# ---- countdown_timer ----
--- src/rtl/timer_pkg.sv ---
// Shared constants and types for the stopwatch / countdown timer family.
package timer_pkg;

  // Binary widths of the HH:MM:SS fields, shared with digit_extractor.
  localparam int unsigned HR_W  = 5;
  localparam int unsigned MIN_W = 6;
  localparam int unsigned SEC_W = 6;

  // Default field limits (23:59:59).
  localparam int unsigned HR_MAX_DEF  = 23;
  localparam int unsigned MIN_MAX_DEF = 59;
  localparam int unsigned SEC_MAX_DEF = 59;

  // Countdown controller states.
  typedef enum logic [1:0] {
    IDLE  = 2'd0,
    RUN   = 2'd1,
    PAUSE = 2'd2,
    DONE  = 2'd3
  } cd_state_t;

endpackage

--- src/rtl/hms_decrement.sv ---
// Combinational one-second decrement of an HH:MM:SS value with borrow chain.
// The caller guarantees the input is nonzero, so the hour never underflows.
module hms_decrement
  import timer_pkg::*;
#(
  parameter int unsigned MIN_MAX = MIN_MAX_DEF,
  parameter int unsigned SEC_MAX = SEC_MAX_DEF
) (
  input  logic [HR_W-1:0]  hr,
  input  logic [MIN_W-1:0] min,
  input  logic [SEC_W-1:0] sec,
  output logic [HR_W-1:0]  hr_dec,
  output logic [MIN_W-1:0] min_dec,
  output logic [SEC_W-1:0] sec_dec,
  output logic             is_zero_next
);

  localparam logic [MIN_W-1:0] MIN_RELOAD = MIN_W'(MIN_MAX);
  localparam logic [SEC_W-1:0] SEC_RELOAD = SEC_W'(SEC_MAX);

  // Seconds borrow from minutes, minutes borrow from hours.
  always_comb begin
    hr_dec  = hr;
    min_dec = min;
    sec_dec = sec;
    if (sec != {SEC_W{1'b0}}) begin
      sec_dec = sec - 6'd1;
    end else begin
      sec_dec = SEC_RELOAD;
      if (min != {MIN_W{1'b0}}) begin
        min_dec = min - 6'd1;
      end else begin
        min_dec = MIN_RELOAD;
        hr_dec  = hr - 5'd1;
      end
    end
    is_zero_next = (hr_dec == {HR_W{1'b0}}) && (min_dec == {MIN_W{1'b0}}) &&
                   (sec_dec == {SEC_W{1'b0}});
  end

endmodule

--- src/rtl/countdown_timer.sv ---
// HH:MM:SS countdown timer: preset load with clamping, 1 Hz decrement,
// pause/resume and a one-cycle expiry pulse. All outputs are registered.
module countdown_timer
  import timer_pkg::*;
#(
  parameter int unsigned HR_MAX  = HR_MAX_DEF,
  parameter int unsigned MIN_MAX = MIN_MAX_DEF,
  parameter int unsigned SEC_MAX = SEC_MAX_DEF
) (
  input  logic             clk,
  input  logic             clr_n,
  input  logic             tick,
  input  logic             load,
  input  logic [HR_W-1:0]  set_hr,
  input  logic [MIN_W-1:0] set_min,
  input  logic [SEC_W-1:0] set_sec,
  input  logic             start,
  input  logic             pause,
  output logic [HR_W-1:0]  hr,
  output logic [MIN_W-1:0] min,
  output logic [SEC_W-1:0] sec,
  output logic             run,
  output logic             done,
  output logic             expired
);

  localparam logic [HR_W-1:0]  HR_LIM  = HR_W'(HR_MAX);
  localparam logic [MIN_W-1:0] MIN_LIM = MIN_W'(MIN_MAX);
  localparam logic [SEC_W-1:0] SEC_LIM = SEC_W'(SEC_MAX);

  cd_state_t        state_q, state_d;
  logic [HR_W-1:0]  hr_q, hr_d;
  logic [MIN_W-1:0] min_q, min_d;
  logic [SEC_W-1:0] sec_q, sec_d;
  logic             run_q, run_d;
  logic             done_q, done_d;
  logic             expired_q, expired_d;

  logic [HR_W-1:0]  hr_dec_s;
  logic [MIN_W-1:0] min_dec_s;
  logic [SEC_W-1:0] sec_dec_s;
  logic             zero_next_s;
  logic             zero_now_s;

  hms_decrement #(
    .MIN_MAX (MIN_MAX),
    .SEC_MAX (SEC_MAX)
  ) u_dec (
    .hr           (hr_q),
    .min          (min_q),
    .sec          (sec_q),
    .hr_dec       (hr_dec_s),
    .min_dec      (min_dec_s),
    .sec_dec      (sec_dec_s),
    .is_zero_next (zero_next_s)
  );

  assign zero_now_s = (hr_q == {HR_W{1'b0}}) && (min_q == {MIN_W{1'b0}}) &&
                      (sec_q == {SEC_W{1'b0}});

  // Next-state, next-count and flag logic; load outranks every state action.
  always_comb begin
    state_d   = state_q;
    hr_d      = hr_q;
    min_d     = min_q;
    sec_d     = sec_q;
    expired_d = 1'b0;
    if (load) begin
      hr_d    = (set_hr  > HR_LIM)  ? HR_LIM  : set_hr;
      min_d   = (set_min > MIN_LIM) ? MIN_LIM : set_min;
      sec_d   = (set_sec > SEC_LIM) ? SEC_LIM : set_sec;
      state_d = IDLE;
    end else begin
      case (state_q)
        IDLE: begin
          if (start && !zero_now_s) begin
            state_d = RUN;
          end else begin
            state_d = IDLE;
          end
        end
        RUN: begin
          if (pause) begin
            state_d = PAUSE;
          end else if (tick) begin
            hr_d  = hr_dec_s;
            min_d = min_dec_s;
            sec_d = sec_dec_s;
            if (zero_next_s) begin
              state_d   = DONE;
              expired_d = 1'b1;
            end else begin
              state_d = RUN;
            end
          end else begin
            state_d = RUN;
          end
        end
        PAUSE: begin
          if (start && !pause) begin
            state_d = RUN;
          end else begin
            state_d = PAUSE;
          end
        end
        DONE: begin
          state_d = DONE;
        end
        default: begin
          state_d = IDLE;
        end
      endcase
    end
    run_d  = (state_d == RUN);
    done_d = (state_d == DONE);
  end

  // State, count and flag registers with synchronous active-low clear.
  always_ff @(posedge clk) begin
    if (!clr_n) begin
      state_q   <= IDLE;
      hr_q      <= {HR_W{1'b0}};
      min_q     <= {MIN_W{1'b0}};
      sec_q     <= {SEC_W{1'b0}};
      run_q     <= 1'b0;
      done_q    <= 1'b0;
      expired_q <= 1'b0;
    end else begin
      state_q   <= state_d;
      hr_q      <= hr_d;
      min_q     <= min_d;
      sec_q     <= sec_d;
      run_q     <= run_d;
      done_q    <= done_d;
      expired_q <= expired_d;
    end
  end

  assign hr      = hr_q;
  assign min     = min_q;
  assign sec     = sec_q;
  assign run     = run_q;
  assign done    = done_q;
  assign expired = expired_q;

endmodule
--- config.mk ---
export PLATFORM = sky130hd
export DESIGN_NAME = countdown_timer
export DESIGN_NICKNAME = d
export VERILOG_FILES = /design/src/rtl/timer_pkg.sv /design/src/rtl/hms_decrement.sv /design/src/rtl/countdown_timer.sv
export SDC_FILE = /design/constraint.sdc
export NUM_CORES = 1
export LEC_CHECK = 0
export ABC_AREA = 1
export CAP_MARGIN = 40
export CORE_UTILIZATION = 40
export DETAILED_ROUTE_END_ITERATION = 8
export HOLD_SLACK_MARGIN = 0.06
export MAX_ROUTING_LAYER = met4
export PLACE_DENSITY_LB_ADDON = 0.1
export REMOVE_ABC_BUFFERS = 1
export SLEW_MARGIN = 40
export SYNTH_ARGS = -nofsm -noshare
export SYNTH_HDL_FRONTEND = slang
export SYNTH_SLANG_ARGS = --single-unit
--- constraint.sdc ---
create_clock -name clk -period 2 [get_ports clk]
set_input_delay 0.2 -clock clk [delete_from_list [all_inputs] [get_ports clk]]
set_output_delay 0.2 -clock clk [all_outputs]
set_load 0.02 [all_outputs]
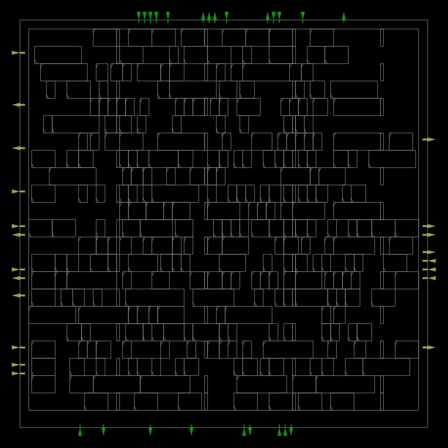
Figure 1: countdown_timer, placement view.
# rows: 22
Finished Layout Cells: 349
Tap Count: 48
final core utilization: 59.6%
sequential share of cell area: 20.5%

==> final timing paths <==
kind,startpoint,to
setup / recovery,min[0],done
hold / removal,min[1],min[1]
setup reg to reg,min[0],done
hold reg to reg,min[1],min[1]
==> power by group through the flow <==
stage | Sequential [mW] | Combinational (mW) | Clock, mW
final | 0.497 | 0.464 | 0.335
after global routing | 0.502 | 0.517 | 0.361
after CTS | 0.495 | 0.432 | 0.339
after detailed placement | 0.505 | 0.429 | 0
after global placement | 0.505 | 0.428 | 0
after floorplan | 0.529 | 0.237 | 0
==> layout make-up <==
type	count	area share, %
repair buffers	53	23.2
clock buffers	4	2.52
flip-flops and latches	22	20.5
well taps	48	2.75
multi-input cells	190	45.5
inverters	32	5.51
==> worst min-delay path, delay by kind of cell (launching register included) <==
kind	cells	cell delay [ns]
flops	1	0.34
compound gates	1	0.07
simple gates	1	0.06
==> metal layers <==
metal  routed length (um)  vias up
li1                     -      903
met1                 1960      776
met2                 1960       47
met3                  210        7
met4                   58        0
met5                    0        -
==> state kept, by name, summed over array words and instances (netlist names) <==
name and count:
done 1, expired 1, sec 6, run 1
hr 5, state_q 2, min 6
==> job_summary.md <==
## PnR job results

| Metric | Value |
|---|---|
| Vias | 1,733 |
| Routability cong. | between 0.8 and 0.9 |
| Final Worst Setup Slack | ~0.17 ns |
| DP Cell Count | roughly 340 |
| FMAX | around 550 MHz |
| Yosys simple share | between 40% and 50% |
| Final TNS setup | 0 ns |
| Layout area overhead | 41.9% |
| Yosys cell types | 24 |
| Fillers | 351 |
| Pins Over Slew Limit | 0 |
| Area fraction in mux cells | 0% |
| Dpl hpwl | around 3.1 mm |
| Cts bufs inserted | 3 |
| DRT Wirelength | approximately 4.2 mm |
| Tightest Hold Check Type | reg -> reg |
| Status | finished, final reports clean |
| Setup CP Type | reg -> reg |
| Depth of the most critical reg-to-reg path | 14 |
| Log Warnings | 26 |
| Net Sw Frac | 34.7% |
| Reg area | 447 um^2 |
| DRC | 0 |
| Hold slack | 0.509 ns |
| Netlist Area Pre-Place | between 1500 and 2000 um^2 |
| Max H-tree Level | 1 |
| Yosys Chip Area | approximately 1500 um^2 |
| Mapped Cells | between 200 and 250 |
| Min Tclk post-route | between 1.5 and 2 ns |
| CP Max Fanout | 5 |
| # Cells Yosys | around 250 |
| Comb pwr share | 35.8% |
| Met2 GRT Util | 36.4% |
| Port Buffers | around 42 |

# ---- demux_frame_assembler_flat ----
$ cat config.mk
export PLATFORM = sky130hd
export DESIGN_NAME = demux_frame_assembler_flat
export DESIGN_NICKNAME = d
export VERILOG_FILES = /design/src/rtl/demux_frame_assembler_if.sv /design/src/rtl/demux_frame_assembler.sv /design/src/flat_wrapper.sv
export SDC_FILE = /design/constraint.sdc
export NUM_CORES = 1
export LEC_CHECK = 0
export CAP_MARGIN = 20
export CORE_MARGIN = 2
export CORE_UTILIZATION = 42
export DETAILED_ROUTE_END_ITERATION = 6
export PLACE_DENSITY = 0.74
export SLEW_MARGIN = 30
export SYNTH_ARGS = -nofsm -noshare
export SYNTH_HDL_FRONTEND = slang
export SYNTH_SLANG_ARGS = --single-unit
$ cat constraint.sdc
create_clock -name clk -period 2 [get_ports clk]
set_clock_uncertainty 0.15 [all_clocks]
set_input_delay 0.2 -clock clk [delete_from_list [all_inputs] [get_ports clk]]
set_output_delay 0.2 -clock clk [all_outputs]
set_load 0.01 [all_outputs]
$ cat src/rtl/demux_frame_assembler_if.sv
// Handshake and demux bundle shared by the frame assembler and its environment.
// The assembler uses the slave modport; the serial source, consumer and demux sit on master.
interface demux_frame_assembler_if #(
  parameter int SEL_W = 3
);
  localparam int CH = 1 << SEL_W;

  logic             in_bit;
  logic             in_valid;
  logic             in_ready;
  logic             sync;
  logic             dmx_i;
  logic [SEL_W-1:0] dmx_sel;
  logic [CH-1:0]    dmx_y;
  logic [CH-1:0]    out_data;
  logic             out_valid;
  logic             out_ready;
  logic             sync_err;

  modport master (
    output in_bit, in_valid, sync, dmx_y, out_ready,
    input  in_ready, dmx_i, dmx_sel, out_data, out_valid, sync_err
  );

  modport slave (
    input  in_bit, in_valid, sync, dmx_y, out_ready,
    output in_ready, dmx_i, dmx_sel, out_data, out_valid, sync_err
  );
endinterface

$ cat src/rtl/demux_frame_assembler.sv
// Serial-to-parallel frame assembler: steers each accepted bit through an external 1:8 demux
// and ORs the demux outputs into a frame, presented through a one-frame holding slot.
module demux_frame_assembler #(
  parameter int SEL_W     = 3,
  parameter bit MSB_FIRST = 1'b0
) (
  input  logic                    clk,
  input  logic                    rst_n,
  demux_frame_assembler_if.slave  bus
);
  localparam int                CH       = 1 << SEL_W;
  localparam logic [SEL_W-1:0]  LAST_POS = SEL_W'(CH - 1);

  typedef enum logic {SLOT_EMPTY, SLOT_FULL} slot_e;

  slot_e            slot_q, slot_d;
  logic [SEL_W-1:0] ch_q, ch_d;
  logic [CH-1:0]    asm_q, asm_d;
  logic [CH-1:0]    out_data_q, out_data_d;
  logic             sync_err_q, sync_err_d;

  logic [SEL_W-1:0] pos;
  logic [CH-1:0]    asm_base;
  logic             slot_full;
  logic             stall;
  logic             acc;

  // A sync forces the current bit to position 0 and discards the partial frame.
  always_comb begin
    pos       = bus.sync ? '0 : ch_q;
    asm_base  = bus.sync ? '0 : asm_q;
    slot_full = (slot_q == SLOT_FULL);
    stall     = (pos == LAST_POS) && slot_full && !bus.out_ready;
    acc       = bus.in_valid && rst_n && !stall;
  end

  assign bus.in_ready  = rst_n & ~stall;
  assign bus.dmx_sel   = MSB_FIRST ? (LAST_POS - pos) : pos;
  assign bus.dmx_i     = bus.in_bit & acc;
  assign bus.out_data  = out_data_q;
  assign bus.out_valid = slot_full;
  assign bus.sync_err  = sync_err_q;

  always_comb begin
    ch_d       = ch_q;
    asm_d      = asm_q;
    out_data_d = out_data_q;
    slot_d     = slot_q;
    sync_err_d = bus.sync && (ch_q != '0);

    if (slot_full && bus.out_ready) begin
      slot_d = SLOT_EMPTY;
    end

    // A frame completing in the same cycle as a drain refills the slot directly.
    if (acc) begin
      if (pos == LAST_POS) begin
        out_data_d = asm_base | bus.dmx_y;
        slot_d     = SLOT_FULL;
        asm_d      = '0;
        ch_d       = '0;
      end else begin
        asm_d = asm_base | bus.dmx_y;
        ch_d  = pos + SEL_W'(1);
      end
    end else if (bus.sync) begin
      asm_d = '0;
      ch_d  = '0;
    end
  end

  always_ff @(posedge clk or negedge rst_n) begin
    if (!rst_n) begin
      slot_q     <= SLOT_EMPTY;
      ch_q       <= '0;
      asm_q      <= '0;
      out_data_q <= '0;
      sync_err_q <= 1'b0;
    end else begin
      slot_q     <= slot_d;
      ch_q       <= ch_d;
      asm_q      <= asm_d;
      out_data_q <= out_data_d;
      sync_err_q <= sync_err_d;
    end
  end
endmodule

$ cat src/flat_wrapper.sv
// flat-port wrapper written by rule: the top's interface ports become plain ports
module demux_frame_assembler_flat 
#(
  parameter int SEL_W     = 3,
  parameter bit MSB_FIRST = 1'b0
)
  (clk, rst_n, bus_in_bit, bus_in_valid, bus_sync, bus_dmx_y, bus_out_ready, bus_in_ready, bus_dmx_i, bus_dmx_sel, bus_out_data, bus_out_valid, bus_sync_err);
  demux_frame_assembler_if #(.SEL_W(SEL_W)) bus_i ();
  input  logic clk;
  input  logic rst_n;
  input wire logic [$bits(bus_i.in_bit)-1:0] bus_in_bit;
  input wire logic [$bits(bus_i.in_valid)-1:0] bus_in_valid;
  input wire logic [$bits(bus_i.sync)-1:0] bus_sync;
  input wire logic [$bits(bus_i.dmx_y)-1:0] bus_dmx_y;
  input wire logic [$bits(bus_i.out_ready)-1:0] bus_out_ready;
  output wire logic [$bits(bus_i.in_ready)-1:0] bus_in_ready;
  output wire logic [$bits(bus_i.dmx_i)-1:0] bus_dmx_i;
  output wire logic [$bits(bus_i.dmx_sel)-1:0] bus_dmx_sel;
  output wire logic [$bits(bus_i.out_data)-1:0] bus_out_data;
  output wire logic [$bits(bus_i.out_valid)-1:0] bus_out_valid;
  output wire logic [$bits(bus_i.sync_err)-1:0] bus_sync_err;
  assign bus_i.in_bit = bus_in_bit;
  assign bus_i.in_valid = bus_in_valid;
  assign bus_i.sync = bus_sync;
  assign bus_i.dmx_y = bus_dmx_y;
  assign bus_i.out_ready = bus_out_ready;
  assign bus_in_ready = bus_i.in_ready;
  assign bus_dmx_i = bus_i.dmx_i;
  assign bus_dmx_sel = bus_i.dmx_sel;
  assign bus_out_data = bus_i.out_data;
  assign bus_out_valid = bus_i.out_valid;
  assign bus_sync_err = bus_i.sync_err;
  demux_frame_assembler #(.SEL_W(SEL_W), .MSB_FIRST(MSB_FIRST)) u_core (.clk(clk), .rst_n(rst_n), .bus(bus_i));
endmodule
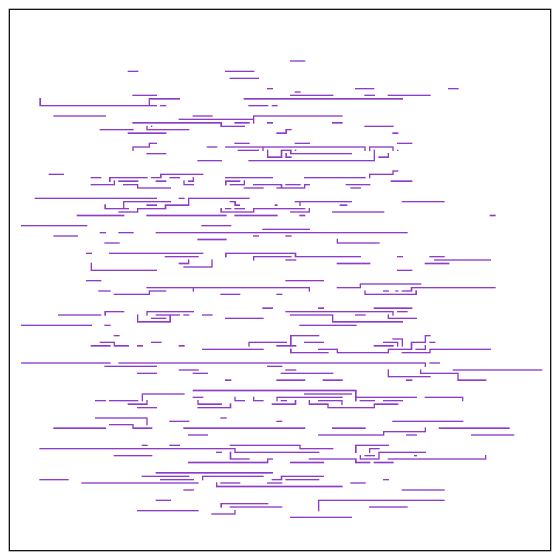
Figure 2: demux_frame_assembler_flat, signal wires on met1.
main direction: horizontal
wire length on this layer: 1,040 um
share of all routed wire: 46%
longest straight run: 30.4 um
nets with wire on the layer: 131

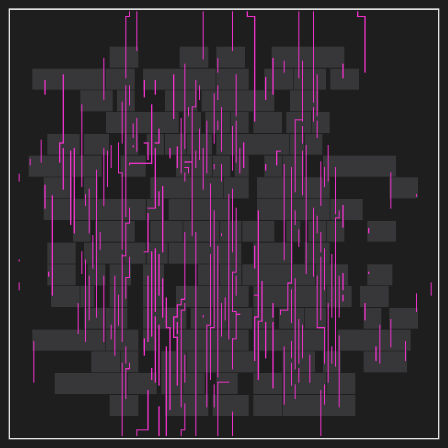
Figure 3: demux_frame_assembler_flat, M2 wires.
longest straight run: 25.3 um
main direction: vertical
wire length on this layer: 1,100 um
share of all routed wire: 49%

==> job_summary.md <==
## PnR job results

| Metric | Value |
|---|---|
| Initial antenna violation count | 0 |
| Die W | about 54 um |
| Pre-antenna DRT Iters | 4 |
| Crit path DRT | 1.65 ns |
| RSZ-0062 raised after global routing | true |
| Sequential area share after synthesis | between 50 and 60% |
| Init Core Util | between 40% and 50% |
| Clock root cell | clkbuf_4 |
| Int Pwr | slightly below 0.6 mW |
| Largest net degree at the start of global routing | 17 |
| CP Buf/Inv Count | 1 |
| Finished Layout Cells | about 160 |
| Top area cell types | dfrtp_1 (51%), nand2b_1 (10%), mux2_2 (8.7%) |
| Mapped Cells | 83 |
| Final total power | 0.796 mW |
| Total stage count of the critical path | 7 |
| Failing checks | setup timing |
| Comb pwr share | 16.5% |
| Max stage delay on crit path | approximately 0.4 ns |
| GRT Overall Usage | about 17% |
| Number of antenna diodes | 0 |
| First-iteration detailed-routing DRC count | 8 |
| Worst setup startpoint | u_core.ch_q[1] |
| Dpl hpwl | ~1.6 mm |
| Congestion Overflow GR | 0 |
| Nets | 145 |
| Resized cells post-CTS | 12 |
| Critical Path AT | 1.70 ns |
| Worst setup path endpoint | bus_dmx_i |
| Yosys Chip Area | between 1000 and 1500 um^2 |
| Status | finished with violations |
| FMAX | approximately 490 MHz |
| Finish-stage setup viols | 1 |
| Die area | 2860 um^2 |
| Worst-path clk slew | 0.13 ns |
| CP Max Fanout | 2 |
| Drt wl/cell | approximately 15 um |
| Final Hold Violation Tally | 0 |
| R2R Path Start | u_core.ch_q[1] |
| Post-synth regs | 21 |
| Log Warnings | 28 |
| Yosys cell types | 21 |
| Clk cell area share | about 1.8% |
| Vias in the first global route | 787 |
| Final Worst Setup Slack | -0.0457 ns |
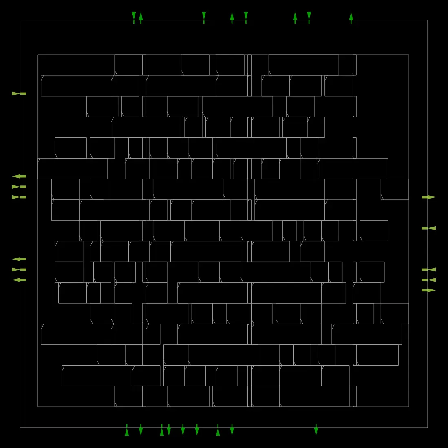
Figure 4: demux_frame_assembler_flat, placement view.
flop count: 21
final core utilization: 67.0%
# rows: 17
Tap Count: 28
fillers: 187

-- kinds of logic (layout without fill, tap and decap cells) --
kind of cell	count (synthesis)	count (layout)	share of synthesized area [%]
simple gates	35	35	24.7
flops	21	21	51.0
mux	10	10	11.7
compound gates	9	9	4.74
buf+inv	5	50	4.62
fa+ha+maj	2	2	2.43
xor+xnor	1	1	0.851
-- metrics by stage --
step,instance area [um^2],TNS [ns]
6_report,1510,-0.0457
2_1_floorplan,1050,0
5_1_grt,1510,-0.549
3_5_place_dp,1410,-6.51
3_3_place_gp,1410,-4.94
4_1_cts,1480,-0.0269
-- power groups by stage --
stage | Combinational (mW) | Clock (mW) | Sequential (mW)
CTS | 0.125 | 0.214 | 0.450
floorplan | 0.0469 | 0 | 0.457
global route | 0.143 | 0.234 | 0.452
finish | 0.131 | 0.215 | 0.450
detailed placement | 0.116 | 0 | 0.458
global placement | 0.113 | 0 | 0.457
-- layer usage --
metal | up-vias | track usage [%] | routed length, um
met3 | 5 | 3.39 | 84
met5 | - | 0 | 0
met1 | 398 | 23.4 | 1040
met4 | 0 | 6.41 | 48
met2 | 20 | 28.0 | 1100
li1 | 377 | - | -

# ---- sdram_burst_seq ----
Figure 5. M2 wires (sdram_burst_seq).
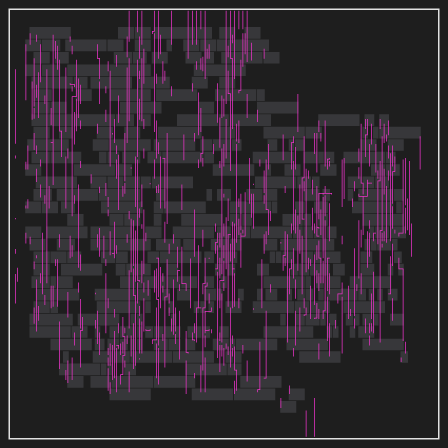
Figure 6. Where the registers sit (sdram_burst_seq).
Other sequential cells in the stronger grey, the rest of the logic in the fainter grey.
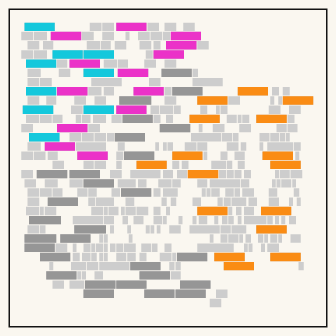
--- config.mk ---
export PLATFORM = sky130hd
export DESIGN_NAME = sdram_burst_seq
export DESIGN_NICKNAME = d
export VERILOG_FILES = /design/src/rtl/sdram_pkg.sv /design/src/rtl/sdram_delay_cnt.sv /design/src/rtl/sdram_burst_seq.sv
export SDC_FILE = /design/constraint.sdc
export NUM_CORES = 1
export LEC_CHECK = 0
export CAP_MARGIN = 20
export CORE_MARGIN = 3
export CORE_UTILIZATION = 40
export CTS_BUF_LIST = sky130_fd_sc_hd__clkbuf_16
export DETAILED_ROUTE_END_ITERATION = 12
export PLACE_DENSITY = 0.67
export SYNTH_ARGS = -nofsm -noshare
export SYNTH_HDL_FRONTEND = slang
export SYNTH_HIERARCHICAL = 1
export SYNTH_SLANG_ARGS = --single-unit
--- constraint.sdc ---
create_clock -name Clk -period 3.64 [get_ports Clk]
set_input_delay 0.728 -clock Clk [delete_from_list [all_inputs] [get_ports Clk]]
set_output_delay 0.728 -clock Clk [all_outputs]
set_load 0.02 [all_outputs]
--- src/rtl/sdram_pkg.sv ---
// Shared SDRAM sequencer definitions: command encodings, FSM states, parameter legality.
package sdram_pkg;

    typedef logic [3:0] cmd_t;   // {Cs_n, Ras_n, Cas_n, We_n}

    localparam cmd_t C_NOP = 4'b0111;
    localparam cmd_t C_ACT = 4'b0011;
    localparam cmd_t C_RD  = 4'b0101;
    localparam cmd_t C_WR  = 4'b0100;
    localparam cmd_t C_PRE = 4'b0010;

    localparam int DLY_W = 16;

    typedef enum logic [3:0] {
        S_IDLE, S_ACT, S_RCD, S_CMD, S_BURST, S_WREC, S_PRE, S_RP, S_DONE
    } state_t;

    function automatic bit cfg_legal(input int row_w, input int col_w, input int t_rcd,
                                     input int t_wr, input int t_rp, input int cas_lat,
                                     input int burst_len);
        return (row_w >= 11) && (col_w <= 10) &&
               (t_rcd >= 1) && (t_rcd <= 65536) &&
               (t_wr >= 1) && (t_wr <= 65536) &&
               (t_rp >= 1) && (t_rp <= 65536) &&
               ((cas_lat == 2) || (cas_lat == 3)) &&
               (burst_len >= 1) && (burst_len <= 256);
    endfunction

endpackage

--- src/rtl/sdram_delay_cnt.sv ---
// Loadable down-counter that parks at zero; zero flag is combinational from the count.
// Shared by the RCD, write-recovery and precharge waits.
module sdram_delay_cnt #(
    parameter int W = 16
) (
    input  logic         Clk,
    input  logic         Rst_n,
    input  logic         load,
    input  logic [W-1:0] value,
    output logic         zero
);

    logic [W-1:0] cnt;

    always_ff @(posedge Clk or negedge Rst_n) begin
        if (!Rst_n)
            cnt <= '0;
        else if (load)
            cnt <= value;
        else if (cnt != '0)
            cnt <= cnt - 1'b1;
    end

    assign zero = (cnt == '0);

endmodule

--- src/rtl/sdram_burst_seq.sv ---
// Single-bank SDRAM read/write burst sequencer; ACT one cycle after accept, all outputs registered.
// One request at a time: Req is only taken in IDLE/DONE, anything else is dropped.
module sdram_burst_seq
    import sdram_pkg::*;
#(
    parameter int ROW_W     = 13,
    parameter int COL_W     = 9,
    parameter int BA_W      = 2,
    parameter int T_RCD     = 2,
    parameter int T_WR      = 2,
    parameter int T_RP      = 2,
    parameter int CAS_LAT   = 3,
    parameter int BURST_LEN = 4,
    parameter int AUTO_PRE  = 0
) (
    input  logic             Clk,
    input  logic             Rst_n,
    input  logic             Req,
    input  logic             Req_wr,
    input  logic [BA_W-1:0]  Req_bank,
    input  logic [ROW_W-1:0] Req_row,
    input  logic [COL_W-1:0] Req_col,
    output logic             Req_ready,
    output logic             Cs_n,
    output logic             Ras_n,
    output logic             Cas_n,
    output logic             We_n,
    output logic [ROW_W-1:0] Sa,
    output logic [BA_W-1:0]  Ba,
    output logic             Wr_data_valid,
    output logic             Rd_data_valid,
    output logic             Done
);

    if (!cfg_legal(ROW_W, COL_W, T_RCD, T_WR, T_RP, CAS_LAT, BURST_LEN)) begin : g_cfg_err
        $error("sdram_burst_seq: illegal parameter set");
    end

    localparam int       RCD_LOAD = (T_RCD > 1) ? T_RCD - 2 : 0;
    localparam int       RP_LOAD  = (T_RP > 1) ? T_RP - 2 : 0;
    localparam logic [8:0] BL9    = 9'(BURST_LEN);

    state_t             state, nxt;
    cmd_t               cmd_q, cmd_n;
    logic [ROW_W-1:0]   sa_n;
    logic [BA_W-1:0]    ba_n;
    logic               wrv_n, rda_n, rd_act;
    logic               wr_q;
    logic [BA_W-1:0]    bank_q;
    logic [COL_W-1:0]   col_q;
    logic [8:0]         beat;
    logic [CAS_LAT-1:0] rd_sr;
    logic               rd_pend, accept;
    logic               dly_load, dly_zero;
    logic [DLY_W-1:0]   dly_val;

    assign accept  = Req && Req_ready;
    // Read beats still in the CAS pipeline beyond the one on the bus now.
    assign rd_pend = rd_act | (|rd_sr[CAS_LAT-2:0]);

    sdram_delay_cnt #(.W(DLY_W)) u_dly (
        .Clk   (Clk),
        .Rst_n (Rst_n),
        .load  (dly_load),
        .value (dly_val),
        .zero  (dly_zero)
    );

    always_comb begin
        nxt      = state;
        dly_load = 1'b0;
        dly_val  = '0;
        case (state)
            S_IDLE, S_DONE: nxt = Req ? S_ACT : S_IDLE;
            S_ACT: begin
                if (T_RCD == 1) begin
                    nxt = S_CMD;
                end else begin
                    nxt      = S_RCD;
                    dly_load = 1'b1;
                    dly_val  = DLY_W'(RCD_LOAD);
                end
            end
            S_RCD:  if (dly_zero) nxt = S_CMD;
            S_CMD, S_BURST: begin
                if (beat == BL9) begin
                    if (wr_q) begin
                        nxt      = S_WREC;
                        dly_load = 1'b1;
                        dly_val  = DLY_W'(T_WR - 1);
                    end else begin
                        nxt = S_PRE;
                    end
                end else begin
                    nxt = S_BURST;
                end
            end
            S_WREC: if (dly_zero) nxt = S_PRE;
            S_PRE: begin
                if (T_RP == 1 && !rd_pend) begin
                    nxt = S_DONE;
                end else begin
                    nxt      = S_RP;
                    dly_load = 1'b1;
                    dly_val  = DLY_W'(RP_LOAD);
                end
            end
            S_RP:   if (dly_zero && !rd_pend) nxt = S_DONE;
            default: nxt = S_IDLE;
        endcase

        // Outputs are registered, so they are decoded from the state being entered.
        cmd_n = C_NOP;
        sa_n  = '0;
        ba_n  = '0;
        case (nxt)
            S_ACT: begin
                cmd_n = C_ACT;
                sa_n  = Req_row;
                ba_n  = Req_bank;
            end
            S_CMD: begin
                cmd_n    = wr_q ? C_WR : C_RD;
                sa_n     = ROW_W'(col_q);
                sa_n[10] = (AUTO_PRE != 0);
                ba_n     = bank_q;
            end
            S_PRE: begin
                if (AUTO_PRE == 0) begin
                    cmd_n    = C_PRE;
                    sa_n[10] = 1'b1;
                    ba_n     = bank_q;
                end
            end
            default: ;
        endcase
        wrv_n = (nxt == S_CMD || nxt == S_BURST) && wr_q;
        rda_n = (nxt == S_CMD || nxt == S_BURST) && !wr_q;
    end

    always_ff @(posedge Clk or negedge Rst_n) begin
        if (!Rst_n) begin
            state         <= S_IDLE;
            cmd_q         <= C_NOP;
            Sa            <= '0;
            Ba            <= '0;
            Wr_data_valid <= 1'b0;
            rd_act        <= 1'b0;
            rd_sr         <= '0;
            Done          <= 1'b0;
            Req_ready     <= 1'b1;
            wr_q          <= 1'b0;
            bank_q        <= '0;
            col_q         <= '0;
            beat          <= '0;
        end else begin
            state         <= nxt;
            cmd_q         <= cmd_n;
            Sa            <= sa_n;
            Ba            <= ba_n;
            Wr_data_valid <= wrv_n;
            rd_act        <= rda_n;
            rd_sr         <= {rd_sr[CAS_LAT-2:0], rd_act};
            Done          <= (nxt == S_DONE);
            Req_ready     <= (nxt == S_IDLE) || (nxt == S_DONE);
            if (accept) begin
                wr_q   <= Req_wr;
                bank_q <= Req_bank;
                col_q  <= Req_col;
            end
            if (nxt == S_CMD)
                beat <= 9'd1;
            else if (nxt == S_BURST && beat < BL9)
                beat <= beat + 1'b1;
        end
    end

    assign {Cs_n, Ras_n, Cas_n, We_n} = cmd_q;
    assign Rd_data_valid = rd_sr[CAS_LAT-1];

endmodule

==> job_summary.md <==
## PnR job results

| Metric | Value |
|---|---|
| RSZ-0062 raised after global routing | false |
| Max-cap violations | 0 |
| Clock share of power | between 30% and 40% |
| Final Hold Violation Tally | 0 |
| Leakage power | 1.76 nW |
| Total stage count of the critical path | 8 |
| CP Max Fanout | 6 |
| Buffer levels on the longest clock path | 2 |
| Post-synth regs | between 60 and 70 |
| Pre-antenna DRT Iters | 4 |
| FF-to-FF setup slack | ~0.55 ns |
| Yosys Chip Area | between 3000 and 4000 um^2 |
| Drt wl/cell | approximately 14 um |
| Finish-stage setup viols | 0 |
| Vias in the first global route | between 2,000 and 2,500 |
| Number of antenna diodes | 0 |
| PD cells | 599 nW/um^2 |
| # IOs | 51 |
| Top class by area | flip-flops and latches |
| Routability cong. | 0.812 |
| Status | finished, final reports clean |
| Critical Path AT | 3.32 ns |
| Most instantiated library cell after synthesis | dfrtp_1 |
| Inverter count | 8 |
| Sequential area share after synthesis | 54.2% |
| Worst-path clk slew | ~0.060 ns |
| # rows | 31 |
| Die H | ~93 um |
| Reg area | between 1500 and 2000 um^2 |
| Post-synth EDFFs | 0 |
| GRT met1 Usage | a little over a fifth |
| Synth warnings | 6 |
| Main synth FF type | dfrtp_1 |
| Clk. pwr | between 0.8 and 0.9 mW |
| Post-DRT Antenna Nets | 0 |
| Port Buffers | between 40 and 50 |
| Family with the most delay on the worst path | simple AND/OR/NAND/NOR gates |
| Fillers | approximately 610 |
| CP dominant cell by count | or4b_1 |
| Area fraction in mux cells | approximately 5.4% |
| Leading area contributor after synthesis | dfrtp_1 |
| Resized cells post-CTS | 0 |
| Worst skew pair latency | roughly 0.32 ns |
| Pins Over Slew Limit | 0 |
| Finished Layout Cells | between 400 and 500 |
| Congestion Overflow GR | 0 |
| CP Buf/Inv Count | 0 |
| Nets | around 370 |
| WL met2 | just under 3 mm |
| Vias per Instance | 5.03 |
| Max stage delay on crit path | between 0.5 and 0.6 ns |
| P_seq | between 1 and 1.5 mW |
| Setup CP Type | reg -> reg |
| Top sig layer | met4 |
| Largest Register | u_dly/cnt |
| Layout area overhead | 31.6% |
| Worst path slowest cell | or4b_1 |
| # Cells Yosys | around 270 |
| Xor/xnor share | approximately 2.3% |
| Post-CTS setup buffers | 0 |
| DRT Wirelength | 6.36 mm |
| Int Pwr | ~1.7 mW |
| Adder and majority gate portion of the synthesized area | 1.23% |
| Clock root cell | clkbuf_16 |
| Tap Count | between 90 and 100 |
Notes on Figure 5 above:
main direction: vertical
wire length on this layer: 2,910 um
nets with wire on the layer: 307
share of all routed wire: 46%
longest straight run: 46.6 um

Notes on Figure 6 above:
| colour | name in the netlist | placed flops |
|---|---|---|
| cyan | `col_q` | 9 |
| magenta | `Sa` | 13 |
| orange | `u_dly/cnt` | 16 |
not coloured: 28

placed cells by master, fill, tap and decap left out, types with 2 or more instances in the layout:
cell	netlist	final
a221o_1	2	2
and2_1	3	3
o21ai_0	7	6
mux2i_1	2	2
a21oi_1	7	7
o31a_1	2	2
nor4_2	2	3
nor2b_1	11	11
nor2_1	14	14
clkinv_2	0	2
nand3_1	2	2
a22o_1	11	11
o211a_1	6	6
buf_4	1	8
xnor2_1	8	8
inv_1	8	8
nor4b_1	2	2
clkdlybuf4s50_1	0	48
dfrtp_1	62	62
conb_1	1	16
ha_1	3	3
nand2b_1	12	12
o31ai_1	2	2
nand3b_1	3	3
a211o_1	2	2
and3_1	2	2
clkbuf_16	0	9
nand4b_1	2	2
or3_1	3	3
mux2_2	13	13
nand2_1	17	17
or2_2	2	2
dfstp_2	4	4
nand4_1	2	2
or4b_1	2	2
nor3_1	9	9
metrics by stage:
step,utilization [%],hold WS [ns],setup WS (ns),area [um^2]
6_report,54.8,0.400,0.550,4020
5_1_grt,54.8,0.420,0.348,4020
4_1_cts,54.8,0.404,0.561,4020
3_5_place_dp,50.8,0.390,0.568,3730
3_3_place_gp,50.8,0.390,0.687,3730
2_1_floorplan,-,0.367,0.705,3110

# ---- fm_sb_seq ----
Figure 7. Cell area per tile (fm_sb_seq).
The die is cut into 9 by 18 equal tiles; white is low, dark blue is high, 0 to 100% covered.
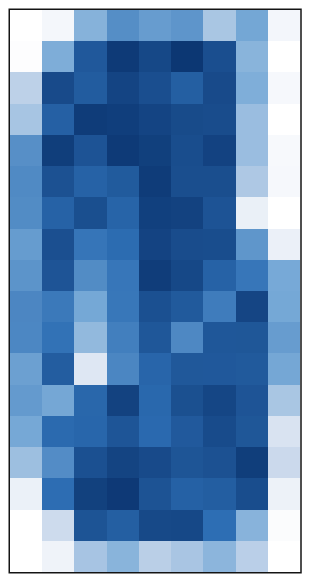
Figure 8. M2 wires (fm_sb_seq).
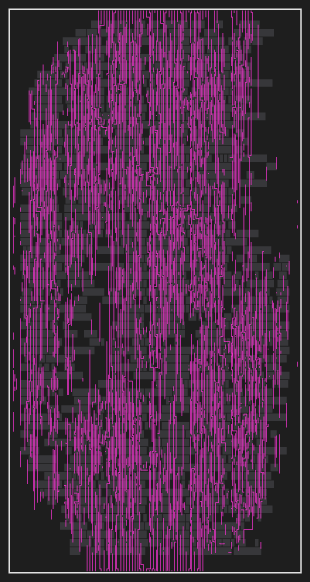
Figure 9. Signal wires on met1 (fm_sb_seq).
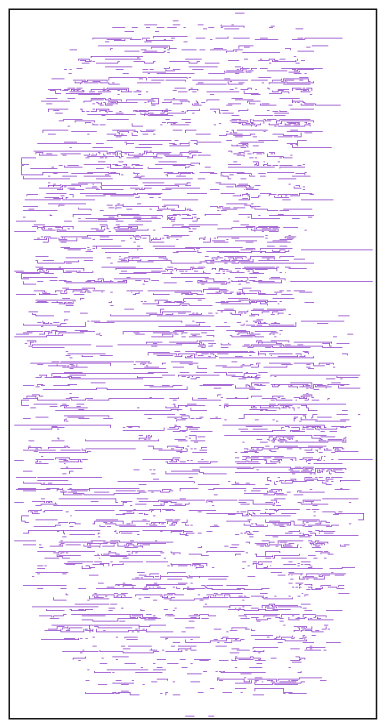
**config.mk**
```make
export PLATFORM = sky130hd
export DESIGN_NAME = fm_sb_seq
export DESIGN_NICKNAME = d
export VERILOG_FILES = /design/src/rtl/fm_sb_seq.sv
export SDC_FILE = /design/constraint.sdc
export NUM_CORES = 1
export LEC_CHECK = 0
export ABC_AREA = 1
export CAP_MARGIN = 20
export CORE_ASPECT_RATIO = 2
export CORE_MARGIN = 3
export CORE_UTILIZATION = 47
export CTS_CLUSTER_SIZE = 14
export DETAILED_ROUTE_END_ITERATION = 12
export PLACE_DENSITY = 0.87
export SLEW_MARGIN = 0
export SYNTH_ARGS = -nofsm -noshare
export SYNTH_HDL_FRONTEND = slang
export SYNTH_SLANG_ARGS = --single-unit
export TNS_END_PERCENT = 1
```
**constraint.sdc**
```tcl
create_clock -name axi_clk -period 1.78 [get_ports axi_clk]
set_input_delay 0.178 -clock axi_clk [delete_from_list [all_inputs] [get_ports axi_clk]]
set_output_delay 0.178 -clock axi_clk [all_outputs]
set_load 0.05 [all_outputs]
```
**src/rtl/fm_sb_seq.sv**
```systemverilog
// rtl/fm_sb_seq.sv - spy-buffer init/arm/freeze/playback sequencer
module fm_sb_seq #(
    parameter int SB_N        = 27,
    parameter int PB_MODE_W   = 2,
    parameter int INIT_CYCLES = 16
) (
    input  logic                 axi_clk,
    input  logic                 axi_reset_n,
    input  logic                 cmd_valid,
    output logic                 cmd_ready,
    input  logic [2:0]           cmd_op,
    input  logic [SB_N-1:0]      cmd_mask,
    input  logic [PB_MODE_W-1:0] cmd_mode,
    input  logic [15:0]          cmd_post,
    input  logic                 trigger,
    output logic [SB_N-1:0]      freeze,
    output logic [PB_MODE_W-1:0] playback_mode [SB_N],
    output logic                 init_spy_mem,
    output logic [2:0]           state,
    output logic                 done,
    output logic                 err,
    output logic [7:0]           err_count
);

    typedef enum logic [2:0] {
        S_IDLE     = 3'd0,
        S_INIT     = 3'd1,
        S_ARMED    = 3'd2,
        S_POST     = 3'd3,
        S_FROZEN   = 3'd4,
        S_PLAYBACK = 3'd5
    } state_e;

    localparam logic [2:0] OP_NOP     = 3'd0;
    localparam logic [2:0] OP_INIT    = 3'd1;
    localparam logic [2:0] OP_ARM     = 3'd2;
    localparam logic [2:0] OP_FREEZE  = 3'd3;
    localparam logic [2:0] OP_RELEASE = 3'd4;
    localparam logic [2:0] OP_PLAY    = 3'd5;
    localparam logic [2:0] OP_STOP    = 3'd6;

    state_e                 state_q, state_d;
    logic [SB_N-1:0]        mask_q, mask_d;
    logic [PB_MODE_W-1:0]   mode_q, mode_d;
    logic [15:0]            post_q, post_d;
    logic [15:0]            cnt_q, cnt_d;
    logic [7:0]             init_cnt_q, init_cnt_d;
    logic [SB_N-1:0]        freeze_q, freeze_d;
    logic [PB_MODE_W-1:0]   pm_q [SB_N];
    logic [PB_MODE_W-1:0]   pm_d [SB_N];
    logic                   init_q, init_d;
    logic                   done_q, done_d;
    logic                   err_q, err_d;
    logic [7:0]             err_count_q, err_count_d;
    logic                   cmd_acc;
    logic                   cmd_ok;

    assign cmd_ready     = (state_q != S_INIT);
    assign cmd_acc       = cmd_valid & cmd_ready;
    assign freeze        = freeze_q;
    assign playback_mode = pm_q;
    assign init_spy_mem  = init_q;
    assign state         = state_q;
    assign done          = done_q;
    assign err           = err_q;
    assign err_count     = err_count_q;

    // Next-state: commands first, then trigger / post-count / init timing when no command moved the FSM
    always_comb begin
        state_d    = state_q;
        mask_d     = mask_q;
        mode_d     = mode_q;
        post_d     = post_q;
        cnt_d      = cnt_q;
        init_cnt_d = init_cnt_q;
        cmd_ok     = (cmd_op == OP_NOP);

        case (state_q)
            S_IDLE: begin
                if (cmd_acc) begin
                    if (cmd_op == OP_INIT) begin
                        cmd_ok     = 1'b1;
                        state_d    = S_INIT;
                        init_cnt_d = 8'(INIT_CYCLES);
                    end else if (cmd_op == OP_ARM && |cmd_mask) begin
                        cmd_ok  = 1'b1;
                        state_d = S_ARMED;
                        mask_d  = cmd_mask;
                        post_d  = cmd_post;
                    end else if (cmd_op == OP_PLAY && |cmd_mask) begin
                        cmd_ok  = 1'b1;
                        state_d = S_PLAYBACK;
                        mask_d  = cmd_mask;
                        mode_d  = cmd_mode;
                    end
                end
            end
            S_INIT: begin
                if (init_cnt_q <= 8'd1) begin
                    state_d    = S_IDLE;
                    init_cnt_d = 8'd0;
                end else begin
                    init_cnt_d = init_cnt_q - 8'd1;
                end
            end
            S_ARMED, S_POST: begin
                if (cmd_acc && cmd_op == OP_FREEZE) begin
                    cmd_ok  = 1'b1;
                    state_d = S_FROZEN;
                    cnt_d   = 16'd0;
                end else if (cmd_acc && cmd_op == OP_RELEASE) begin
                    cmd_ok  = 1'b1;
                    state_d = S_IDLE;
                    cnt_d   = 16'd0;
                end else if (state_q == S_ARMED) begin
                    if (trigger) begin
                        if (post_q == 16'd0) begin
                            state_d = S_FROZEN;
                        end else begin
                            state_d = S_POST;
                            cnt_d   = post_q;
                        end
                    end
                end else begin
                    cnt_d = cnt_q - 16'd1;
                    if (cnt_q == 16'd1) begin
                        state_d = S_FROZEN;
                    end
                end
            end
            S_FROZEN: begin
                if (cmd_acc && cmd_op == OP_RELEASE) begin
                    cmd_ok  = 1'b1;
                    state_d = S_IDLE;
                end
            end
            S_PLAYBACK: begin
                if (cmd_acc && cmd_op == OP_STOP) begin
                    cmd_ok  = 1'b1;
                    state_d = S_IDLE;
                end
            end
            default: begin
                state_d = S_IDLE;
            end
        endcase
    end

    // Output next-values are derived from the next state so every output is registered
    always_comb begin
        freeze_d = (state_d == S_FROZEN) ? mask_d : '0;
        for (int i = 0; i < SB_N; i++) begin
            pm_d[i] = (state_d == S_PLAYBACK && mask_d[i]) ? mode_d : '0;
        end
        init_d = (state_d == S_INIT);
        done_d = (state_d == S_FROZEN && state_q != S_FROZEN) ||
                 (state_q == S_INIT && state_d == S_IDLE);
        err_d  = cmd_acc & ~cmd_ok;
        err_count_d = (err_d && err_count_q != 8'hff) ? err_count_q + 8'd1 : err_count_q;
    end

    // State, latched command fields, counters and registered outputs
    always_ff @(posedge axi_clk or negedge axi_reset_n) begin
        if (!axi_reset_n) begin
            state_q     <= S_IDLE;
            mask_q      <= '0;
            mode_q      <= '0;
            post_q      <= '0;
            cnt_q       <= '0;
            init_cnt_q  <= '0;
            freeze_q    <= '0;
            for (int i = 0; i < SB_N; i++) begin
                pm_q[i] <= '0;
            end
            init_q      <= 1'b0;
            done_q      <= 1'b0;
            err_q       <= 1'b0;
            err_count_q <= '0;
        end else begin
            state_q     <= state_d;
            mask_q      <= mask_d;
            mode_q      <= mode_d;
            post_q      <= post_d;
            cnt_q       <= cnt_d;
            init_cnt_q  <= init_cnt_d;
            freeze_q    <= freeze_d;
            for (int i = 0; i < SB_N; i++) begin
                pm_q[i] <= pm_d[i];
            end
            init_q      <= init_d;
            done_q      <= done_d;
            err_q       <= err_d;
            err_count_q <= err_count_d;
        end
    end

endmodule

```
==> job_summary.md <==
## PnR job results

| Metric | Value |
|---|---|
| Status | finished with violations |
| Failing checks | setup timing |
| Leakage power | 6.60 nW |
| Core Footprint | 15,300 um^2 |
| Worst Tran Pin Value | approximately 0.57 ns |
| Commonest cells post-synth | nand2_1 (240), dfrtp_1 (164), nor2_1 (115), inv_1 (81), o21ai_0 (57) |
| Finish-stage setup viols | 104 |
| Comb. cell area | approximately 3200 um^2 |
| WL met2 | around 14 mm |
| Leading area contributor after synthesis | dfrtp_1 |
| Final Worst Setup Slack | -0.221 ns |
| Die area | around 17,000 um^2 |
| Post-CTS setup buffers | 1 |
| CTS tree | done |
| CP dominant cell by count | nand2_1 |
Notes on Figure 7 above:
emptiest ninth of the die: top right
fullest tile: 97%
tiles over 75% full: 53%
nearly empty tiles: 5.6%
mean over tiles: 64%

Notes on Figure 8 above:
share of all routed wire: 56%
wire length on this layer: 13,700 um
main direction: vertical
nets with wire on the layer: 1,058
longest straight run: 60.2 um

Notes on Figure 9 above:
nets with wire on the layer: 1,097
share of all routed wire: 33%
main direction: horizontal
wire length on this layer: 8,030 um

==> flip-flops by register name, indices dropped and copies added (netlist names) <==
name / count
err_count: 8
mask_q: 27
post_q: 16
done: 1
state: 3
mode_q: 2
cnt_q: 16
err: 1
init_cnt_q: 8
playback_mode: 54
freeze: 27
init_spy_mem: 1
==> through the flow <==
stage / setup TNS, ns / utilization [%] / cells
2_1_floorplan: -37.09 / - / 874
3_3_place_gp: -50.37 / 65.7 / 1319
3_5_place_dp: -64.76 / 65.7 / 1319
4_1_cts: -10.08 / 70.5 / 1354
5_1_grt: -24.56 / 74.1 / 1366
6_report: -13.00 / 74.1 / 1366
==> worst register-to-register path: stages, from the launching register on <==
cell and delay [ns]:
dfrtp_2 0.38, inv_2 0.05, nand3_4 0.11, nand2_4 0.08
or2_4 0.27, nor2_8 0.17, nand2_8 0.11, nand2_2 0.10
inv_2 0.07, nand2_8 0.10, buf_12 0.15, nand3_1 0.12
nor2_1 0.18
==> area by class of cell <==
type / count / area share, %
clock buffers: 25 / 4.20
flip-flops and latches: 164 / 36.3
repair buffers: 287 / 25.4
well taps: 198 / 2.19
clock inverters: 7 / 1.07
diodes: 3 / 0.0663
inverters: 87 / 2.93
multi-input cells: 595 / 27.9

# ---- tmds_encoder_dvi_flat ----
$ cat src/rtl/tmds_encoder_dvi_if.sv
// Pixel-side bundle for one TMDS channel encoder:
// colour byte, control pair, display enable in; 10-bit symbol out.
interface tmds_encoder_dvi_if;
  logic [7:0] i_data;
  logic [1:0] i_ctrl;
  logic       i_de;
  logic [9:0] o_tmds;

  modport master (
    output i_data,
    output i_ctrl,
    output i_de,
    input  o_tmds
  );

  modport slave (
    input  i_data,
    input  i_ctrl,
    input  i_de,
    output o_tmds
  );
endinterface

$ cat src/rtl/tmds_encoder_dvi.sv
// DVI 1.0 TMDS channel encoder: transition minimise + DC balance.
// Define TMDS_ENC_REG_IN_EN to add an input register stage (latency 3).
module tmds_encoder_dvi (
  input  logic                i_pix_clk,
  input  logic                i_rst,
  tmds_encoder_dvi_if.slave   bus
);

  logic [7:0] s_data;
  logic [1:0] s_ctrl;
  logic       s_de;

`ifdef TMDS_ENC_REG_IN_EN
  logic [7:0] in_data;
  logic [1:0] in_ctrl;
  logic       in_de;

  always_ff @(posedge i_pix_clk) begin
    if (i_rst) begin
      in_data <= '0;
      in_ctrl <= '0;
      in_de   <= 1'b0;
    end else begin
      in_data <= bus.i_data;
      in_ctrl <= bus.i_ctrl;
      in_de   <= bus.i_de;
    end
  end

  assign s_data = in_data;
  assign s_ctrl = in_ctrl;
  assign s_de   = in_de;
`else
  assign s_data = bus.i_data;
  assign s_ctrl = bus.i_ctrl;
  assign s_de   = bus.i_de;
`endif

  logic [3:0] n1;
  logic       use_xnor;
  logic [8:0] qm_c;

  always_comb begin
    n1 = '0;
    for (int i = 0; i < 8; i++)
      n1 = n1 + {3'b000, s_data[i]};
    use_xnor = (n1 > 4'd4) ||
               ((n1 == 4'd4) && !s_data[0]);
    qm_c = '0;
    qm_c[0] = s_data[0];
    for (int i = 1; i < 8; i++)
      qm_c[i] = use_xnor ?
                ~(qm_c[i-1] ^ s_data[i]) :
                 (qm_c[i-1] ^ s_data[i]);
    qm_c[8] = !use_xnor;
  end

  logic [8:0] qm;
  logic       de1;
  logic [1:0] ctrl1;

  always_ff @(posedge i_pix_clk) begin
    if (i_rst) begin
      qm    <= '0;
      de1   <= 1'b0;
      ctrl1 <= '0;
    end else begin
      qm    <= qm_c;
      de1   <= s_de;
      ctrl1 <= s_ctrl;
    end
  end

  logic [5:0] bias;
  logic [5:0] bias_nx;
  logic [9:0] tmds_nx;
  logic [3:0] n1q;
  logic [5:0] diff;
  logic [5:0] qm8_x2;
  logic [5:0] nqm8_x2;
  logic       neutral;
  logic       invert;

  always_comb begin
    n1q = '0;
    for (int i = 0; i < 8; i++)
      n1q = n1q + {3'b000, qm[i]};
    // N1q - N0q == 2*N1q - 8
    diff    = {1'b0, n1q, 1'b0} - 6'd8;
    qm8_x2  = {4'b0000, qm[8], 1'b0};
    nqm8_x2 = {4'b0000, ~qm[8], 1'b0};
    neutral = (bias == 6'd0) || (n1q == 4'd4);
    invert  = (!bias[5] && n1q > 4'd4) ||
              ( bias[5] && n1q < 4'd4);
  end

  always_comb begin
    tmds_nx = 10'b1101010100;
    bias_nx = bias;
    unique case (1'b1)
      !de1: begin
        bias_nx = '0;
        unique case (ctrl1)
          2'b00: tmds_nx = 10'b1101010100;
          2'b01: tmds_nx = 10'b0010101011;
          2'b10: tmds_nx = 10'b0101010100;
          2'b11: tmds_nx = 10'b1010101011;
        endcase
      end
      de1 && neutral: begin
        tmds_nx = {~qm[8], qm[8],
                   qm[8] ? qm[7:0] : ~qm[7:0]};
        bias_nx = qm[8] ? bias + diff :
                          bias - diff;
      end
      de1 && !neutral && invert: begin
        tmds_nx = {1'b1, qm[8], ~qm[7:0]};
        bias_nx = bias + qm8_x2 - diff;
      end
      de1 && !neutral && !invert: begin
        tmds_nx = {1'b0, qm[8], qm[7:0]};
        bias_nx = bias - nqm8_x2 + diff;
      end
    endcase
  end

  logic [9:0] tmds_q;

  always_ff @(posedge i_pix_clk) begin
    if (i_rst) begin
      tmds_q <= 10'b1101010100;
      bias   <= '0;
    end else begin
      tmds_q <= tmds_nx;
      bias   <= bias_nx;
    end
  end

  assign bus.o_tmds = tmds_q;

endmodule

$ cat src/flat_wrapper.sv
// flat-port wrapper written by rule: the top's interface ports become plain ports
module tmds_encoder_dvi_flat 
  (i_pix_clk, i_rst, bus_i_data, bus_i_ctrl, bus_i_de, bus_o_tmds);
  tmds_encoder_dvi_if bus_i ();
  input  logic i_pix_clk;
  input  logic i_rst;
  input wire logic [$bits(bus_i.i_data)-1:0] bus_i_data;
  input wire logic [$bits(bus_i.i_ctrl)-1:0] bus_i_ctrl;
  input wire logic [$bits(bus_i.i_de)-1:0] bus_i_de;
  output wire logic [$bits(bus_i.o_tmds)-1:0] bus_o_tmds;
  assign bus_i.i_data = bus_i_data;
  assign bus_i.i_ctrl = bus_i_ctrl;
  assign bus_i.i_de = bus_i_de;
  assign bus_o_tmds = bus_i.o_tmds;
  tmds_encoder_dvi u_core (.i_pix_clk(i_pix_clk), .i_rst(i_rst), .bus(bus_i));
endmodule
$ cat config.mk
export PLATFORM = sky130hd
export DESIGN_NAME = tmds_encoder_dvi_flat
export DESIGN_NICKNAME = d
export VERILOG_FILES = /design/src/rtl/tmds_encoder_dvi_if.sv /design/src/rtl/tmds_encoder_dvi.sv /design/src/flat_wrapper.sv
export SDC_FILE = /design/constraint.sdc
export NUM_CORES = 1
export LEC_CHECK = 0
export CAP_MARGIN = 20
export CORE_MARGIN = 1.5
export CORE_UTILIZATION = 60
export CTS_CLUSTER_SIZE = 28
export DETAILED_ROUTE_END_ITERATION = 16
export PLACE_DENSITY = 0.84
export SLEW_MARGIN = 10
export SYNTH_ARGS = -nofsm -noshare
export SYNTH_HDL_FRONTEND = slang
export SYNTH_SLANG_ARGS = --single-unit
$ cat constraint.sdc
create_clock -name i_pix_clk -period 11.9 [get_ports i_pix_clk]
set_input_delay 1.19 -clock i_pix_clk [delete_from_list [all_inputs] [get_ports i_pix_clk]]
set_output_delay 1.19 -clock i_pix_clk [all_outputs]
set_load 0.01 [all_outputs]
==> job_summary.md <==
## PnR job results

| Metric | Value |
|---|---|
| Finished Layout Cells | 307 |
| Number of antenna diodes | 0 |
| Drt wl/cell | around 13 um |
| Routability cong. | approximately 0.8 |
| Netlist Area Pre-Place | roughly 2200 um^2 |
| Largest net degree at the start of global routing | 20 |
| Final Skew | around 0.0021 ns |
| # rows | 21 |
| Worst slew margin | ~56% |
| Resized cells post-CTS | 0 |
| Vias per Instance | 5.21 |
| Dpl hpwl | around 3.3 mm |
| Clock root cell | clkbuf_8 |
| CP startpoint kind | input pin |
| R2R Path Start | u_core.qm[0] |
| Cts bufs inserted | 3 |
| Log Warnings | 35 |
| FFs w/ async S/R, synth | 0% |
| Synth warnings | 0 |
| Top cell excl fill/tap | inv_1 |
| Vias | 1,599 |
| Worst skew pair latency | between 0.2 and 0.3 ns |
| CTS tree | done |
| Worst setup startpoint | bus_i_data[0] |
| Pins Over Slew Limit | 0 |
| Setup CP Type | in -> reg |
| FF-to-FF setup slack | between 6 and 7 ns |
| Floorplan net count | roughly 300 |
| Xor/xnor share | between 10 and 15% |
| Synth Area per Inst | around 9 um^2 |
| # Cells Yosys | approximately 240 |
| DRT Wirelength | ~4 mm |
| Die H | 63.9 um |
| Crit path DRT | around 12 ns |
| Reg area | between 500 and 600 um^2 |
| Leading area contributor after synthesis | dfxtp_1 |
| CP Max Fanout | 4 |
| Most instantiated library cell after synthesis | inv_1 |
| Dominant cell area share | 25.2% |
| Sequential area share after synthesis | around 25% |
| CP cell instances | clkdlybuf4s50_1, ha_1, inv_1, fa_1, fa_1, inv_1, fa_1, fa_1, nor3b_1, o21ai_0, a21oi_1, xor2_1, mux2_2 |
| Die W | approximately 64 um |
| Status | finished, final reports clean |
| Pre-CTS setup slack | 6.49 ns |
| Min Tclk post-route | around 5.1 ns |
| Final Hold Violation Tally | 0 |
| Buffer levels on the longest clock path | 2 |
| Most numerous logic cells after layout | inv_1 (36), ha_1 (29), dfxtp_1 (28) |
| GRT Overall Usage | between 20 and 25% |
| Initial antenna violation count | 0 |
| FMAX | 196 MHz |
-- per-layer routing --
metal,vias up,track usage (%),share of wire (%)
met3,3,4.23,3.0
li1,823,-,-
met4,0,3.53,0.20
met5,-,0,0
met2,30,38.4,49
met1,743,28.2,48
-- how the worst min path moves through the flow --
stage	depth (start not counted)	end	start	slack [ns]
3_3_place_gp	1	u_core.bias[0]	u_core.bias[0]	0.45
2_1_floorplan	1	u_core.bias[0]	u_core.bias[0]	0.43
4_1_cts	1	u_core.bias[0]	u_core.bias[0]	0.48
5_1_grt	1	u_core.bias[0]	u_core.bias[0]	0.50
6_report	1	u_core.bias[0]	u_core.bias[0]	0.47
3_5_place_dp	1	u_core.bias[0]	u_core.bias[0]	0.45
-- layout make-up --
type | instances | area share (%)
flip-flops and latches | 28 | 22.2
multi-input cells | 171 | 59.2
repair buffers | 22 | 8.73
clock buffers | 4 | 2.18
inverters | 36 | 5.35
well taps | 46 | 2.28
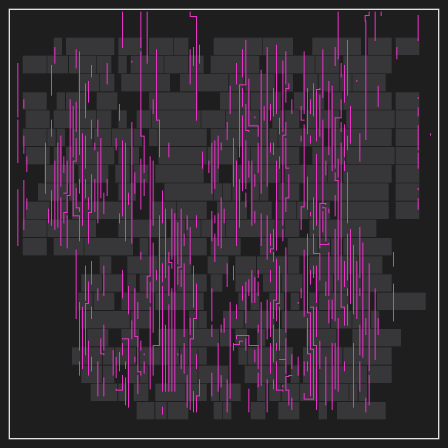
Figure 10: tmds_encoder_dvi_flat, M2 wires.
wire length on this layer: 1,940 um
longest straight run: 26.5 um


# ---- mc_sequencer ----
$ cat src/rtl/mc_sequencer.sv
// Multicycle CPU control sequencer: walks the fetch/decode/execute/memory/
// writeback states, counts retired instructions, and stops on halt or on a
// memory-wait timeout.
module mc_sequencer #(
  parameter int unsigned TIMEOUT = 15
) (
  input  logic        CLK,
  input  logic        Reset,
  input  logic [5:0]  opcode,
  input  logic        mem_ready,
  input  logic        resume,
  output logic [2:0]  state,
  output logic        halted,
  output logic        instr_done,
  output logic        illegal_op,
  output logic        bus_err,
  output logic [31:0] instr_count
);

  typedef enum logic [2:0] {
    S_IF   = 3'b000,
    S_ID   = 3'b001,
    S_AEXE = 3'b110,
    S_BEXE = 3'b101,
    S_CEXE = 3'b010,
    S_MEM  = 3'b011,
    S_AWB  = 3'b111,
    S_CWB  = 3'b100
  } state_t;

  localparam logic [5:0] OP_ADD  = 6'b000000;
  localparam logic [5:0] OP_SUB  = 6'b000001;
  localparam logic [5:0] OP_OR   = 6'b010000;
  localparam logic [5:0] OP_SW   = 6'b110000;
  localparam logic [5:0] OP_LW   = 6'b110001;
  localparam logic [5:0] OP_BEQ  = 6'b110100;
  localparam logic [5:0] OP_J    = 6'b111000;
  localparam logic [5:0] OP_HALT = 6'b111111;

  localparam logic [7:0] TIMEOUT_W = 8'(TIMEOUT);

  state_t     cur;
  logic [7:0] wait_cnt;
  // Remembers load vs store from ID, since opcode is only meaningful there.
  logic       is_load;

  assign state = cur;

  // Whole sequencer: state, flags, pulses and counters all registered together.
  always_ff @(posedge CLK or negedge Reset) begin
    if (!Reset) begin
      cur         <= S_IF;
      halted      <= 1'b0;
      bus_err     <= 1'b0;
      instr_done  <= 1'b0;
      illegal_op  <= 1'b0;
      instr_count <= 32'd0;
      wait_cnt    <= 8'd0;
      is_load     <= 1'b0;
    end else begin
      // NOTE: pulses default low every cycle and are raised only by the
      // branch that fires them; non-blocking keeps later reads on old values.
      instr_done <= 1'b0;
      illegal_op <= 1'b0;

      unique case (cur)
        S_IF: begin
          if (halted) begin
            wait_cnt <= 8'd0;
            if (resume) halted <= 1'b0;
          end else if (mem_ready) begin
            cur      <= S_ID;
            wait_cnt <= 8'd0;
          end else if (wait_cnt >= TIMEOUT_W) begin
            bus_err  <= 1'b1;
            halted   <= 1'b1;
            wait_cnt <= 8'd0;
          end else if (wait_cnt != 8'hFF) begin
            wait_cnt <= wait_cnt + 8'd1;
          end
        end

        S_ID: begin
          wait_cnt <= 8'd0;
          case (opcode)
            OP_ADD, OP_SUB, OP_OR: cur <= S_AEXE;
            OP_BEQ:                cur <= S_BEXE;
            OP_SW, OP_LW: begin
              cur     <= S_CEXE;
              is_load <= (opcode == OP_LW);
            end
            OP_J: begin
              cur         <= S_IF;
              instr_done  <= 1'b1;
              instr_count <= instr_count + 32'd1;
            end
            OP_HALT: begin
              cur    <= S_IF;
              halted <= 1'b1;
            end
            default: begin
              cur        <= S_IF;
              illegal_op <= 1'b1;
            end
          endcase
        end

        S_AEXE: cur <= S_AWB;

        S_AWB, S_BEXE, S_CWB: begin
          cur         <= S_IF;
          instr_done  <= 1'b1;
          instr_count <= instr_count + 32'd1;
        end

        S_CEXE: cur <= S_MEM;

        S_MEM: begin
          if (mem_ready) begin
            wait_cnt <= 8'd0;
            if (is_load) begin
              cur <= S_CWB;
            end else begin
              cur         <= S_IF;
              instr_done  <= 1'b1;
              instr_count <= instr_count + 32'd1;
            end
          end else if (wait_cnt >= TIMEOUT_W) begin
            cur      <= S_IF;
            bus_err  <= 1'b1;
            halted   <= 1'b1;
            wait_cnt <= 8'd0;
          end else if (wait_cnt != 8'hFF) begin
            wait_cnt <= wait_cnt + 8'd1;
          end
        end

        default: cur <= S_IF;
      endcase
    end
  end

endmodule
$ cat config.mk
export PLATFORM = sky130hd
export DESIGN_NAME = mc_sequencer
export DESIGN_NICKNAME = d
export VERILOG_FILES = /design/src/rtl/mc_sequencer.sv
export SDC_FILE = /design/constraint.sdc
export NUM_CORES = 1
export LEC_CHECK = 0
export CORE_UTILIZATION = 51
export CTS_CLUSTER_SIZE = 28
export DETAILED_ROUTE_END_ITERATION = 8
export PLACE_DENSITY_LB_ADDON = 0.1
export SYNTH_ARGS = -nofsm -noshare
export SYNTH_HDL_FRONTEND = slang
export SYNTH_SLANG_ARGS = --single-unit
$ cat constraint.sdc
create_clock -name CLK -period 2.3 [get_ports CLK]
set_input_delay 0.23 -clock CLK [delete_from_list [all_inputs] [get_ports CLK]]
set_output_delay 0.23 -clock CLK [all_outputs]
set_load 0.02 [all_outputs]
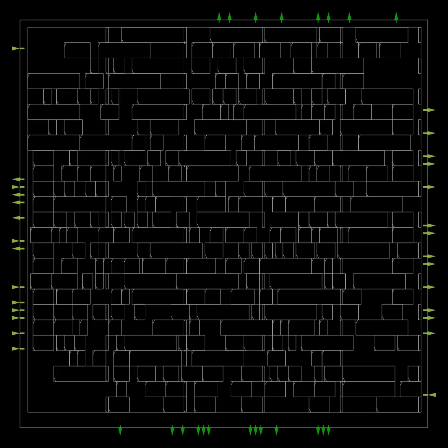
Figure 11: mc_sequencer, placement view.
sequential share of cell area: 36.9%
Core Footprint: 4720 um^2
Finished Layout Cells: 364
fillers: 401
final core utilization: 68.8%

==> job_summary.md <==
## PnR job results

| Metric | Value |
|---|---|
| Status | finished, final reports clean |
| Main synth FF type | dfrtp_1 |
| Port Buffers | roughly 48 |
| Int Pwr | about 1.8 mW |
| Init Core Util | approximately 53% |
| Cts bufs inserted | 5 |
| Total stage count of the critical path | 6 |
| Max-cap violations | 0 |
| CTS tree | done |
| Die H | ~70 um |
| Area fraction in mux cells | less than 1% |
| DP Cell Count | roughly 360 |
| Crit path DRT | between 2 and 3 ns |
| Critical Path AT | 2.10 ns |
| Comb pwr share | 28.5% |
| Net Sw Frac | a little under a third |
| # rows | 25 |
| Drt wl/cell | between 10 and 15 um |
| # IOs | 49 |
| Finish-stage setup viols | 0 |
| P_seq | around 1.1 mW |
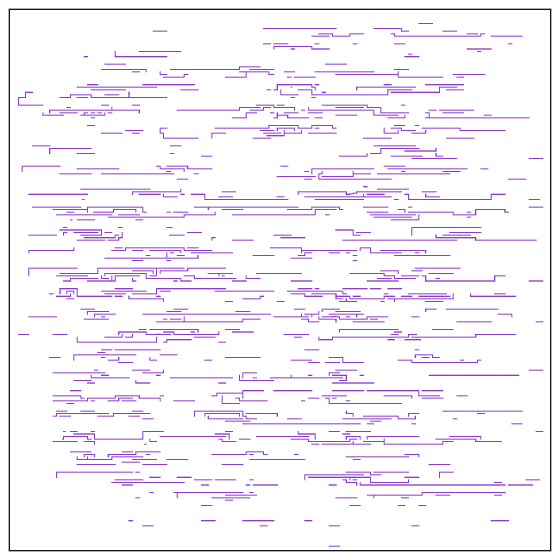
Figure 12: mc_sequencer, signal wires on met1.
share of all routed wire: 46%
wire length on this layer: 2,240 um
nets with wire on the layer: 273
main direction: horizontal

## sequential cells by signal, summed over array words and instances (netlist names)
name / flops
bus_err: 1
halted: 1
illegal_op: 1
instr_count: 32
instr_done: 1
is_load: 1
state: 3
wait_cnt: 8
## cell type report
class	count	area, um^2	share of cell area (%)
clock buffer	5	68.8	2.12
clock inverter	3	90.1	2.77
inverter	5	18.8	0.577
multi-input combinational	179	1230	37.9
sequential	48	1200	36.9
tap	67	83.8	2.58
timing repair buffer	57	558	17.2
## cell usage in the layout, fill, tap and decap left out, types with 6 or more instances in the layout
master,instances
dfrtp_1,48
o21ai_0,8
nor4_1,6
xor2_1,20
xnor2_1,14
nor2_1,15
nand4_1,11
buf_4,7
nand3_1,14
nand2_1,21
clkdlybuf4s50_1,47
nor3_1,11
## routing by layer
metal | wire (um) | vias to the layer above
li1 | - | 961
met1 | 2240 | 933
met2 | 2390 | 46
met3 | 175 | 2
met4 | 27 | 0
met5 | 0 | -
## repair_timing
action	CTS	global route
gates resized	0	0
hold endpoints to repair	48	0
hold buffers	1	0

# ---- fft_writeback_ctrl_flat ----
===== config.mk =====
export PLATFORM = sky130hd
export DESIGN_NAME = fft_writeback_ctrl_flat
export DESIGN_NICKNAME = d
export VERILOG_FILES = /design/src/rtl/fft_writeback_ctrl_if.sv /design/src/rtl/fft_writeback_ctrl.sv /design/src/flat_wrapper.sv
export SDC_FILE = /design/constraint.sdc
export NUM_CORES = 1
export LEC_CHECK = 0
export CAP_MARGIN = 20
export CORE_AREA = 4 4 226 228
export DETAILED_ROUTE_END_ITERATION = 8
export DIE_AREA = 0 0 230 232
export PLACE_DENSITY_LB_ADDON = 0.3
export SLEW_MARGIN = 40
export SYNTH_ARGS = -nofsm -noshare
export SYNTH_HDL_FRONTEND = slang
export SYNTH_SLANG_ARGS = --single-unit

===== constraint.sdc =====
create_clock -name clk -period 5 [get_ports clk]
set_clock_uncertainty 0.05 [all_clocks]
set_input_delay 1 -clock clk [delete_from_list [all_inputs] [get_ports clk]]
set_output_delay 1 -clock clk [all_outputs]
set_load 0.01 [all_outputs]

===== src/rtl/fft_writeback_ctrl_if.sv =====
// Bus between the FFT lanes / control source and the grid write-back controller.
// The controller takes the slave side; the source and the memory observe the master side.
interface fft_writeback_ctrl_if #(
  parameter int NUM_FFTS        = 4,
  parameter int DATA_REAL_WIDTH = 32,
  parameter int DATA_IMAG_WIDTH = 32,
  parameter int ADDR_WIDTH      = 12
);
  localparam int DATA_WIDTH = NUM_FFTS * (DATA_REAL_WIDTH + DATA_IMAG_WIDTH + 2);

  // Handshake: a beat is transferred on every cycle FFTData_valid is high (no ready, the
  // controller never stalls); a write is performed on every cycle a DATABASE_wren bit is high.
  logic                             start;
  logic [2:0]                       FFT_dim;
  logic                             FFTData_valid;
  logic [DATA_WIDTH-1:0]            FFTData_in;
  logic [NUM_FFTS-1:0]              DATABASE_wren;
  logic [NUM_FFTS*ADDR_WIDTH-1:0]   DATABASE_writeAddress;
  logic [DATA_WIDTH-1:0]            DATABASE_dataIn;
  logic                             busy;
  logic                             done;
  logic                             err;
  logic [1:0]                       fsm_state;

  modport master (
    output start, FFT_dim, FFTData_valid, FFTData_in,
    input  DATABASE_wren, DATABASE_writeAddress, DATABASE_dataIn, busy, done, err, fsm_state
  );

  modport slave (
    input  start, FFT_dim, FFTData_valid, FFTData_in,
    output DATABASE_wren, DATABASE_writeAddress, DATABASE_dataIn, busy, done, err, fsm_state
  );
endinterface


===== src/rtl/fft_writeback_ctrl.sv =====
// Scatters NUM_FFTS parallel FFT result lanes back into the D^3 grid memory.
// Optional FFT_WB_BITREV_EN: sample index k is bit-reversed before address mapping.
module fft_writeback_ctrl #(
  parameter int DIMENSION       = 16,
  parameter int NUM_FFTS        = 4,
  parameter int DATA_REAL_WIDTH = 32,
  parameter int DATA_IMAG_WIDTH = 32,
  parameter int ADDR_WIDTH      = 3 * $clog2(DIMENSION)
) (
  input  logic                 clk,
  input  logic                 rst,
  fft_writeback_ctrl_if.slave  bus
);
  localparam int LOG_D      = $clog2(DIMENSION);
  localparam int LINE_W     = 2 * LOG_D;
  localparam int GRP_W      = LINE_W - $clog2(NUM_FFTS);
  localparam int DATA_WIDTH = NUM_FFTS * (DATA_REAL_WIDTH + DATA_IMAG_WIDTH + 2);
  localparam logic [LOG_D-1:0] K_MAX   = LOG_D'(DIMENSION - 1);
  localparam logic [GRP_W-1:0] GRP_MAX = GRP_W'(DIMENSION * DIMENSION / NUM_FFTS - 1);

  typedef enum logic [1:0] {
    S_IDLE = 2'd0,
    S_RUN  = 2'd1,
    S_DONE = 2'd2
  } state_e;

  state_e                          state_q, state_d;
  logic [2:0]                      dim_q, dim_d;
  logic [LOG_D-1:0]                k_q, k_d;
  logic [GRP_W-1:0]                grp_q, grp_d;
  logic                            err_q, err_d;
  logic [NUM_FFTS-1:0]             wren_q, wren_d;
  logic [NUM_FFTS*ADDR_WIDTH-1:0]  addr_q, addr_d;
  logic [DATA_WIDTH-1:0]           data_q, data_d;

  logic [LOG_D-1:0]                k_eff;
  logic [LINE_W-1:0]               line;
  logic [LOG_D-1:0]                line_a;
  logic [LOG_D-1:0]                line_b;
  logic [NUM_FFTS*ADDR_WIDTH-1:0]  addr_calc;
  logic                            dim_ok;

  always_comb begin
    k_eff = k_q;
`ifdef FFT_WB_BITREV_EN
    for (int i = 0; i < LOG_D; i++) begin
      k_eff[i] = k_q[LOG_D-1-i];
    end
`endif
  end

  // Lane l writes line grp*NUM_FFTS+l; the line splits into the two non-transform axes.
  always_comb begin
    addr_calc = '0;
    line      = '0;
    line_a    = '0;
    line_b    = '0;
    for (int l = 0; l < NUM_FFTS; l++) begin
      line   = LINE_W'(grp_q) * LINE_W'(NUM_FFTS) + LINE_W'(l);
      line_a = line[LOG_D-1:0];
      line_b = line[LINE_W-1:LOG_D];
      if (dim_q[0]) begin
        addr_calc[l*ADDR_WIDTH +: ADDR_WIDTH] = ADDR_WIDTH'({line_b, line_a, k_eff});
      end else if (dim_q[1]) begin
        addr_calc[l*ADDR_WIDTH +: ADDR_WIDTH] = ADDR_WIDTH'({line_b, k_eff, line_a});
      end else begin
        addr_calc[l*ADDR_WIDTH +: ADDR_WIDTH] = ADDR_WIDTH'({k_eff, line_b, line_a});
      end
    end
  end

  assign dim_ok = (bus.FFT_dim == 3'b001) || (bus.FFT_dim == 3'b010) || (bus.FFT_dim == 3'b100);

  always_comb begin
    state_d = state_q;
    dim_d   = dim_q;
    k_d     = k_q;
    grp_d   = grp_q;
    err_d   = err_q;
    wren_d  = '0;
    addr_d  = addr_q;
    data_d  = data_q;
    case (state_q)
      S_IDLE: begin
        if (bus.FFTData_valid) begin
          err_d = 1'b1;
        end
        if (bus.start) begin
          if (dim_ok) begin
            state_d = S_RUN;
            dim_d   = bus.FFT_dim;
            k_d     = '0;
            grp_d   = '0;
          end else begin
            err_d = 1'b1;
          end
        end
      end
      S_RUN: begin
        if (bus.start) begin
          err_d = 1'b1;
        end
        if (bus.FFTData_valid) begin
          wren_d = '1;
          addr_d = addr_calc;
          data_d = bus.FFTData_in;
          k_d    = k_q + LOG_D'(1);
          if (k_q == K_MAX) begin
            grp_d = grp_q + GRP_W'(1);
            if (grp_q == GRP_MAX) begin
              state_d = S_DONE;
            end
          end
        end
      end
      S_DONE: begin
        if (bus.start) begin
          err_d = 1'b1;
        end
        state_d = S_IDLE;
      end
      default: state_d = S_IDLE;
    endcase
  end

  always_ff @(posedge clk) begin
    if (rst) begin
      state_q <= S_IDLE;
      dim_q   <= '0;
      k_q     <= '0;
      grp_q   <= '0;
      err_q   <= 1'b0;
      wren_q  <= '0;
      addr_q  <= '0;
      data_q  <= '0;
    end else begin
      state_q <= state_d;
      dim_q   <= dim_d;
      k_q     <= k_d;
      grp_q   <= grp_d;
      err_q   <= err_d;
      wren_q  <= wren_d;
      addr_q  <= addr_d;
      data_q  <= data_d;
    end
  end

  assign bus.DATABASE_wren         = wren_q;
  assign bus.DATABASE_writeAddress = addr_q;
  assign bus.DATABASE_dataIn       = data_q;
  assign bus.busy                  = (state_q != S_IDLE);
  assign bus.done                  = (state_q == S_DONE);
  assign bus.err                   = err_q;
  assign bus.fsm_state             = state_q;
endmodule


===== src/flat_wrapper.sv =====
// flat-port wrapper written by rule: the top's interface ports become plain ports
module fft_writeback_ctrl_flat 
#(
  parameter int DIMENSION       = 16,
  parameter int NUM_FFTS        = 4,
  parameter int DATA_REAL_WIDTH = 32,
  parameter int DATA_IMAG_WIDTH = 32,
  parameter int ADDR_WIDTH      = 3 * $clog2(DIMENSION)
)
  (clk, rst, bus_start, bus_FFT_dim, bus_FFTData_valid, bus_FFTData_in, bus_DATABASE_wren, bus_DATABASE_writeAddress, bus_DATABASE_dataIn, bus_busy, bus_done, bus_err, bus_fsm_state);
  fft_writeback_ctrl_if #(.NUM_FFTS(NUM_FFTS), .DATA_REAL_WIDTH(DATA_REAL_WIDTH), .DATA_IMAG_WIDTH(DATA_IMAG_WIDTH), .ADDR_WIDTH(ADDR_WIDTH)) bus_i ();
  input  logic clk;
  input  logic rst;
  input wire logic [$bits(bus_i.start)-1:0] bus_start;
  input wire logic [$bits(bus_i.FFT_dim)-1:0] bus_FFT_dim;
  input wire logic [$bits(bus_i.FFTData_valid)-1:0] bus_FFTData_valid;
  input wire logic [$bits(bus_i.FFTData_in)-1:0] bus_FFTData_in;
  output wire logic [$bits(bus_i.DATABASE_wren)-1:0] bus_DATABASE_wren;
  output wire logic [$bits(bus_i.DATABASE_writeAddress)-1:0] bus_DATABASE_writeAddress;
  output wire logic [$bits(bus_i.DATABASE_dataIn)-1:0] bus_DATABASE_dataIn;
  output wire logic [$bits(bus_i.busy)-1:0] bus_busy;
  output wire logic [$bits(bus_i.done)-1:0] bus_done;
  output wire logic [$bits(bus_i.err)-1:0] bus_err;
  output wire logic [$bits(bus_i.fsm_state)-1:0] bus_fsm_state;
  assign bus_i.start = bus_start;
  assign bus_i.FFT_dim = bus_FFT_dim;
  assign bus_i.FFTData_valid = bus_FFTData_valid;
  assign bus_i.FFTData_in = bus_FFTData_in;
  assign bus_DATABASE_wren = bus_i.DATABASE_wren;
  assign bus_DATABASE_writeAddress = bus_i.DATABASE_writeAddress;
  assign bus_DATABASE_dataIn = bus_i.DATABASE_dataIn;
  assign bus_busy = bus_i.busy;
  assign bus_done = bus_i.done;
  assign bus_err = bus_i.err;
  assign bus_fsm_state = bus_i.fsm_state;
  fft_writeback_ctrl #(.DIMENSION(DIMENSION), .NUM_FFTS(NUM_FFTS), .DATA_REAL_WIDTH(DATA_REAL_WIDTH), .DATA_IMAG_WIDTH(DATA_IMAG_WIDTH), .ADDR_WIDTH(ADDR_WIDTH)) u_core (.clk(clk), .rst(rst), .bus(bus_i));
endmodule

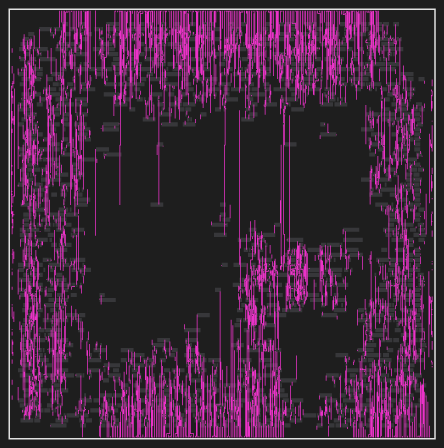
Figure 13: fft_writeback_ctrl_flat, M2 wires.
share of all routed wire: 50%
main direction: vertical
wire length on this layer: 20.5 mm

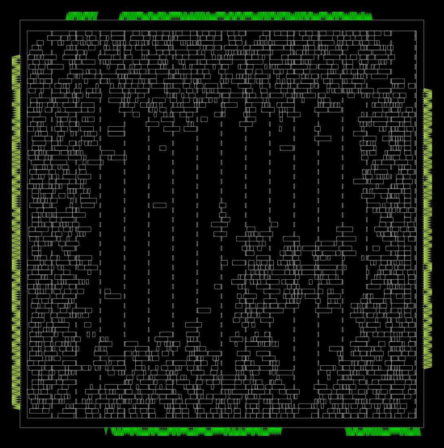
Figure 14: fft_writeback_ctrl_flat, placement view.
flop count: 296
Core Footprint: 48,800 um^2
sequential share of cell area: 32.4%
# rows: 81

==> job_summary.md <==
## PnR job results

| Metric | Value |
|---|---|
| Cts hold-fix bufs | 0 |
| Most instantiated library cell after synthesis | nand2_1 |
| Vias per Instance | about 4.3 |
| Tightest Hold Check Type | reg -> reg |
| Xor/xnor share | less than 1% |
| PD cells | around 420 nW/um^2 |
| Post-synth regs | 296 |
| RR Endpoint | u_core.k_eff[3] |
| CP startpoint kind | flop |
| Min Tclk post-route | a little over 3 ns |
| Hold path depth | 2 |
| Cts bufs inserted | 36 |
| Die H | between 200 and 250 um |
| Init Core Util | 22.2% |
| Switching pwr | roughly 2.3 mW |
| Depth of the most critical reg-to-reg path | 7 |
| Yosys Chip Area | between 10,000 and 15,000 um^2 |
| Fraction of area in multi-input gates | a little under a quarter |
| R2R Path Start | u_core.bus.fsm_state[1] |
| Family with the most delay on the worst path | buffers and inverters |
| Inverter count | 4 |
| GRT Overall Usage | roughly 14% |
| Routability cong. | ~0.80 |
| CP Max Fanout | 7 |
| Layout area overhead | 69.2% |
| Commonest cells post-synth | nand2_1 (543), dfxtp_1 (296), a21oi_1 (278), clkbuf_1 (72), buf_4 (36) |
| First-iteration detailed-routing DRC count | ~650 |
| Min-delay src | u_core.bus.DATABASE_dataIn[16] |
| FFs w/ async S/R, synth | 0% |
| Post-DRT Antenna Nets | 0 |
| Status | finished, final reports clean |
| CTS Sinks | between 200 and 300 |
| Nets | ~2,200 |
| Sequential share of power | about 37% |
| Bufs w/o clock | 601 |
| Leading area contributor after synthesis | dfxtp_1 |
| CP Buf/Inv Count | 3 |
| Clk cell area share | under 10% |
| Int Pwr | ~5.4 mW |
| Ao+oa area frac | between 10% and 20% |
| Setup crit end kind | output pin |
| # Cells Yosys | ~1,400 |
| Leakage power | roughly 6 nW |
| Worst skew pair latency | around 0.54 ns |
| Synth Area per Inst | 7.87 um^2 |
| Combinational Gates | between 900 and 1,000 |
| Pwr top | registers |
| Max reg flops | between 200 and 300 |
| Critical Path AT | between 2 and 2.5 ns |
| Comb. cell area | roughly 4200 um^2 |
| Tap Count | around 660 |
| DRT Wirelength | ~41 mm |
| Tcrit/Tclk final | 62.2% |
| Top class by area | non-clock buffers |
| Adder and majority gate portion of the synthesized area | 0.694% |
| CTS tree | done |
| Buffer levels on the longest clock path | 3 |
| Vias | approximately 11,000 |
| Fillers | between 5,000 and 6,000 |
| Main synth FF type | dfxtp_1 |
| Finish-stage setup viols | 0 |
| Reg area | around 5900 um^2 |
| # IOs | approximately 590 |
| Setup CP Type | reg -> out |
| Final TNS setup | 0 ns |
| Largest net degree at the start of global routing | between 150 and 200 |
| Clock root cell | clkbuf_16 |
| Die W | around 230 um |
## per-stage QoR
stage	hold slack [ns]	cell area (um^2)	instances	setup WS (ns)	util, %
6_report	0.401	18300	2565	1.89	37.5
5_1_grt	0.415	18300	2565	1.78	37.5
4_1_cts	0.403	18300	2565	1.82	37.5
3_5_place_dp	0.396	17100	2503	1.65	35.0
3_3_place_gp	0.391	17100	2502	1.71	34.9
2_1_floorplan	0.431	10800	1376	2.75	-
## metal layers
layer	track usage, %	wire length (um)
met3	5.66	3870
met2	25.3	20500
met1	15.9	15800
met5	0	13
met4	4.78	1100
## worst max path at each step
| stage | to | slack, ns | depth (start not counted) |
|---|---|---|---|
| floorplan | u_core.grp_q[5] | 2.75 | 6 |
| global placement | u_core.bus.DATABASE_dataIn[113] | 1.71 | 5 |
| detailed placement | u_core.k_eff[3] | 1.65 | 6 |
| CTS | bus_busy | 1.82 | 4 |
| global route | bus_busy | 1.78 | 4 |
| finish | bus_busy | 1.89 | 4 |

# ---- ccc_tgt_engine_v2 ----
## config.mk

```make
export PLATFORM = sky130hd
export DESIGN_NAME = ccc_tgt_engine_v2
export DESIGN_NICKNAME = d
export VERILOG_FILES = /design/src/rtl/ccc_tgt_engine_v2.sv
export SDC_FILE = /design/constraint.sdc
export NUM_CORES = 1
export LEC_CHECK = 0
export CORE_ASPECT_RATIO = 1.2
export CORE_MARGIN = 2
export CORE_UTILIZATION = 59
export CTS_BUF_LIST = sky130_fd_sc_hd__clkbuf_16
export CTS_CLUSTER_SIZE = 40
export DETAILED_ROUTE_END_ITERATION = 10
export PLACE_DENSITY = 0.83
export SLEW_MARGIN = 20
export SYNTH_ARGS = -nofsm -noshare
export SYNTH_HDL_FRONTEND = slang
export SYNTH_SLANG_ARGS = --single-unit
```

## constraint.sdc

```tcl
create_clock -name i_sys_clk -period 6.79 [get_ports i_sys_clk]
set_input_delay 1.0185 -clock i_sys_clk [delete_from_list [all_inputs] [get_ports i_sys_clk]]
set_output_delay 1.0185 -clock i_sys_clk [all_outputs]
set_load 0.03 [all_outputs]
```

## src/rtl/ccc_tgt_engine_v2.sv

```systemverilog
// HDR-DDR Common Command Code sequencer for the I3C target: walks each CCC frame word by word
// and moves data bytes to/from the regfile. Define CCC_GETPID_EN to support direct GETPID (0x8D).
module ccc_tgt_engine_v2 #(
    parameter int unsigned        REGF_AW   = 8,
    parameter int unsigned        MAX_BYTES = 6,
    parameter logic [REGF_AW-1:0] MWL_BASE  = 'h00,
    parameter logic [REGF_AW-1:0] MRL_BASE  = 'h02,
    parameter logic [REGF_AW-1:0] STAT_BASE = 'h04,
    parameter logic [REGF_AW-1:0] PID_BASE  = 'h10,
    parameter logic [REGF_AW-1:0] DEF_ADDR  = 'hFF
) (
    input  logic               i_sys_clk,
    input  logic               i_sys_rst,
    input  logic               i_engine_en,
    input  logic               i_rx_mode_done,
    input  logic               i_tx_mode_done,
    input  logic               i_rx_error,
    input  logic               i_rx_preamble,
    input  logic               i_restart_done,
    input  logic               i_exit_done,
    input  logic [7:0]         i_ccc_value,
    output logic               o_rx_en,
    output logic [3:0]         o_rx_mode,
    output logic               o_tx_en,
    output logic [2:0]         o_tx_mode,
    output logic [REGF_AW-1:0] o_regf_addr,
    output logic               o_regf_wr_en,
    output logic               o_regf_rd_en,
    output logic               o_engine_done,
    output logic               o_ccc_err
);
    localparam int unsigned CW = $clog2(MAX_BYTES + 1);

    typedef enum logic [4:0] {
        StIdle, StPreCmd, StAck, StCccVal, StDefByte, StParity, StZeros, StAddr, StData,
        StGetRd, StGetTx, StTxPar, StTxCrc, StSpecPre, StTokenCrc, StCrcVal, StWaitRs
    } state_e;

    state_e             state_q, state_d;
    logic               dir_q, dir_d, data_q, data_d, get_q, get_d;
    logic [CW-1:0]      cnt_q, cnt_d, nb_q, nb_d, cnt_inc;
    logic [REGF_AW-1:0] base_q, base_d, addr_q, addr_d;
    logic               rx_en_q, rx_en_d, tx_en_q, tx_en_d;
    logic [3:0]         rx_mode_q, rx_mode_d;
    logic [2:0]         tx_mode_q, tx_mode_d;
    logic               wr_q, wr_d, rd_q, rd_d, done_q, done_d, err_q, err_d;

    logic               dec_ok, dec_get;
    int unsigned        dec_raw;
    logic [REGF_AW-1:0] dec_base;
    logic [CW-1:0]      dec_nb;

    always_comb begin
        dec_ok   = 1'b1;
        dec_get  = 1'b0;
        dec_raw  = 0;
        dec_base = '0;
        case (i_ccc_value)
            8'h00, 8'h01, 8'h80, 8'h81, 8'h2A, 8'h9A: ;
            8'h09, 8'h89: begin dec_raw = 2; dec_base = MWL_BASE; end
            8'h0A, 8'h8A: begin dec_raw = 2; dec_base = MRL_BASE; end
            8'h8B: begin dec_raw = 2; dec_base = MWL_BASE; dec_get = 1'b1; end
            8'h8C: begin dec_raw = 2; dec_base = MRL_BASE; dec_get = 1'b1; end
            8'h90: begin dec_raw = 2; dec_base = STAT_BASE; dec_get = 1'b1; end
            8'h8E: begin dec_raw = 1; dec_base = STAT_BASE + REGF_AW'(2); dec_get = 1'b1; end
            8'h8F: begin dec_raw = 1; dec_base = STAT_BASE + REGF_AW'(3); dec_get = 1'b1; end
`ifdef CCC_GETPID_EN
            8'h8D: begin dec_raw = 6; dec_base = PID_BASE; dec_get = 1'b1; end
`endif
            default: dec_ok = 1'b0;
        endcase
        dec_nb = (dec_raw > MAX_BYTES) ? CW'(MAX_BYTES) : CW'(dec_raw);
    end

    assign cnt_inc = cnt_q + CW'(1);

    always_comb begin
        state_d = state_q;
        dir_d   = dir_q;
        data_d  = data_q;
        get_d   = get_q;
        cnt_d   = cnt_q;
        nb_d    = nb_q;
        base_d  = base_q;
        addr_d  = '0;
        wr_d    = 1'b0;
        rd_d    = 1'b0;
        done_d  = 1'b0;
        err_d   = 1'b0;
        if (state_q != StIdle && !i_engine_en) begin
            state_d = StIdle;
            dir_d   = 1'b0;
            data_d  = 1'b0;
            cnt_d   = '0;
        end else begin
            unique case (state_q)
                StIdle: if (i_engine_en) state_d = StPreCmd;
                StPreCmd: if (i_rx_mode_done) begin
                    if (i_rx_preamble) state_d = StAck;
                    else if (data_q) state_d = StData;
                    else begin state_d = StIdle; done_d = 1'b1; end
                end
                StAck: if (i_tx_mode_done) begin
                    if (!data_q) state_d = StCccVal;
                    else if (dir_q) state_d = StZeros;
                    else begin state_d = StIdle; done_d = 1'b1; err_d = 1'b1; end
                end
                StCccVal: if (i_rx_mode_done) begin
                    if (!dec_ok) begin
                        state_d = StIdle; done_d = 1'b1; err_d = 1'b1;
                    end else begin
                        dir_d   = i_ccc_value[7];
                        nb_d    = dec_nb;
                        base_d  = dec_base;
                        get_d   = dec_get;
                        state_d = StDefByte;
                        wr_d    = 1'b1;
                        addr_d  = DEF_ADDR;
                    end
                end
                StDefByte: if (i_rx_mode_done) state_d = StParity;
                StParity: if (i_rx_mode_done) begin
                    if (i_rx_error) begin state_d = StIdle; done_d = 1'b1; err_d = 1'b1; end
                    else if (nb_q != '0 && !data_q) begin data_d = 1'b1; state_d = StPreCmd; end
                    else state_d = StSpecPre;
                end
                StZeros: if (i_rx_mode_done) state_d = StAddr;
                StAddr: if (i_rx_mode_done) begin
                    // Address mismatch means the frame is for another target: quiet release.
                    if (i_rx_error) begin state_d = StIdle; done_d = 1'b1; end
                    else if (get_q) begin
                        state_d = StGetRd; rd_d = 1'b1; addr_d = base_q + REGF_AW'(cnt_q);
                    end else state_d = StData;
                end
                StData: begin
                    if (cnt_q >= nb_q) state_d = StParity;
                    else if (i_rx_mode_done) begin
                        wr_d   = 1'b1;
                        addr_d = base_q + REGF_AW'(cnt_q);
                        cnt_d  = cnt_inc;
                        if (cnt_inc >= nb_q) state_d = StParity;
                    end
                end
                StGetRd: state_d = StGetTx;
                StGetTx: if (i_tx_mode_done) begin
                    cnt_d = cnt_inc;
                    if (cnt_inc >= nb_q) state_d = StTxPar;
                    else begin
                        state_d = StGetRd; rd_d = 1'b1; addr_d = base_q + REGF_AW'(cnt_inc);
                    end
                end
                StTxPar: if (i_tx_mode_done) state_d = StTxCrc;
                StTxCrc: if (i_tx_mode_done) begin
                    state_d = StWaitRs; data_d = 1'b0; cnt_d = '0;
                end
                StSpecPre, StTokenCrc, StCrcVal: if (i_rx_mode_done) begin
                    if (i_rx_error) begin state_d = StIdle; done_d = 1'b1; err_d = 1'b1; end
                    else if (state_q == StSpecPre) state_d = StTokenCrc;
                    else if (state_q == StTokenCrc) state_d = StCrcVal;
                    else begin state_d = StWaitRs; data_d = 1'b0; cnt_d = '0; end
                end
                StWaitRs: begin
                    if (i_exit_done) begin state_d = StIdle; done_d = 1'b1; end
                    else if (i_restart_done) state_d = StPreCmd;
                end
                default: state_d = StIdle;
            endcase
        end
        if (done_d) begin
            dir_d  = 1'b0;
            data_d = 1'b0;
            cnt_d  = '0;
        end

        // Level outputs follow the destination state so they are valid on its first cycle.
        rx_en_d   = 1'b0;
        rx_mode_d = 4'd0;
        tx_en_d   = 1'b0;
        tx_mode_d = 3'd0;
        unique case (state_d)
            StPreCmd:   begin rx_en_d = 1'b1; rx_mode_d = 4'd0; end
            StCccVal:   begin rx_en_d = 1'b1; rx_mode_d = 4'd1; end
            StDefByte:  begin rx_en_d = 1'b1; rx_mode_d = 4'd2; end
            StData:     begin rx_en_d = 1'b1; rx_mode_d = 4'd2; end
            StParity:   begin rx_en_d = 1'b1; rx_mode_d = 4'd3; end
            StSpecPre:  begin rx_en_d = 1'b1; rx_mode_d = 4'd4; end
            StZeros:    begin rx_en_d = 1'b1; rx_mode_d = 4'd5; end
            StAddr:     begin rx_en_d = 1'b1; rx_mode_d = 4'd6; end
            StTokenCrc: begin rx_en_d = 1'b1; rx_mode_d = 4'd7; end
            StCrcVal:   begin rx_en_d = 1'b1; rx_mode_d = 4'd8; end
            StAck:      begin tx_en_d = 1'b1; tx_mode_d = 3'd1; end
            StGetTx:    begin tx_en_d = 1'b1; tx_mode_d = 3'd2; end
            StTxPar:    begin tx_en_d = 1'b1; tx_mode_d = 3'd3; end
            StTxCrc:    begin tx_en_d = 1'b1; tx_mode_d = 3'd4; end
            default: ;
        endcase
    end

    always_ff @(posedge i_sys_clk or negedge i_sys_rst) begin
        if (!i_sys_rst) begin
            state_q   <= StIdle;
            dir_q     <= 1'b0;
            data_q    <= 1'b0;
            get_q     <= 1'b0;
            cnt_q     <= '0;
            nb_q      <= '0;
            base_q    <= '0;
            addr_q    <= '0;
            rx_en_q   <= 1'b0;
            rx_mode_q <= 4'd0;
            tx_en_q   <= 1'b0;
            tx_mode_q <= 3'd0;
            wr_q      <= 1'b0;
            rd_q      <= 1'b0;
            done_q    <= 1'b0;
            err_q     <= 1'b0;
        end else begin
            state_q   <= state_d;
            dir_q     <= dir_d;
            data_q    <= data_d;
            get_q     <= get_d;
            cnt_q     <= cnt_d;
            nb_q      <= nb_d;
            base_q    <= base_d;
            addr_q    <= addr_d;
            rx_en_q   <= rx_en_d;
            rx_mode_q <= rx_mode_d;
            tx_en_q   <= tx_en_d;
            tx_mode_q <= tx_mode_d;
            wr_q      <= wr_d;
            rd_q      <= rd_d;
            done_q    <= done_d;
            err_q     <= err_d;
        end
    end

    assign o_rx_en       = rx_en_q;
    assign o_rx_mode     = rx_mode_q;
    assign o_tx_en       = tx_en_q;
    assign o_tx_mode     = tx_mode_q;
    assign o_regf_addr   = addr_q;
    assign o_regf_wr_en  = wr_q;
    assign o_regf_rd_en  = rd_q;
    assign o_engine_done = done_q;
    assign o_ccc_err     = err_q;

endmodule

```

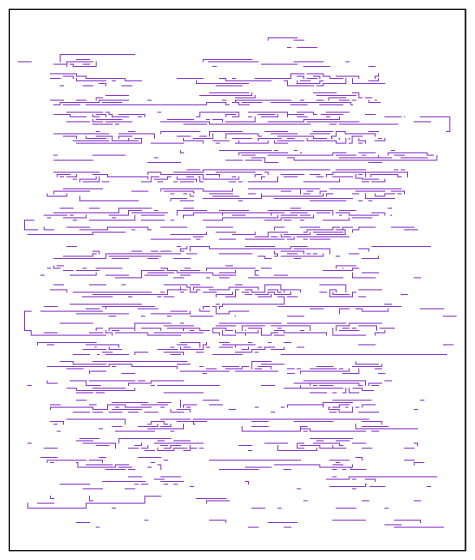
Figure 15: ccc_tgt_engine_v2, signal wires on met1.
share of all routed wire: 39%
nets with wire on the layer: 317
wire length on this layer: 2,600 um

==> job_summary.md <==
## PnR job results

| Metric | Value |
|---|---|
| Comb pwr share | roughly 44% |
| Die H | 76.5 um |
| Final Hold Violation Tally | 0 |
| WL met2 | around 3.6 mm |
| Max IR drop VDD | 156 uV |
| Failing checks | DRC |
| Most numerous logic cells after layout | clkdlybuf4s50_1 (37), dfrtp_1 (34), nor2_1 (30) |
| Status | finished with violations |
| Pins Over Slew Limit | 0 |
| Comb. pwr | between 0.3 and 0.4 mW |
| DRC | 1 |
| Synth warnings | 0 |
| Netlist Area Pre-Place | 2590 um^2 |
| Hold path depth | 1 |
| Worst-path clk slew | about 0.06 ns |
==> critical path, delay by kind of cell <==
kind	cells	cell delay, ns
AOI/OAI and AO/OA	4	1.27
buffers and inverters	2	0.94
and+or+nand+nor	1	0.36
xor gates and xnor gates	1	0.13
==> logic make-up (layout without fill, tap and decap cells) <==
logic type | after synthesis | after routing | synth area share, %
simple gates | 122 | 122 | 26.5
compound gates | 87 | 87 | 23.5
flops | 34 | 34 | 32.9
buf+inv | 30 | 56 | 4.89
fa+ha+maj | 13 | 13 | 6.87
mux | 8 | 8 | 3.34
xor+xnor | 6 | 6 | 2.03
==> flip-flops by register name (all words and copies together) (netlist names) <==
signal	cells
base_q	3
cnt_q	3
data_q	1
dir_q	1
get_q	1
nb_q	2
o_ccc_err	1
o_engine_done	1
o_regf_addr	5
o_regf_rd_en	1
o_regf_wr_en	1
o_rx_en	1
o_rx_mode	4
o_tx_en	1
o_tx_mode	3
state_q	5
==> area by class of cell <==
cell class,count,share of cell area (%)
flip-flops and latches,34,27.6
repair buffers,38,12.2
clock inverters,3,0.527
inverters,10,1.22
well taps,56,2.27
multi-input cells,236,52.1
clock buffers,5,4.05

# ---- libv_deque ----
Figure 16. Where the registers sit (libv_deque).
Other sequential cells in the stronger grey, the rest of the logic in the fainter grey.
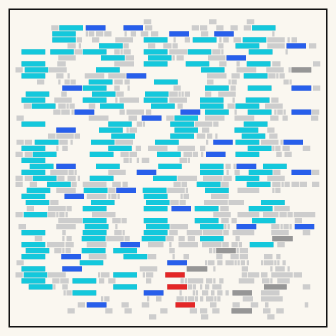
### config.mk
export PLATFORM = sky130hd
export DESIGN_NAME = libv_deque
export DESIGN_NICKNAME = d
export VERILOG_FILES = /design/src/rtl/libv_deque.sv
export SDC_FILE = /design/constraint.sdc
export NUM_CORES = 1
export LEC_CHECK = 0
export CELL_PAD_IN_SITES_DETAIL_PLACEMENT = 0
export CELL_PAD_IN_SITES_GLOBAL_PLACEMENT = 1
export CORE_MARGIN = 2
export CORE_UTILIZATION = 40
export CTS_CLUSTER_SIZE = 30
export DETAILED_ROUTE_END_ITERATION = 12
export GPL_TIMING_DRIVEN = 0
export PLACE_DENSITY_LB_ADDON = 0.1
export REMOVE_ABC_BUFFERS = 1
export SLEW_MARGIN = 10
export SYNTH_ARGS = -nofsm -noshare
export SYNTH_HDL_FRONTEND = slang
export SYNTH_SLANG_ARGS = --single-unit
export TNS_END_PERCENT = 30
### constraint.sdc
create_clock -name clk -period 3.72 [get_ports clk]
set_input_delay 0.744 -clock clk [delete_from_list [all_inputs] [get_ports clk]]
set_output_delay 0.744 -clock clk [all_outputs]
set_load 0.005 [all_outputs]
### src/rtl/libv_deque.sv
// libv_deque: ring-buffer double-ended queue, responder side of the deque command port.
// Ports:
//   clk, arst_n          clock and asynchronous active-low reset
//   flush                synchronous clear of contents (wins over any command)
//   cmd_vld/cmd/cmd_dat  command request; cmd_dat used by pushes only
//   cmd_rdy              combinational accept; command taken when cmd_vld & cmd_rdy
//   rsp_vld/rsp_dat      registered pop result, one-cycle pulse, data held otherwise
//   empty/full/cnt       registered occupancy status

package libv_pkg;
    typedef enum logic [1:0] {
        PUSH_FRONT = 2'b00,
        POP_FRONT  = 2'b01,
        PUSH_BACK  = 2'b10,
        POP_BACK   = 2'b11
    } cmd_t;
endpackage

module libv_deque
    import libv_pkg::*;
#(
    parameter int unsigned N = 4,
    parameter int unsigned W = 32
) (
    input  logic                     clk,
    input  logic                     arst_n,
    input  logic                     flush,
    input  logic                     cmd_vld,
    input  cmd_t                     cmd,
    input  logic [W-1:0]             cmd_dat,
    output logic                     cmd_rdy,
    output logic                     rsp_vld,
    output logic [W-1:0]             rsp_dat,
    output logic                     empty,
    output logic                     full,
    output logic [$clog2(N+1)-1:0]   cnt
);

    localparam int unsigned PW = (N > 1) ? $clog2(N) : 1;
    localparam int unsigned CW = $clog2(N + 1);
    localparam logic [PW-1:0] LAST_IDX = PW'(N - 1);
    localparam logic [CW-1:0] CNT_MAX  = CW'(N);

    logic [W-1:0]  r_mem [N];
    logic [PW-1:0] r_head, r_tail;
    logic [CW-1:0] r_cnt;
    logic          r_empty, r_full;
    logic          r_rsp_vld;
    logic [W-1:0]  r_rsp_dat;

    logic [PW-1:0] w_head_inc, w_head_dec, w_tail_inc, w_tail_dec;
    logic [PW-1:0] w_head_nxt, w_tail_nxt, w_wr_idx;
    logic [CW-1:0] w_cnt_nxt;
    logic          w_rsp_vld_nxt, w_wr_en;
    logic [W-1:0]  w_rsp_dat_nxt;
    logic          w_is_push, w_is_pop, w_acc;

    // Explicit wrap so N need not be a power of two
    assign w_head_inc = (r_head == LAST_IDX) ? '0 : r_head + PW'(1);
    assign w_head_dec = (r_head == '0) ? LAST_IDX : r_head - PW'(1);
    assign w_tail_inc = (r_tail == LAST_IDX) ? '0 : r_tail + PW'(1);
    assign w_tail_dec = (r_tail == '0) ? LAST_IDX : r_tail - PW'(1);

    assign w_is_push = (cmd == PUSH_FRONT) || (cmd == PUSH_BACK);
    assign w_is_pop  = !w_is_push;

    // Ready is high when idle so a producer can see readiness before asserting valid
    assign cmd_rdy = !flush && (!cmd_vld || (w_is_push && !r_full) || (w_is_pop && !r_empty));
    assign w_acc   = cmd_vld && cmd_rdy;

    // Next-state for pointers, occupancy, response and write port
    always_comb begin
        w_head_nxt    = r_head;
        w_tail_nxt    = r_tail;
        w_cnt_nxt     = r_cnt;
        w_rsp_vld_nxt = 1'b0;
        w_rsp_dat_nxt = r_rsp_dat;
        w_wr_en       = 1'b0;
        w_wr_idx      = r_tail;
        if (flush) begin
            w_head_nxt = '0;
            w_tail_nxt = '0;
            w_cnt_nxt  = '0;
        end else if (w_acc) begin
            unique case (cmd)
                PUSH_FRONT: begin
                    w_head_nxt = w_head_dec;
                    w_wr_en    = 1'b1;
                    w_wr_idx   = w_head_dec;
                    w_cnt_nxt  = r_cnt + CW'(1);
                end
                PUSH_BACK: begin
                    w_tail_nxt = w_tail_inc;
                    w_wr_en    = 1'b1;
                    w_wr_idx   = r_tail;
                    w_cnt_nxt  = r_cnt + CW'(1);
                end
                POP_FRONT: begin
                    w_head_nxt    = w_head_inc;
                    w_rsp_vld_nxt = 1'b1;
                    w_rsp_dat_nxt = r_mem[r_head];
                    w_cnt_nxt     = r_cnt - CW'(1);
                end
                POP_BACK: begin
                    w_tail_nxt    = w_tail_dec;
                    w_rsp_vld_nxt = 1'b1;
                    w_rsp_dat_nxt = r_mem[w_tail_dec];
                    w_cnt_nxt     = r_cnt - CW'(1);
                end
                default: ;
            endcase
        end
    end

    // Control and status registers
    always_ff @(posedge clk or negedge arst_n) begin
        if (!arst_n) begin
            r_head    <= '0;
            r_tail    <= '0;
            r_cnt     <= '0;
            r_empty   <= 1'b1;
            r_full    <= 1'b0;
            r_rsp_vld <= 1'b0;
            r_rsp_dat <= '0;
        end else begin
            r_head    <= w_head_nxt;
            r_tail    <= w_tail_nxt;
            r_cnt     <= w_cnt_nxt;
            r_empty   <= (w_cnt_nxt == '0);
            r_full    <= (w_cnt_nxt == CNT_MAX);
            r_rsp_vld <= w_rsp_vld_nxt;
            r_rsp_dat <= w_rsp_dat_nxt;
        end
    end

    // Storage is not reset; only occupied slots are ever read
    always_ff @(posedge clk) begin
        if (w_wr_en) begin
            r_mem[w_wr_idx] <= cmd_dat;
        end
    end

    assign rsp_vld = r_rsp_vld;
    assign rsp_dat = r_rsp_dat;
    assign empty   = r_empty;
    assign full    = r_full;
    assign cnt     = r_cnt;

    a_cnt_bound: assert property (@(posedge clk) disable iff (!arst_n) r_cnt <= CNT_MAX);
    a_no_push_full: assert property (@(posedge clk) disable iff (!arst_n)
        (w_acc && w_is_push) |-> !r_full);
    a_no_pop_empty: assert property (@(posedge clk) disable iff (!arst_n)
        (w_acc && w_is_pop) |-> !r_empty);
    // A stalled push that is still presented next cycle must carry the same data
    a_hold_stable: assert property (@(posedge clk) disable iff (!arst_n)
        (cmd_vld && !cmd_rdy && !flush && w_is_push)
        |=> (!cmd_vld || (cmd != $past(cmd)) || (cmd_dat == $past(cmd_dat))));

endmodule

==> job_summary.md <==
## PnR job results

| Metric | Value |
|---|---|
| Setup CP Type | in -> out |
| Dpl hpwl | around 11 mm |
| Post-synth EDFFs | around 130 |
| Sequential share of power | roughly 47% |
| Commonest cells post-synth | edfxtp_1 (128), nand2_1 (71), dfrtp_1 (41), mux4_2 (33) |
| Vias per Instance | roughly 5.6 |
| # rows | about 50 |
| Pins Over Slew Limit | 0 |
| Yosys cell types | about 43 |
| R2R Path Start | r_head[1] |
| RR Endpoint | r_mem[0][5] |
| CP Max Fanout | 10 |
| Top Usage Layer GRT | met2 |
| Tcrit/Tclk final | approximately 90% |
| Finish-stage setup viols | 0 |
| Setup crit end kind | output pin |
| Crit path DRT | just under 3 ns |
| CTS tree | done |
| Met3 WL | ~830 um |
| Status | finished, final reports clean |
| Vias in the first global route | ~4,700 |
| Comb. pwr | 0.818 mW |
| Net Sw Frac | between 20% and 30% |
| Metal1 wirelength | between 7 and 8 mm |
| Synth Area per Inst | roughly 15 um^2 |
| Hold slack | 0.338 ns |
| Layout area overhead | 23.4% |
| Clock root cell | clkbuf_16 |
| Yosys simple share | 5.47% |
| Most instantiated library cell after synthesis | edfxtp_1 |
| Adder and majority gate portion of the synthesized area | less than 1% |
| Max IR drop VDD | ~330 uV |
| Tightest Hold Check Type | in -> async |
| Leakage power | 3.22 nW |
| FF-to-FF setup slack | ~0.80 ns |
| DRT Wirelength | around 18 mm |
| Nets | roughly 610 |
| Netlist Area Pre-Place | 7690 um^2 |
| First-pass GRT wire length | roughly 27 mm |
| Worst setup path endpoint | cmd_rdy |
| CP startpoint kind | input pin |
| Dominant cell area share | between 40% and 50% |
| Min Tclk post-route | around 3.4 ns |
| # Cells Yosys | slightly below 500 |
| Drt wl/cell | approximately 22 um |
| Worst skew pair latency | about 0.43 ns |
| Depth of the most critical reg-to-reg path | 7 |
| Fillers | ~1,600 |
| Routability cong. | between 0.6 and 0.7 |
| DRC | 0 |
| Leading area contributor after synthesis | edfxtp_1 |
| Most numerous logic cells after layout | edfxtp_1 (128), clkdlybuf4s50_1 (75), nand2_1 (71) |
| Worst Tran Pin Value | 0.769 ns |
| Worst-path clk slew | ~0.07 ns |
About Figure 16:
| colour | name in the netlist | placed flops |
|---|---|---|
| red | `cnt` | 3 |
| cyan | `r_mem` | 128 |
| blue | `rsp_dat` | 32 |

==> final cells by class <==
cell class	instances	area (um^2)	area share, %
Multi-Input combinational cell	282	2620	27.6
Sequential cell	170	4900	51.7
Timing Repair Buffer	87	1010	10.7
Inverter	9	33.8	0.356
Antenna cell	1	2.50	0.0264
Clock buffer	17	425	4.48
Clock inverter	15	198	2.08
Tap cell	234	293	3.09
==> flip-flops by register name, summed over array words and instances, names as in the netlist <==
name	count
r_mem	128
rsp_dat	32
cnt	3
r_head	2
r_tail	2
empty	1
full	1
rsp_vld	1
==> stage by stage <==
| stage | setup WS [ns] | util (%) | area (um^2) | setup TNS, ns |
|---|---|---|---|---|
| floorplan | -0.313 | - | 7480 | -30.63 |
| global placement | -2.73 | 45.5 | 8530 | -397.81 |
| detailed placement | -0.0827 | 47.2 | 8860 | -3.51 |
| CTS | 0.290 | 50.6 | 9490 | 0 |
| global route | 0.186 | 50.6 | 9490 | 0 |
| finish | 0.322 | 50.6 | 9490 | 0 |
==> worst max-delay path, stage by stage <==
cell,delay (ns)
clkdlybuf4s50_1,0.86
mux2_4,0.37
a21oi_1,0.15
clkdlybuf4s50_1,0.53

# ---- pcpu_imem_loader ----
Figure 17. Cell area per tile (pcpu_imem_loader).
The die is cut into 27 by 27 equal tiles; white is low, dark blue is high, 0 to 100% covered.
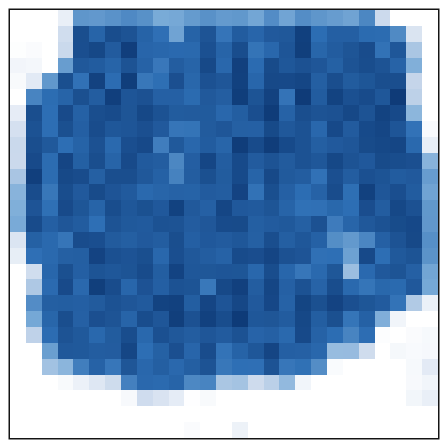
Figure 18. Signal wires on met1 (pcpu_imem_loader).
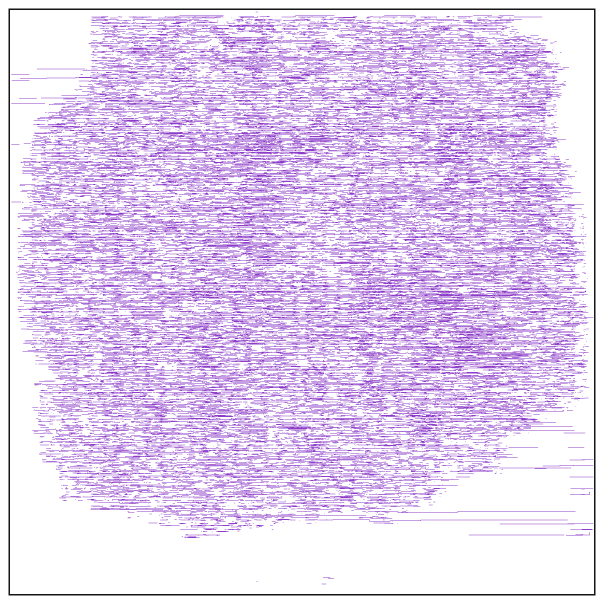
Figure 19. Placement view (pcpu_imem_loader).
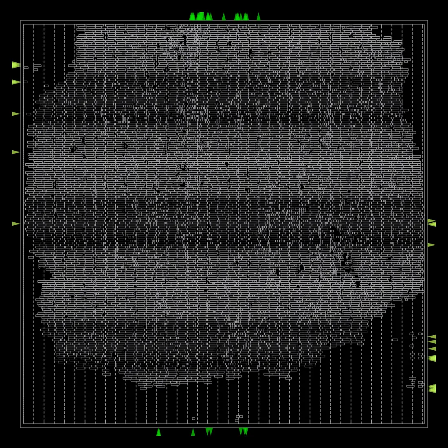
File: src/rtl/pcpu_imem_loader.sv
// pcpu_imem_loader: 256x16 instruction RAM plus boot controller that loads it from a stream and releases the CPU.
// Define IMEM_LOADER_CHECKSUM_EN to require a trailing 16-bit wrap-around checksum word after the data.
module pcpu_imem_loader #(
    parameter int ADDR_W = 8,
    parameter int DATA_W = 16,
    parameter int DEPTH  = 256
) (
    input  logic              clock,
    input  logic              reset,
    input  logic              load_valid,
    input  logic [DATA_W-1:0] load_data,
    output logic              load_ready,
    input  logic              load_req,
    input  logic [ADDR_W-1:0] i_addr,
    output logic [DATA_W-1:0] i_datain,
    output logic              cpu_reset,
    output logic              cpu_enable,
    output logic              cpu_start,
    output logic              busy,
    output logic              error,
    output logic [ADDR_W:0]   words_loaded
);
    typedef enum logic [2:0] {
        S_IDLE,
        S_DATA,
`ifdef IMEM_LOADER_CHECKSUM_EN
        S_CHK,
`endif
        S_START,
        S_RUN,
        S_ERR
    } state_t;

    localparam logic [ADDR_W:0] MAX_N = (ADDR_W+1)'(DEPTH);

    state_t              state_q, state_d;
    logic [ADDR_W:0]     len_q, len_d;
    logic [ADDR_W-1:0]   addr_q, addr_d;
    logic [ADDR_W:0]     cnt_q, cnt_d;
    logic [DATA_W-1:0]   mem [DEPTH];
    logic [ADDR_W:0]     n;
    logic                xfer, last, we, in_chk;
`ifdef IMEM_LOADER_CHECKSUM_EN
    logic [DATA_W-1:0]   sum_q, sum_d;
    assign in_chk = state_q == S_CHK;
`else
    assign in_chk = 1'b0;
`endif

    assign n          = load_data[ADDR_W:0];
    assign load_ready = state_q == S_IDLE || state_q == S_DATA || in_chk;
    assign xfer       = load_valid & load_ready;
    assign last       = {1'b0, addr_q} == len_q - (ADDR_W+1)'(1);
    assign cpu_enable = state_q == S_START || state_q == S_RUN;
    assign cpu_reset  = ~cpu_enable;
    assign cpu_start  = state_q == S_START;
    assign busy       = state_q == S_DATA || in_chk;
    assign error      = state_q == S_ERR;
    assign words_loaded = cnt_q;
    assign i_datain   = mem[i_addr];

    always_comb begin
        state_d = state_q;
        len_d   = len_q;
        addr_d  = addr_q;
        cnt_d   = cnt_q;
        we      = 1'b0;
`ifdef IMEM_LOADER_CHECKSUM_EN
        sum_d   = sum_q;
`endif
        // An abort outranks any word offered on the same edge; in IDLE it is a no-op.
        if (load_req && state_q != S_IDLE) begin
            state_d = S_IDLE;
        end else begin
            case (state_q)
                S_IDLE: if (xfer) begin
                    if (n == '0 || n > MAX_N) begin
                        state_d = S_ERR;
                    end else begin
                        state_d = S_DATA;
                        len_d   = n;
                        addr_d  = '0;
                        cnt_d   = '0;
`ifdef IMEM_LOADER_CHECKSUM_EN
                        sum_d   = '0;
`endif
                    end
                end
                S_DATA: if (xfer) begin
                    we     = 1'b1;
                    addr_d = addr_q + 1'b1;
                    cnt_d  = cnt_q + 1'b1;
`ifdef IMEM_LOADER_CHECKSUM_EN
                    sum_d  = sum_q + load_data;
                    if (last) state_d = S_CHK;
`else
                    if (last) state_d = S_START;
`endif
                end
`ifdef IMEM_LOADER_CHECKSUM_EN
                S_CHK: if (xfer) state_d = load_data == sum_q ? S_START : S_ERR;
`endif
                S_START: state_d = S_RUN;
                default: state_d = state_q;
            endcase
        end
    end

    always_ff @(posedge clock or posedge reset) begin
        if (reset) begin
            state_q <= S_IDLE;
            len_q   <= '0;
            addr_q  <= '0;
            cnt_q   <= '0;
`ifdef IMEM_LOADER_CHECKSUM_EN
            sum_q   <= '0;
`endif
        end else begin
            state_q <= state_d;
            len_q   <= len_d;
            addr_q  <= addr_d;
            cnt_q   <= cnt_d;
`ifdef IMEM_LOADER_CHECKSUM_EN
            sum_q   <= sum_d;
`endif
        end
    end

    // RAM contents survive reset on purpose.
    always_ff @(posedge clock) begin
        if (we) mem[addr_q] <= load_data;
    end
endmodule
File: config.mk
export PLATFORM = sky130hd
export DESIGN_NAME = pcpu_imem_loader
export DESIGN_NICKNAME = d
export VERILOG_FILES = /design/src/rtl/pcpu_imem_loader.sv
export SDC_FILE = /design/constraint.sdc
export NUM_CORES = 2
export LEC_CHECK = 0
export CAP_MARGIN = 0
export CELL_PAD_IN_SITES_DETAIL_PLACEMENT = 0
export CELL_PAD_IN_SITES_GLOBAL_PLACEMENT = 1
export CORE_MARGIN = 4
export CORE_UTILIZATION = 55
export DETAILED_ROUTE_END_ITERATION = 6
export PLACE_DENSITY = 0.86
export REMOVE_ABC_BUFFERS = 1
export SYNTH_ARGS = -nofsm -noshare
export SYNTH_HDL_FRONTEND = slang
export SYNTH_SLANG_ARGS = --single-unit
export TNS_END_PERCENT = 100
File: constraint.sdc
create_clock -name clock -period 3.5 [get_ports clock]
set_clock_uncertainty 0.1 [all_clocks]
set_input_delay 0.525 -clock clock [delete_from_list [all_inputs] [get_ports clock]]
set_output_delay 0.525 -clock clock [all_outputs]
set_load 0.005 [all_outputs]
==> job_summary.md <==
## PnR job results

| Metric | Value |
|---|---|
| Family with the most delay on the worst path | simple AND/OR/NAND/NOR gates |
| Commonest cells post-synth | edfxtp_1 (4,096), mux4_2 (770), mux2i_1 (512), nor2_1 (359), o221ai_1 (173) |
| Vias in the first global route | 89,600 |
| Hold path depth | 1 |
| Worst Tran Pin Value | ~1.4 ns |
| Worst path slowest cell | nor4_4 |
| Post-synth regs | 4,125 |
| Dpl hpwl | approximately 280 mm |
| Total stage count of the critical path | 13 |
| DRC | 0 |
| Min Tclk post-route | 4.23 ns |
| # Cells Yosys | around 7,600 |
| Fraction of area in multi-input gates | between 10% and 20% |
| Failing checks | setup timing |
| FMAX | 236 MHz |
| Flop count | 4,125 |
| Finish-stage setup viols | 16 |
| Layout area overhead | 19.7% |
| Vias | 90,300 |
| Status | finished with violations |
| Ao+oa area frac | 3.38% |
| CTS Sinks | between 4,000 and 5,000 |
| Worst setup startpoint | i_addr[1] |
| Max-cap violations | 0 |
| Min-delay src | load_data[11] |
| Critical Path AT | between 3 and 4 ns |
| R2R Path Start | state_q[1] |
| Yosys simple share | 2.33% |
| Worst Hold Path EP | mem[108][11] |
| Clk cell area share | 6.54% |
| Final Worst Setup Slack | -0.732 ns |
| Max IR drop VDD | 476 uV |
| Post-synth EDFFs | roughly 4,100 |
About Figure 17:
mean over tiles: 62%
tiles over 75% full: 62%
nearly empty tiles: 16%
fullest tile: 96%
emptiest ninth of the die: bottom right

About Figure 18:
main direction: horizontal
nets with wire on the layer: 8,761
wire length on this layer: 158 mm
share of all routed wire: 32%
longest straight run: 138 um

About Figure 19:
Core Footprint: 291,000 um^2
# rows: 198
final core utilization: 66.3%
sequential share of cell area: 64.1%

-- layout by cell type, fill, tap and decap left out, drive strengths merged, types with 29 or more instances in the layout --
cell / count
o221ai: 174
nor2: 359
dfrtp: 29
o22ai: 160
nand2: 162
clkinv: 169
a21oi: 170
buf: 1447
o21ai: 73
edfxtp: 4096
bufinv: 41
a22oi: 30
clkbuf: 487
mux2i: 512
a211oi: 29
nor4: 29
mux4: 843
nor3: 146
-- registers in the layout, summed over array words and instances (netlist names) --
| register | flops |
|---|---|
| addr_q | 8 |
| len_q | 9 |
| mem | 4096 |
| state_q | 3 |
| words_loaded | 9 |
-- per-layer routing --
layer | share of wire [%] | GRT usage (%) | vias up
li1 | - | - | 34900
met1 | 32 | 41.8 | 46400
met2 | 47 | 49.1 | 7665
met3 | 13 | 7.88 | 1393
met4 | 7.1 | 18.6 | 16
met5 | 0.022 | 0 | -
-- metrics by stage --
step                worst slack [ns]  cell area [um^2]  hold WS, ns  total power, mW
floorplan                      -4.15            158000        0.362             57.9
global placement               -2.30            175000        0.388             62.3
detailed placement             -2.09            175000        0.406             62.5
CTS                           -0.706            192000      0.00866              105
global route                  -0.676            193000       0.0344              107
finish                        -0.732            193000       0.0250              105

# ---- mem_port_arbiter ----
Figure 20. M2 wires (mem_port_arbiter).
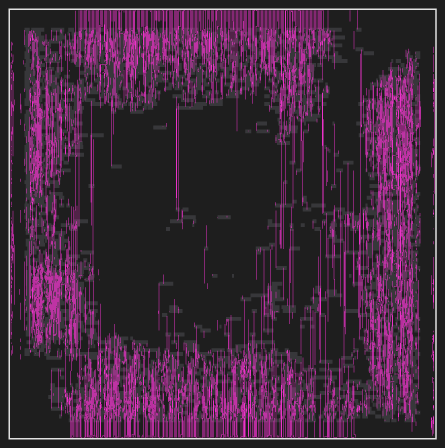
Figure 21. Signal wires on met1 (mem_port_arbiter).
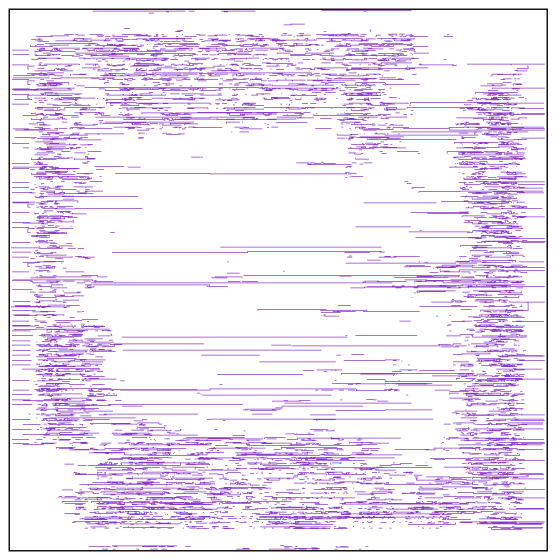
[src/rtl/mem_arb_pkg.sv]
// mem_arb_pkg: shared types and default widths for the memory port arbiter.
package mem_arb_pkg;
   localparam int N_REQ_DEF   = 2;
   localparam int ADDR_W_DEF  = 32;
   localparam int DATA_W_DEF  = 128;
   localparam int TIMEOUT_DEF = 255;
   typedef enum logic [1:0] {IDLE, ISSUE, RELEASE} arb_state_t;
   typedef struct packed {
      logic [DATA_W_DEF-1:0] data;
      logic [ADDR_W_DEF-1:0] addr;
      logic                  rw;
      logic                  valid;
   } mem_req_t;
   typedef struct packed {
      logic [DATA_W_DEF-1:0] data;
      logic                  ready;
   } mem_rsp_t;
endpackage

[src/rtl/rr_picker.sv]
// rr_picker: combinational round-robin chooser, first set bit after last_i.
module rr_picker import mem_arb_pkg::*; #(
   parameter int N_REQ = N_REQ_DEF
) (
   input  logic [N_REQ-1:0]         req_i,
   input  logic [$clog2(N_REQ)-1:0] last_i,
   output logic [$clog2(N_REQ)-1:0] grant_o,
   output logic                     any_o
);
   localparam int GW = $clog2(N_REQ);
   // Scan farthest offset first so the nearest set bit after last_i wins.
   always_comb begin
      grant_o = '0;
      any_o = |req_i;
      for (int k = N_REQ; k >= 1; k--)
         if (req_i[(int'(last_i) + k) % N_REQ]) grant_o = GW'((int'(last_i) + k) % N_REQ);
   end
endmodule

[src/rtl/mem_port_arbiter.sv]
// mem_port_arbiter: round-robin sharing of one line-granular memory port.
// Optional watchdog enabled by defining MEM_ARB_TIMEOUT_EN.
module mem_port_arbiter import mem_arb_pkg::*; #(
   parameter int N_REQ       = N_REQ_DEF,
   parameter int ADDR_W      = ADDR_W_DEF,
   parameter int DATA_W      = DATA_W_DEF,
   parameter int TIMEOUT_CYC = TIMEOUT_DEF
) (
   input  logic                      clk,
   input  logic                      rst,
   input  logic [N_REQ-1:0]          req_valid,
   input  logic [N_REQ-1:0]          req_rw,
   input  logic [N_REQ*ADDR_W-1:0]   req_addr,
   input  logic [N_REQ*DATA_W-1:0]   req_data,
   output logic [N_REQ-1:0]          req_ready,
   output logic [DATA_W-1:0]         rsp_data,
   output logic                      mem_req_valid,
   output logic                      mem_req_rw,
   output logic [ADDR_W-1:0]         mem_req_addr,
   output logic [DATA_W-1:0]         mem_req_data,
   input  logic                      mem_rsp_ready,
   input  logic [DATA_W-1:0]         mem_rsp_data,
   output logic [$clog2(N_REQ)-1:0]  grant_id,
   output logic                      busy,
   output logic                      timeout_err
);
   localparam int GW = $clog2(N_REQ);
   arb_state_t        state_q;
   logic [GW-1:0]     last_q, grant_q, pick;
   logic              any, rw_q, expire;
   logic [ADDR_W-1:0] addr_q;
   logic [DATA_W-1:0] data_q, rsp_q;
   logic [N_REQ-1:0]  ready_q;
   rr_picker #(.N_REQ(N_REQ)) u_pick (
      .req_i   (req_valid),
      .last_i  (last_q),
      .grant_o (pick),
      .any_o   (any)
   );
`ifdef MEM_ARB_TIMEOUT_EN
   localparam int CW = $clog2(TIMEOUT_CYC + 1);
   logic [CW-1:0] cnt_q;
   logic          tout_q;
   assign expire = cnt_q == CW'(TIMEOUT_CYC - 1);
   assign timeout_err = tout_q;
   always_ff @(posedge clk or negedge rst) begin
      if (!rst) begin
         cnt_q <= '0;
         tout_q <= 1'b0;
      end else begin
         cnt_q <= (state_q == ISSUE && !mem_rsp_ready) ? cnt_q + 1'b1 : '0;
         if (state_q == ISSUE && !mem_rsp_ready && expire) tout_q <= 1'b1;
      end
   end
`else
   assign expire = TIMEOUT_CYC < 0;
   assign timeout_err = 1'b0;
`endif
   assign mem_req_valid = state_q == ISSUE;
   assign busy = state_q != IDLE;
   assign mem_req_rw = rw_q;
   assign mem_req_addr = addr_q;
   assign mem_req_data = data_q;
   assign grant_id = grant_q;
   assign req_ready = ready_q;
   assign rsp_data = rsp_q;
   always_ff @(posedge clk or negedge rst) begin
      if (!rst) begin
         state_q <= IDLE;
         last_q <= GW'(N_REQ - 1);
         grant_q <= '0;
         rw_q <= 1'b0;
         addr_q <= '0;
         data_q <= '0;
         ready_q <= '0;
         rsp_q <= '0;
      end else begin
         case (state_q)
            IDLE: if (any) begin
               grant_q <= pick;
               last_q <= pick;
               rw_q <= req_rw[pick];
               addr_q <= req_addr[int'(pick)*ADDR_W +: ADDR_W];
               data_q <= req_data[int'(pick)*DATA_W +: DATA_W];
               state_q <= ISSUE;
            end
            ISSUE: if (mem_rsp_ready || expire) begin
               ready_q <= N_REQ'(1) << grant_q;
               rsp_q <= mem_rsp_ready ? mem_rsp_data : '0;
               state_q <= RELEASE;
            end
            RELEASE: begin
               ready_q <= '0;
               state_q <= IDLE;
            end
            default: state_q <= IDLE;
         endcase
      end
   end
endmodule

[config.mk]
export PLATFORM = sky130hd
export DESIGN_NAME = mem_port_arbiter
export DESIGN_NICKNAME = d
export VERILOG_FILES = /design/src/rtl/mem_arb_pkg.sv /design/src/rtl/rr_picker.sv /design/src/rtl/mem_port_arbiter.sv
export SDC_FILE = /design/constraint.sdc
export NUM_CORES = 1
export LEC_CHECK = 0
export ABC_AREA = 1
export CAP_MARGIN = 10
export CORE_AREA = 10 10 286 288
export CTS_CLUSTER_DIAMETER = 50
export DETAILED_ROUTE_END_ITERATION = 12
export DIE_AREA = 0 0 296 298
export HOLD_SLACK_MARGIN = 0.05
export SLEW_MARGIN = 20
export SYNTH_ARGS = -nofsm -noshare
export SYNTH_HDL_FRONTEND = slang
export SYNTH_SLANG_ARGS = --single-unit
[constraint.sdc]
create_clock -name clk -period 1.3 [get_ports clk]
set_input_delay 0.13 -clock clk [delete_from_list [all_inputs] [get_ports clk]]
set_output_delay 0.13 -clock clk [all_outputs]
set_load 0.02 [all_outputs]
==> job_summary.md <==
## PnR job results

| Metric | Value |
|---|---|
| Floorplan net count | between 2,000 and 2,500 |
| DRC | 0 |
| GRT Overall Usage | roughly 17% |
| Pins Over Slew Limit | 0 |
| Final Worst Setup Slack | -0.331 ns |
| Worst Tran Pin Value | slightly below 0.8 ns |
| Top sig layer | met5 |
| Most numerous logic cells after layout | nand2_1 (797), clkdlybuf4s50_1 (452), inv_1 (323) |
| Depth of the most critical reg-to-reg path | 9 |
| GRT met1 Usage | a little under a fifth |
| Final Hold Violation Tally | 0 |
| Main logic family | simple AND/OR/NAND/NOR gates |
| RR Endpoint | mem_req_data[38] |
| Crit path DRT | between 1.5 and 2 ns |
| Port Buffers | ~750 |
| Finish-stage setup viols | between 200 and 300 |
| Synth Area per Inst | between 7 and 8 um^2 |
| Dpl hpwl | about 55 mm |
| Status | finished with violations |
| Area fraction in mux cells | 0% |
| Mapped Cells | 1,946 |
| RSZ-0062 raised after global routing | true |
| FF-to-FF setup slack | -0.33 ns |
| Pre-antenna DRT Iters | 5 |
| Layout area overhead | 105% |
| Worst setup path endpoint | mem_req_data[38] |
| Resized cells post-CTS | between 1,500 and 2,000 |
| Failing checks | setup timing |
| Die W | between 200 and 300 um |
| Post-DP Area | 23,700 um^2 |
| # IOs | roughly 750 |
| Hold path depth | 3 |
Notes on Figure 20 above:
longest straight run: 177 um
share of all routed wire: 49%
nets with wire on the layer: 2,775

Notes on Figure 21 above:
main direction: horizontal
longest straight run: 150 um
share of all routed wire: 38%

-- per-stage QoR --
step / std cells / utilization (%) / hold slack [ns]
floorplan: 1946 / - / -0.166
global placement: 3673 / 31.3 / 0.0146
detailed placement: 3673 / 31.3 / 0.0141
CTS: 3944 / 37.6 / 0.0511
global route: 3965 / 38.3 / 0.0705
finish: 3968 / 38.3 / 0.0918
-- report_power, final --
group | switching (mW) | total, mW | internal [mW]
Clock | 5.06 | 14.3 | 9.29
Sequential | 3.40 | 17.2 | 13.8
Combinational | 19.2 | 36.4 | 17.2
-- area by class of cell --
type	count	share of cell area, %
clock inverter	27	1.48
antenna	7	0.0605
sequential	295	25.5
timing repair buffer	1060	39.7
multi-input combinational	1208	19.8
inverter	328	4.38
timing repair inverter	2	0.108
clock buffer	63	4.73
tap	978	4.22
-- worst max-delay path, stage by stage (launching register included) --
cell	delay, ns
dfrtp_1	0.40
inv_2	0.09
nand2_4	0.07
nor2_4	0.19
buf_12	0.14
buf_16	0.16
clkinv_16	0.10
clkbuf_16	0.18
nand2_1	0.08
nand2_1	0.06


==> screenshots <==
Cell area per tile.
Plate I
The die is cut into 14 by 14 equal tiles; white is low, dark blue is high, 0 to 100% covered.
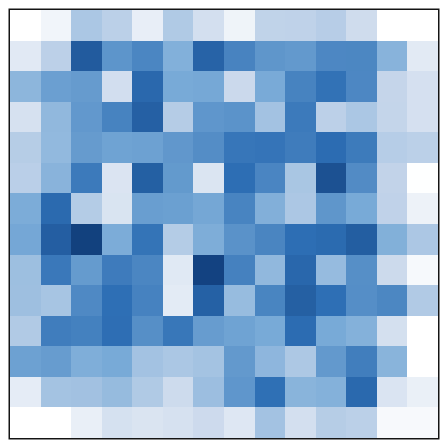
Plate II
The die is cut into 11 by 11 equal tiles; white is low, dark blue is high, 0 to 100% covered.
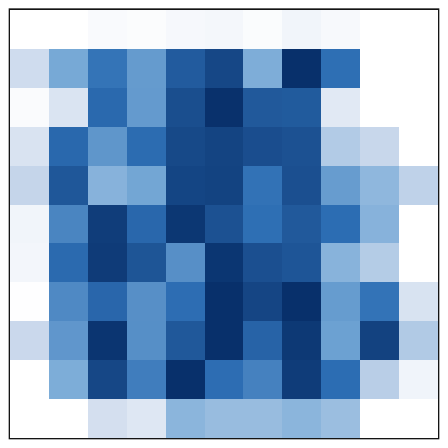
Plate III
The die is cut into 30 by 30 equal tiles; white is low, dark blue is high, 0 to 100% covered.
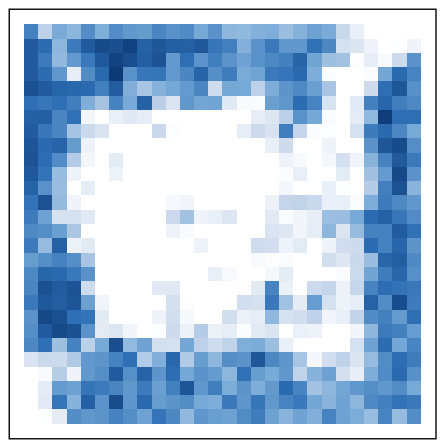
Plate IV
The die is cut into 6 by 6 equal tiles; white is low, dark blue is high, 0 to 100% covered.
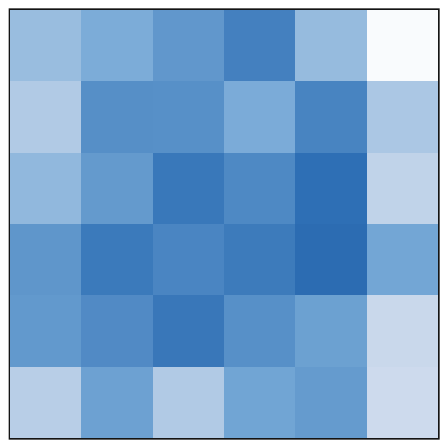
Plate V
The die is cut into 7 by 7 equal tiles; white is low, dark blue is high, 0 to 100% covered.
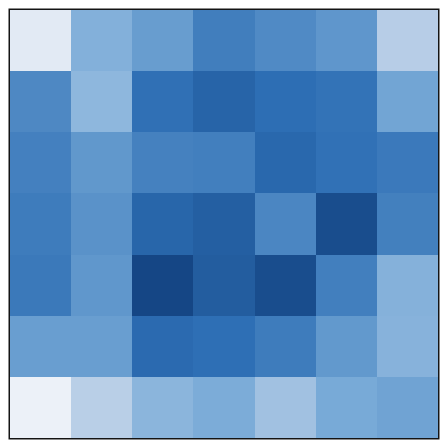
Plate VI
The die is cut into 23 by 23 equal tiles; white is low, dark blue is high, 0 to 100% covered.
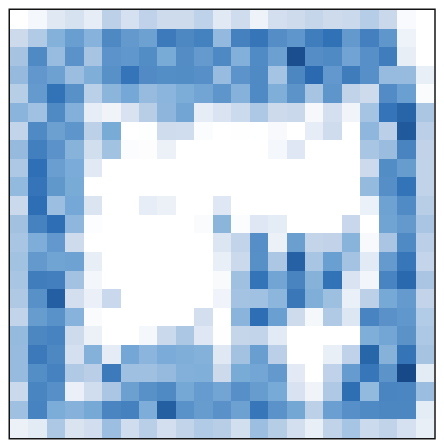
Plate IV -> countdown_timer
Plate I -> libv_deque
Plate III -> mem_port_arbiter
Plate V -> mc_sequencer
Plate II -> demux_frame_assembler_flat
Plate VI -> fft_writeback_ctrl_flat

Key to Plate I:
fullest tile: 93%
nearly empty tiles: 4.1%
mean over tiles: 45%


==> gallery <==
Signal wires on met1.
panel A
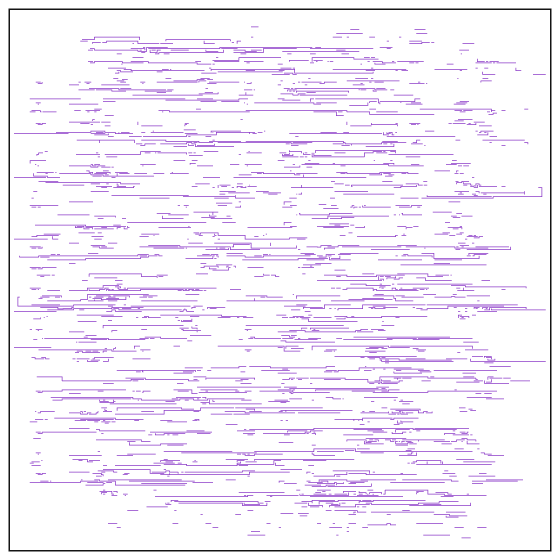
panel B
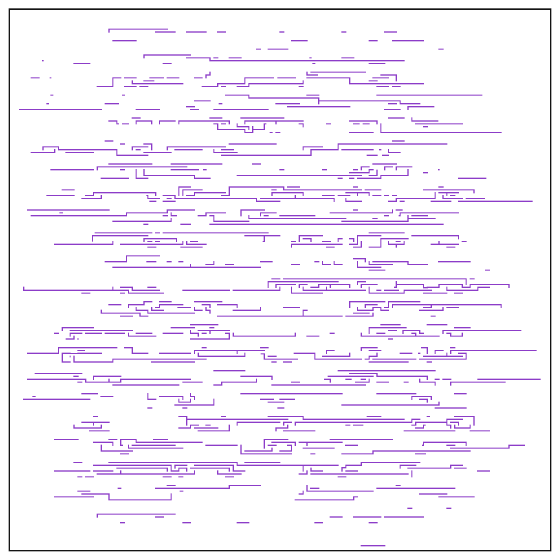
panel C
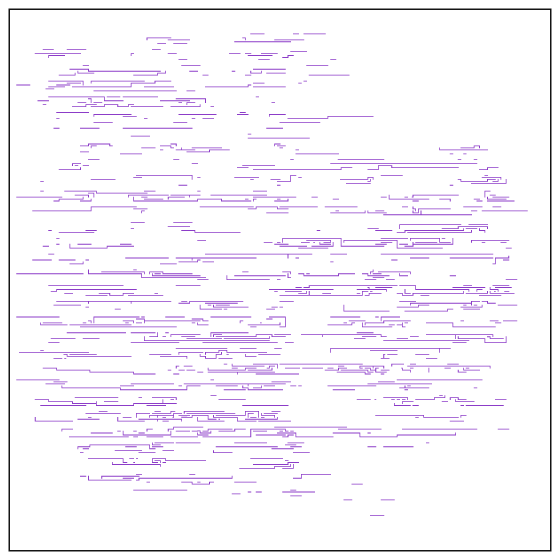
panel D
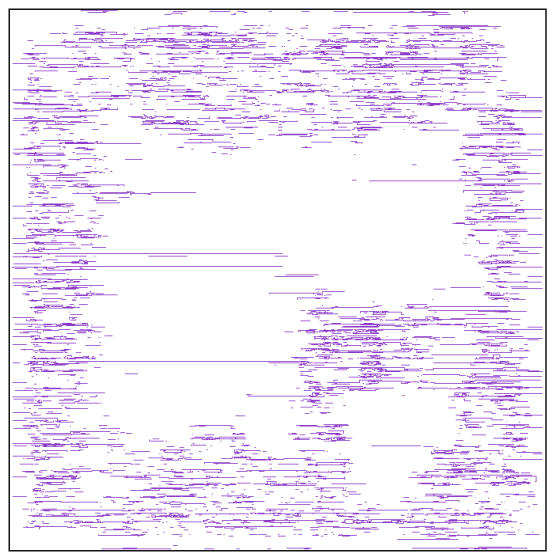
Panel C is sdram_burst_seq.
Panel D is fft_writeback_ctrl_flat.
Panel B is countdown_timer.
Panel A is libv_deque.

No activity file was given, so power comes from the tool's default toggle rates.
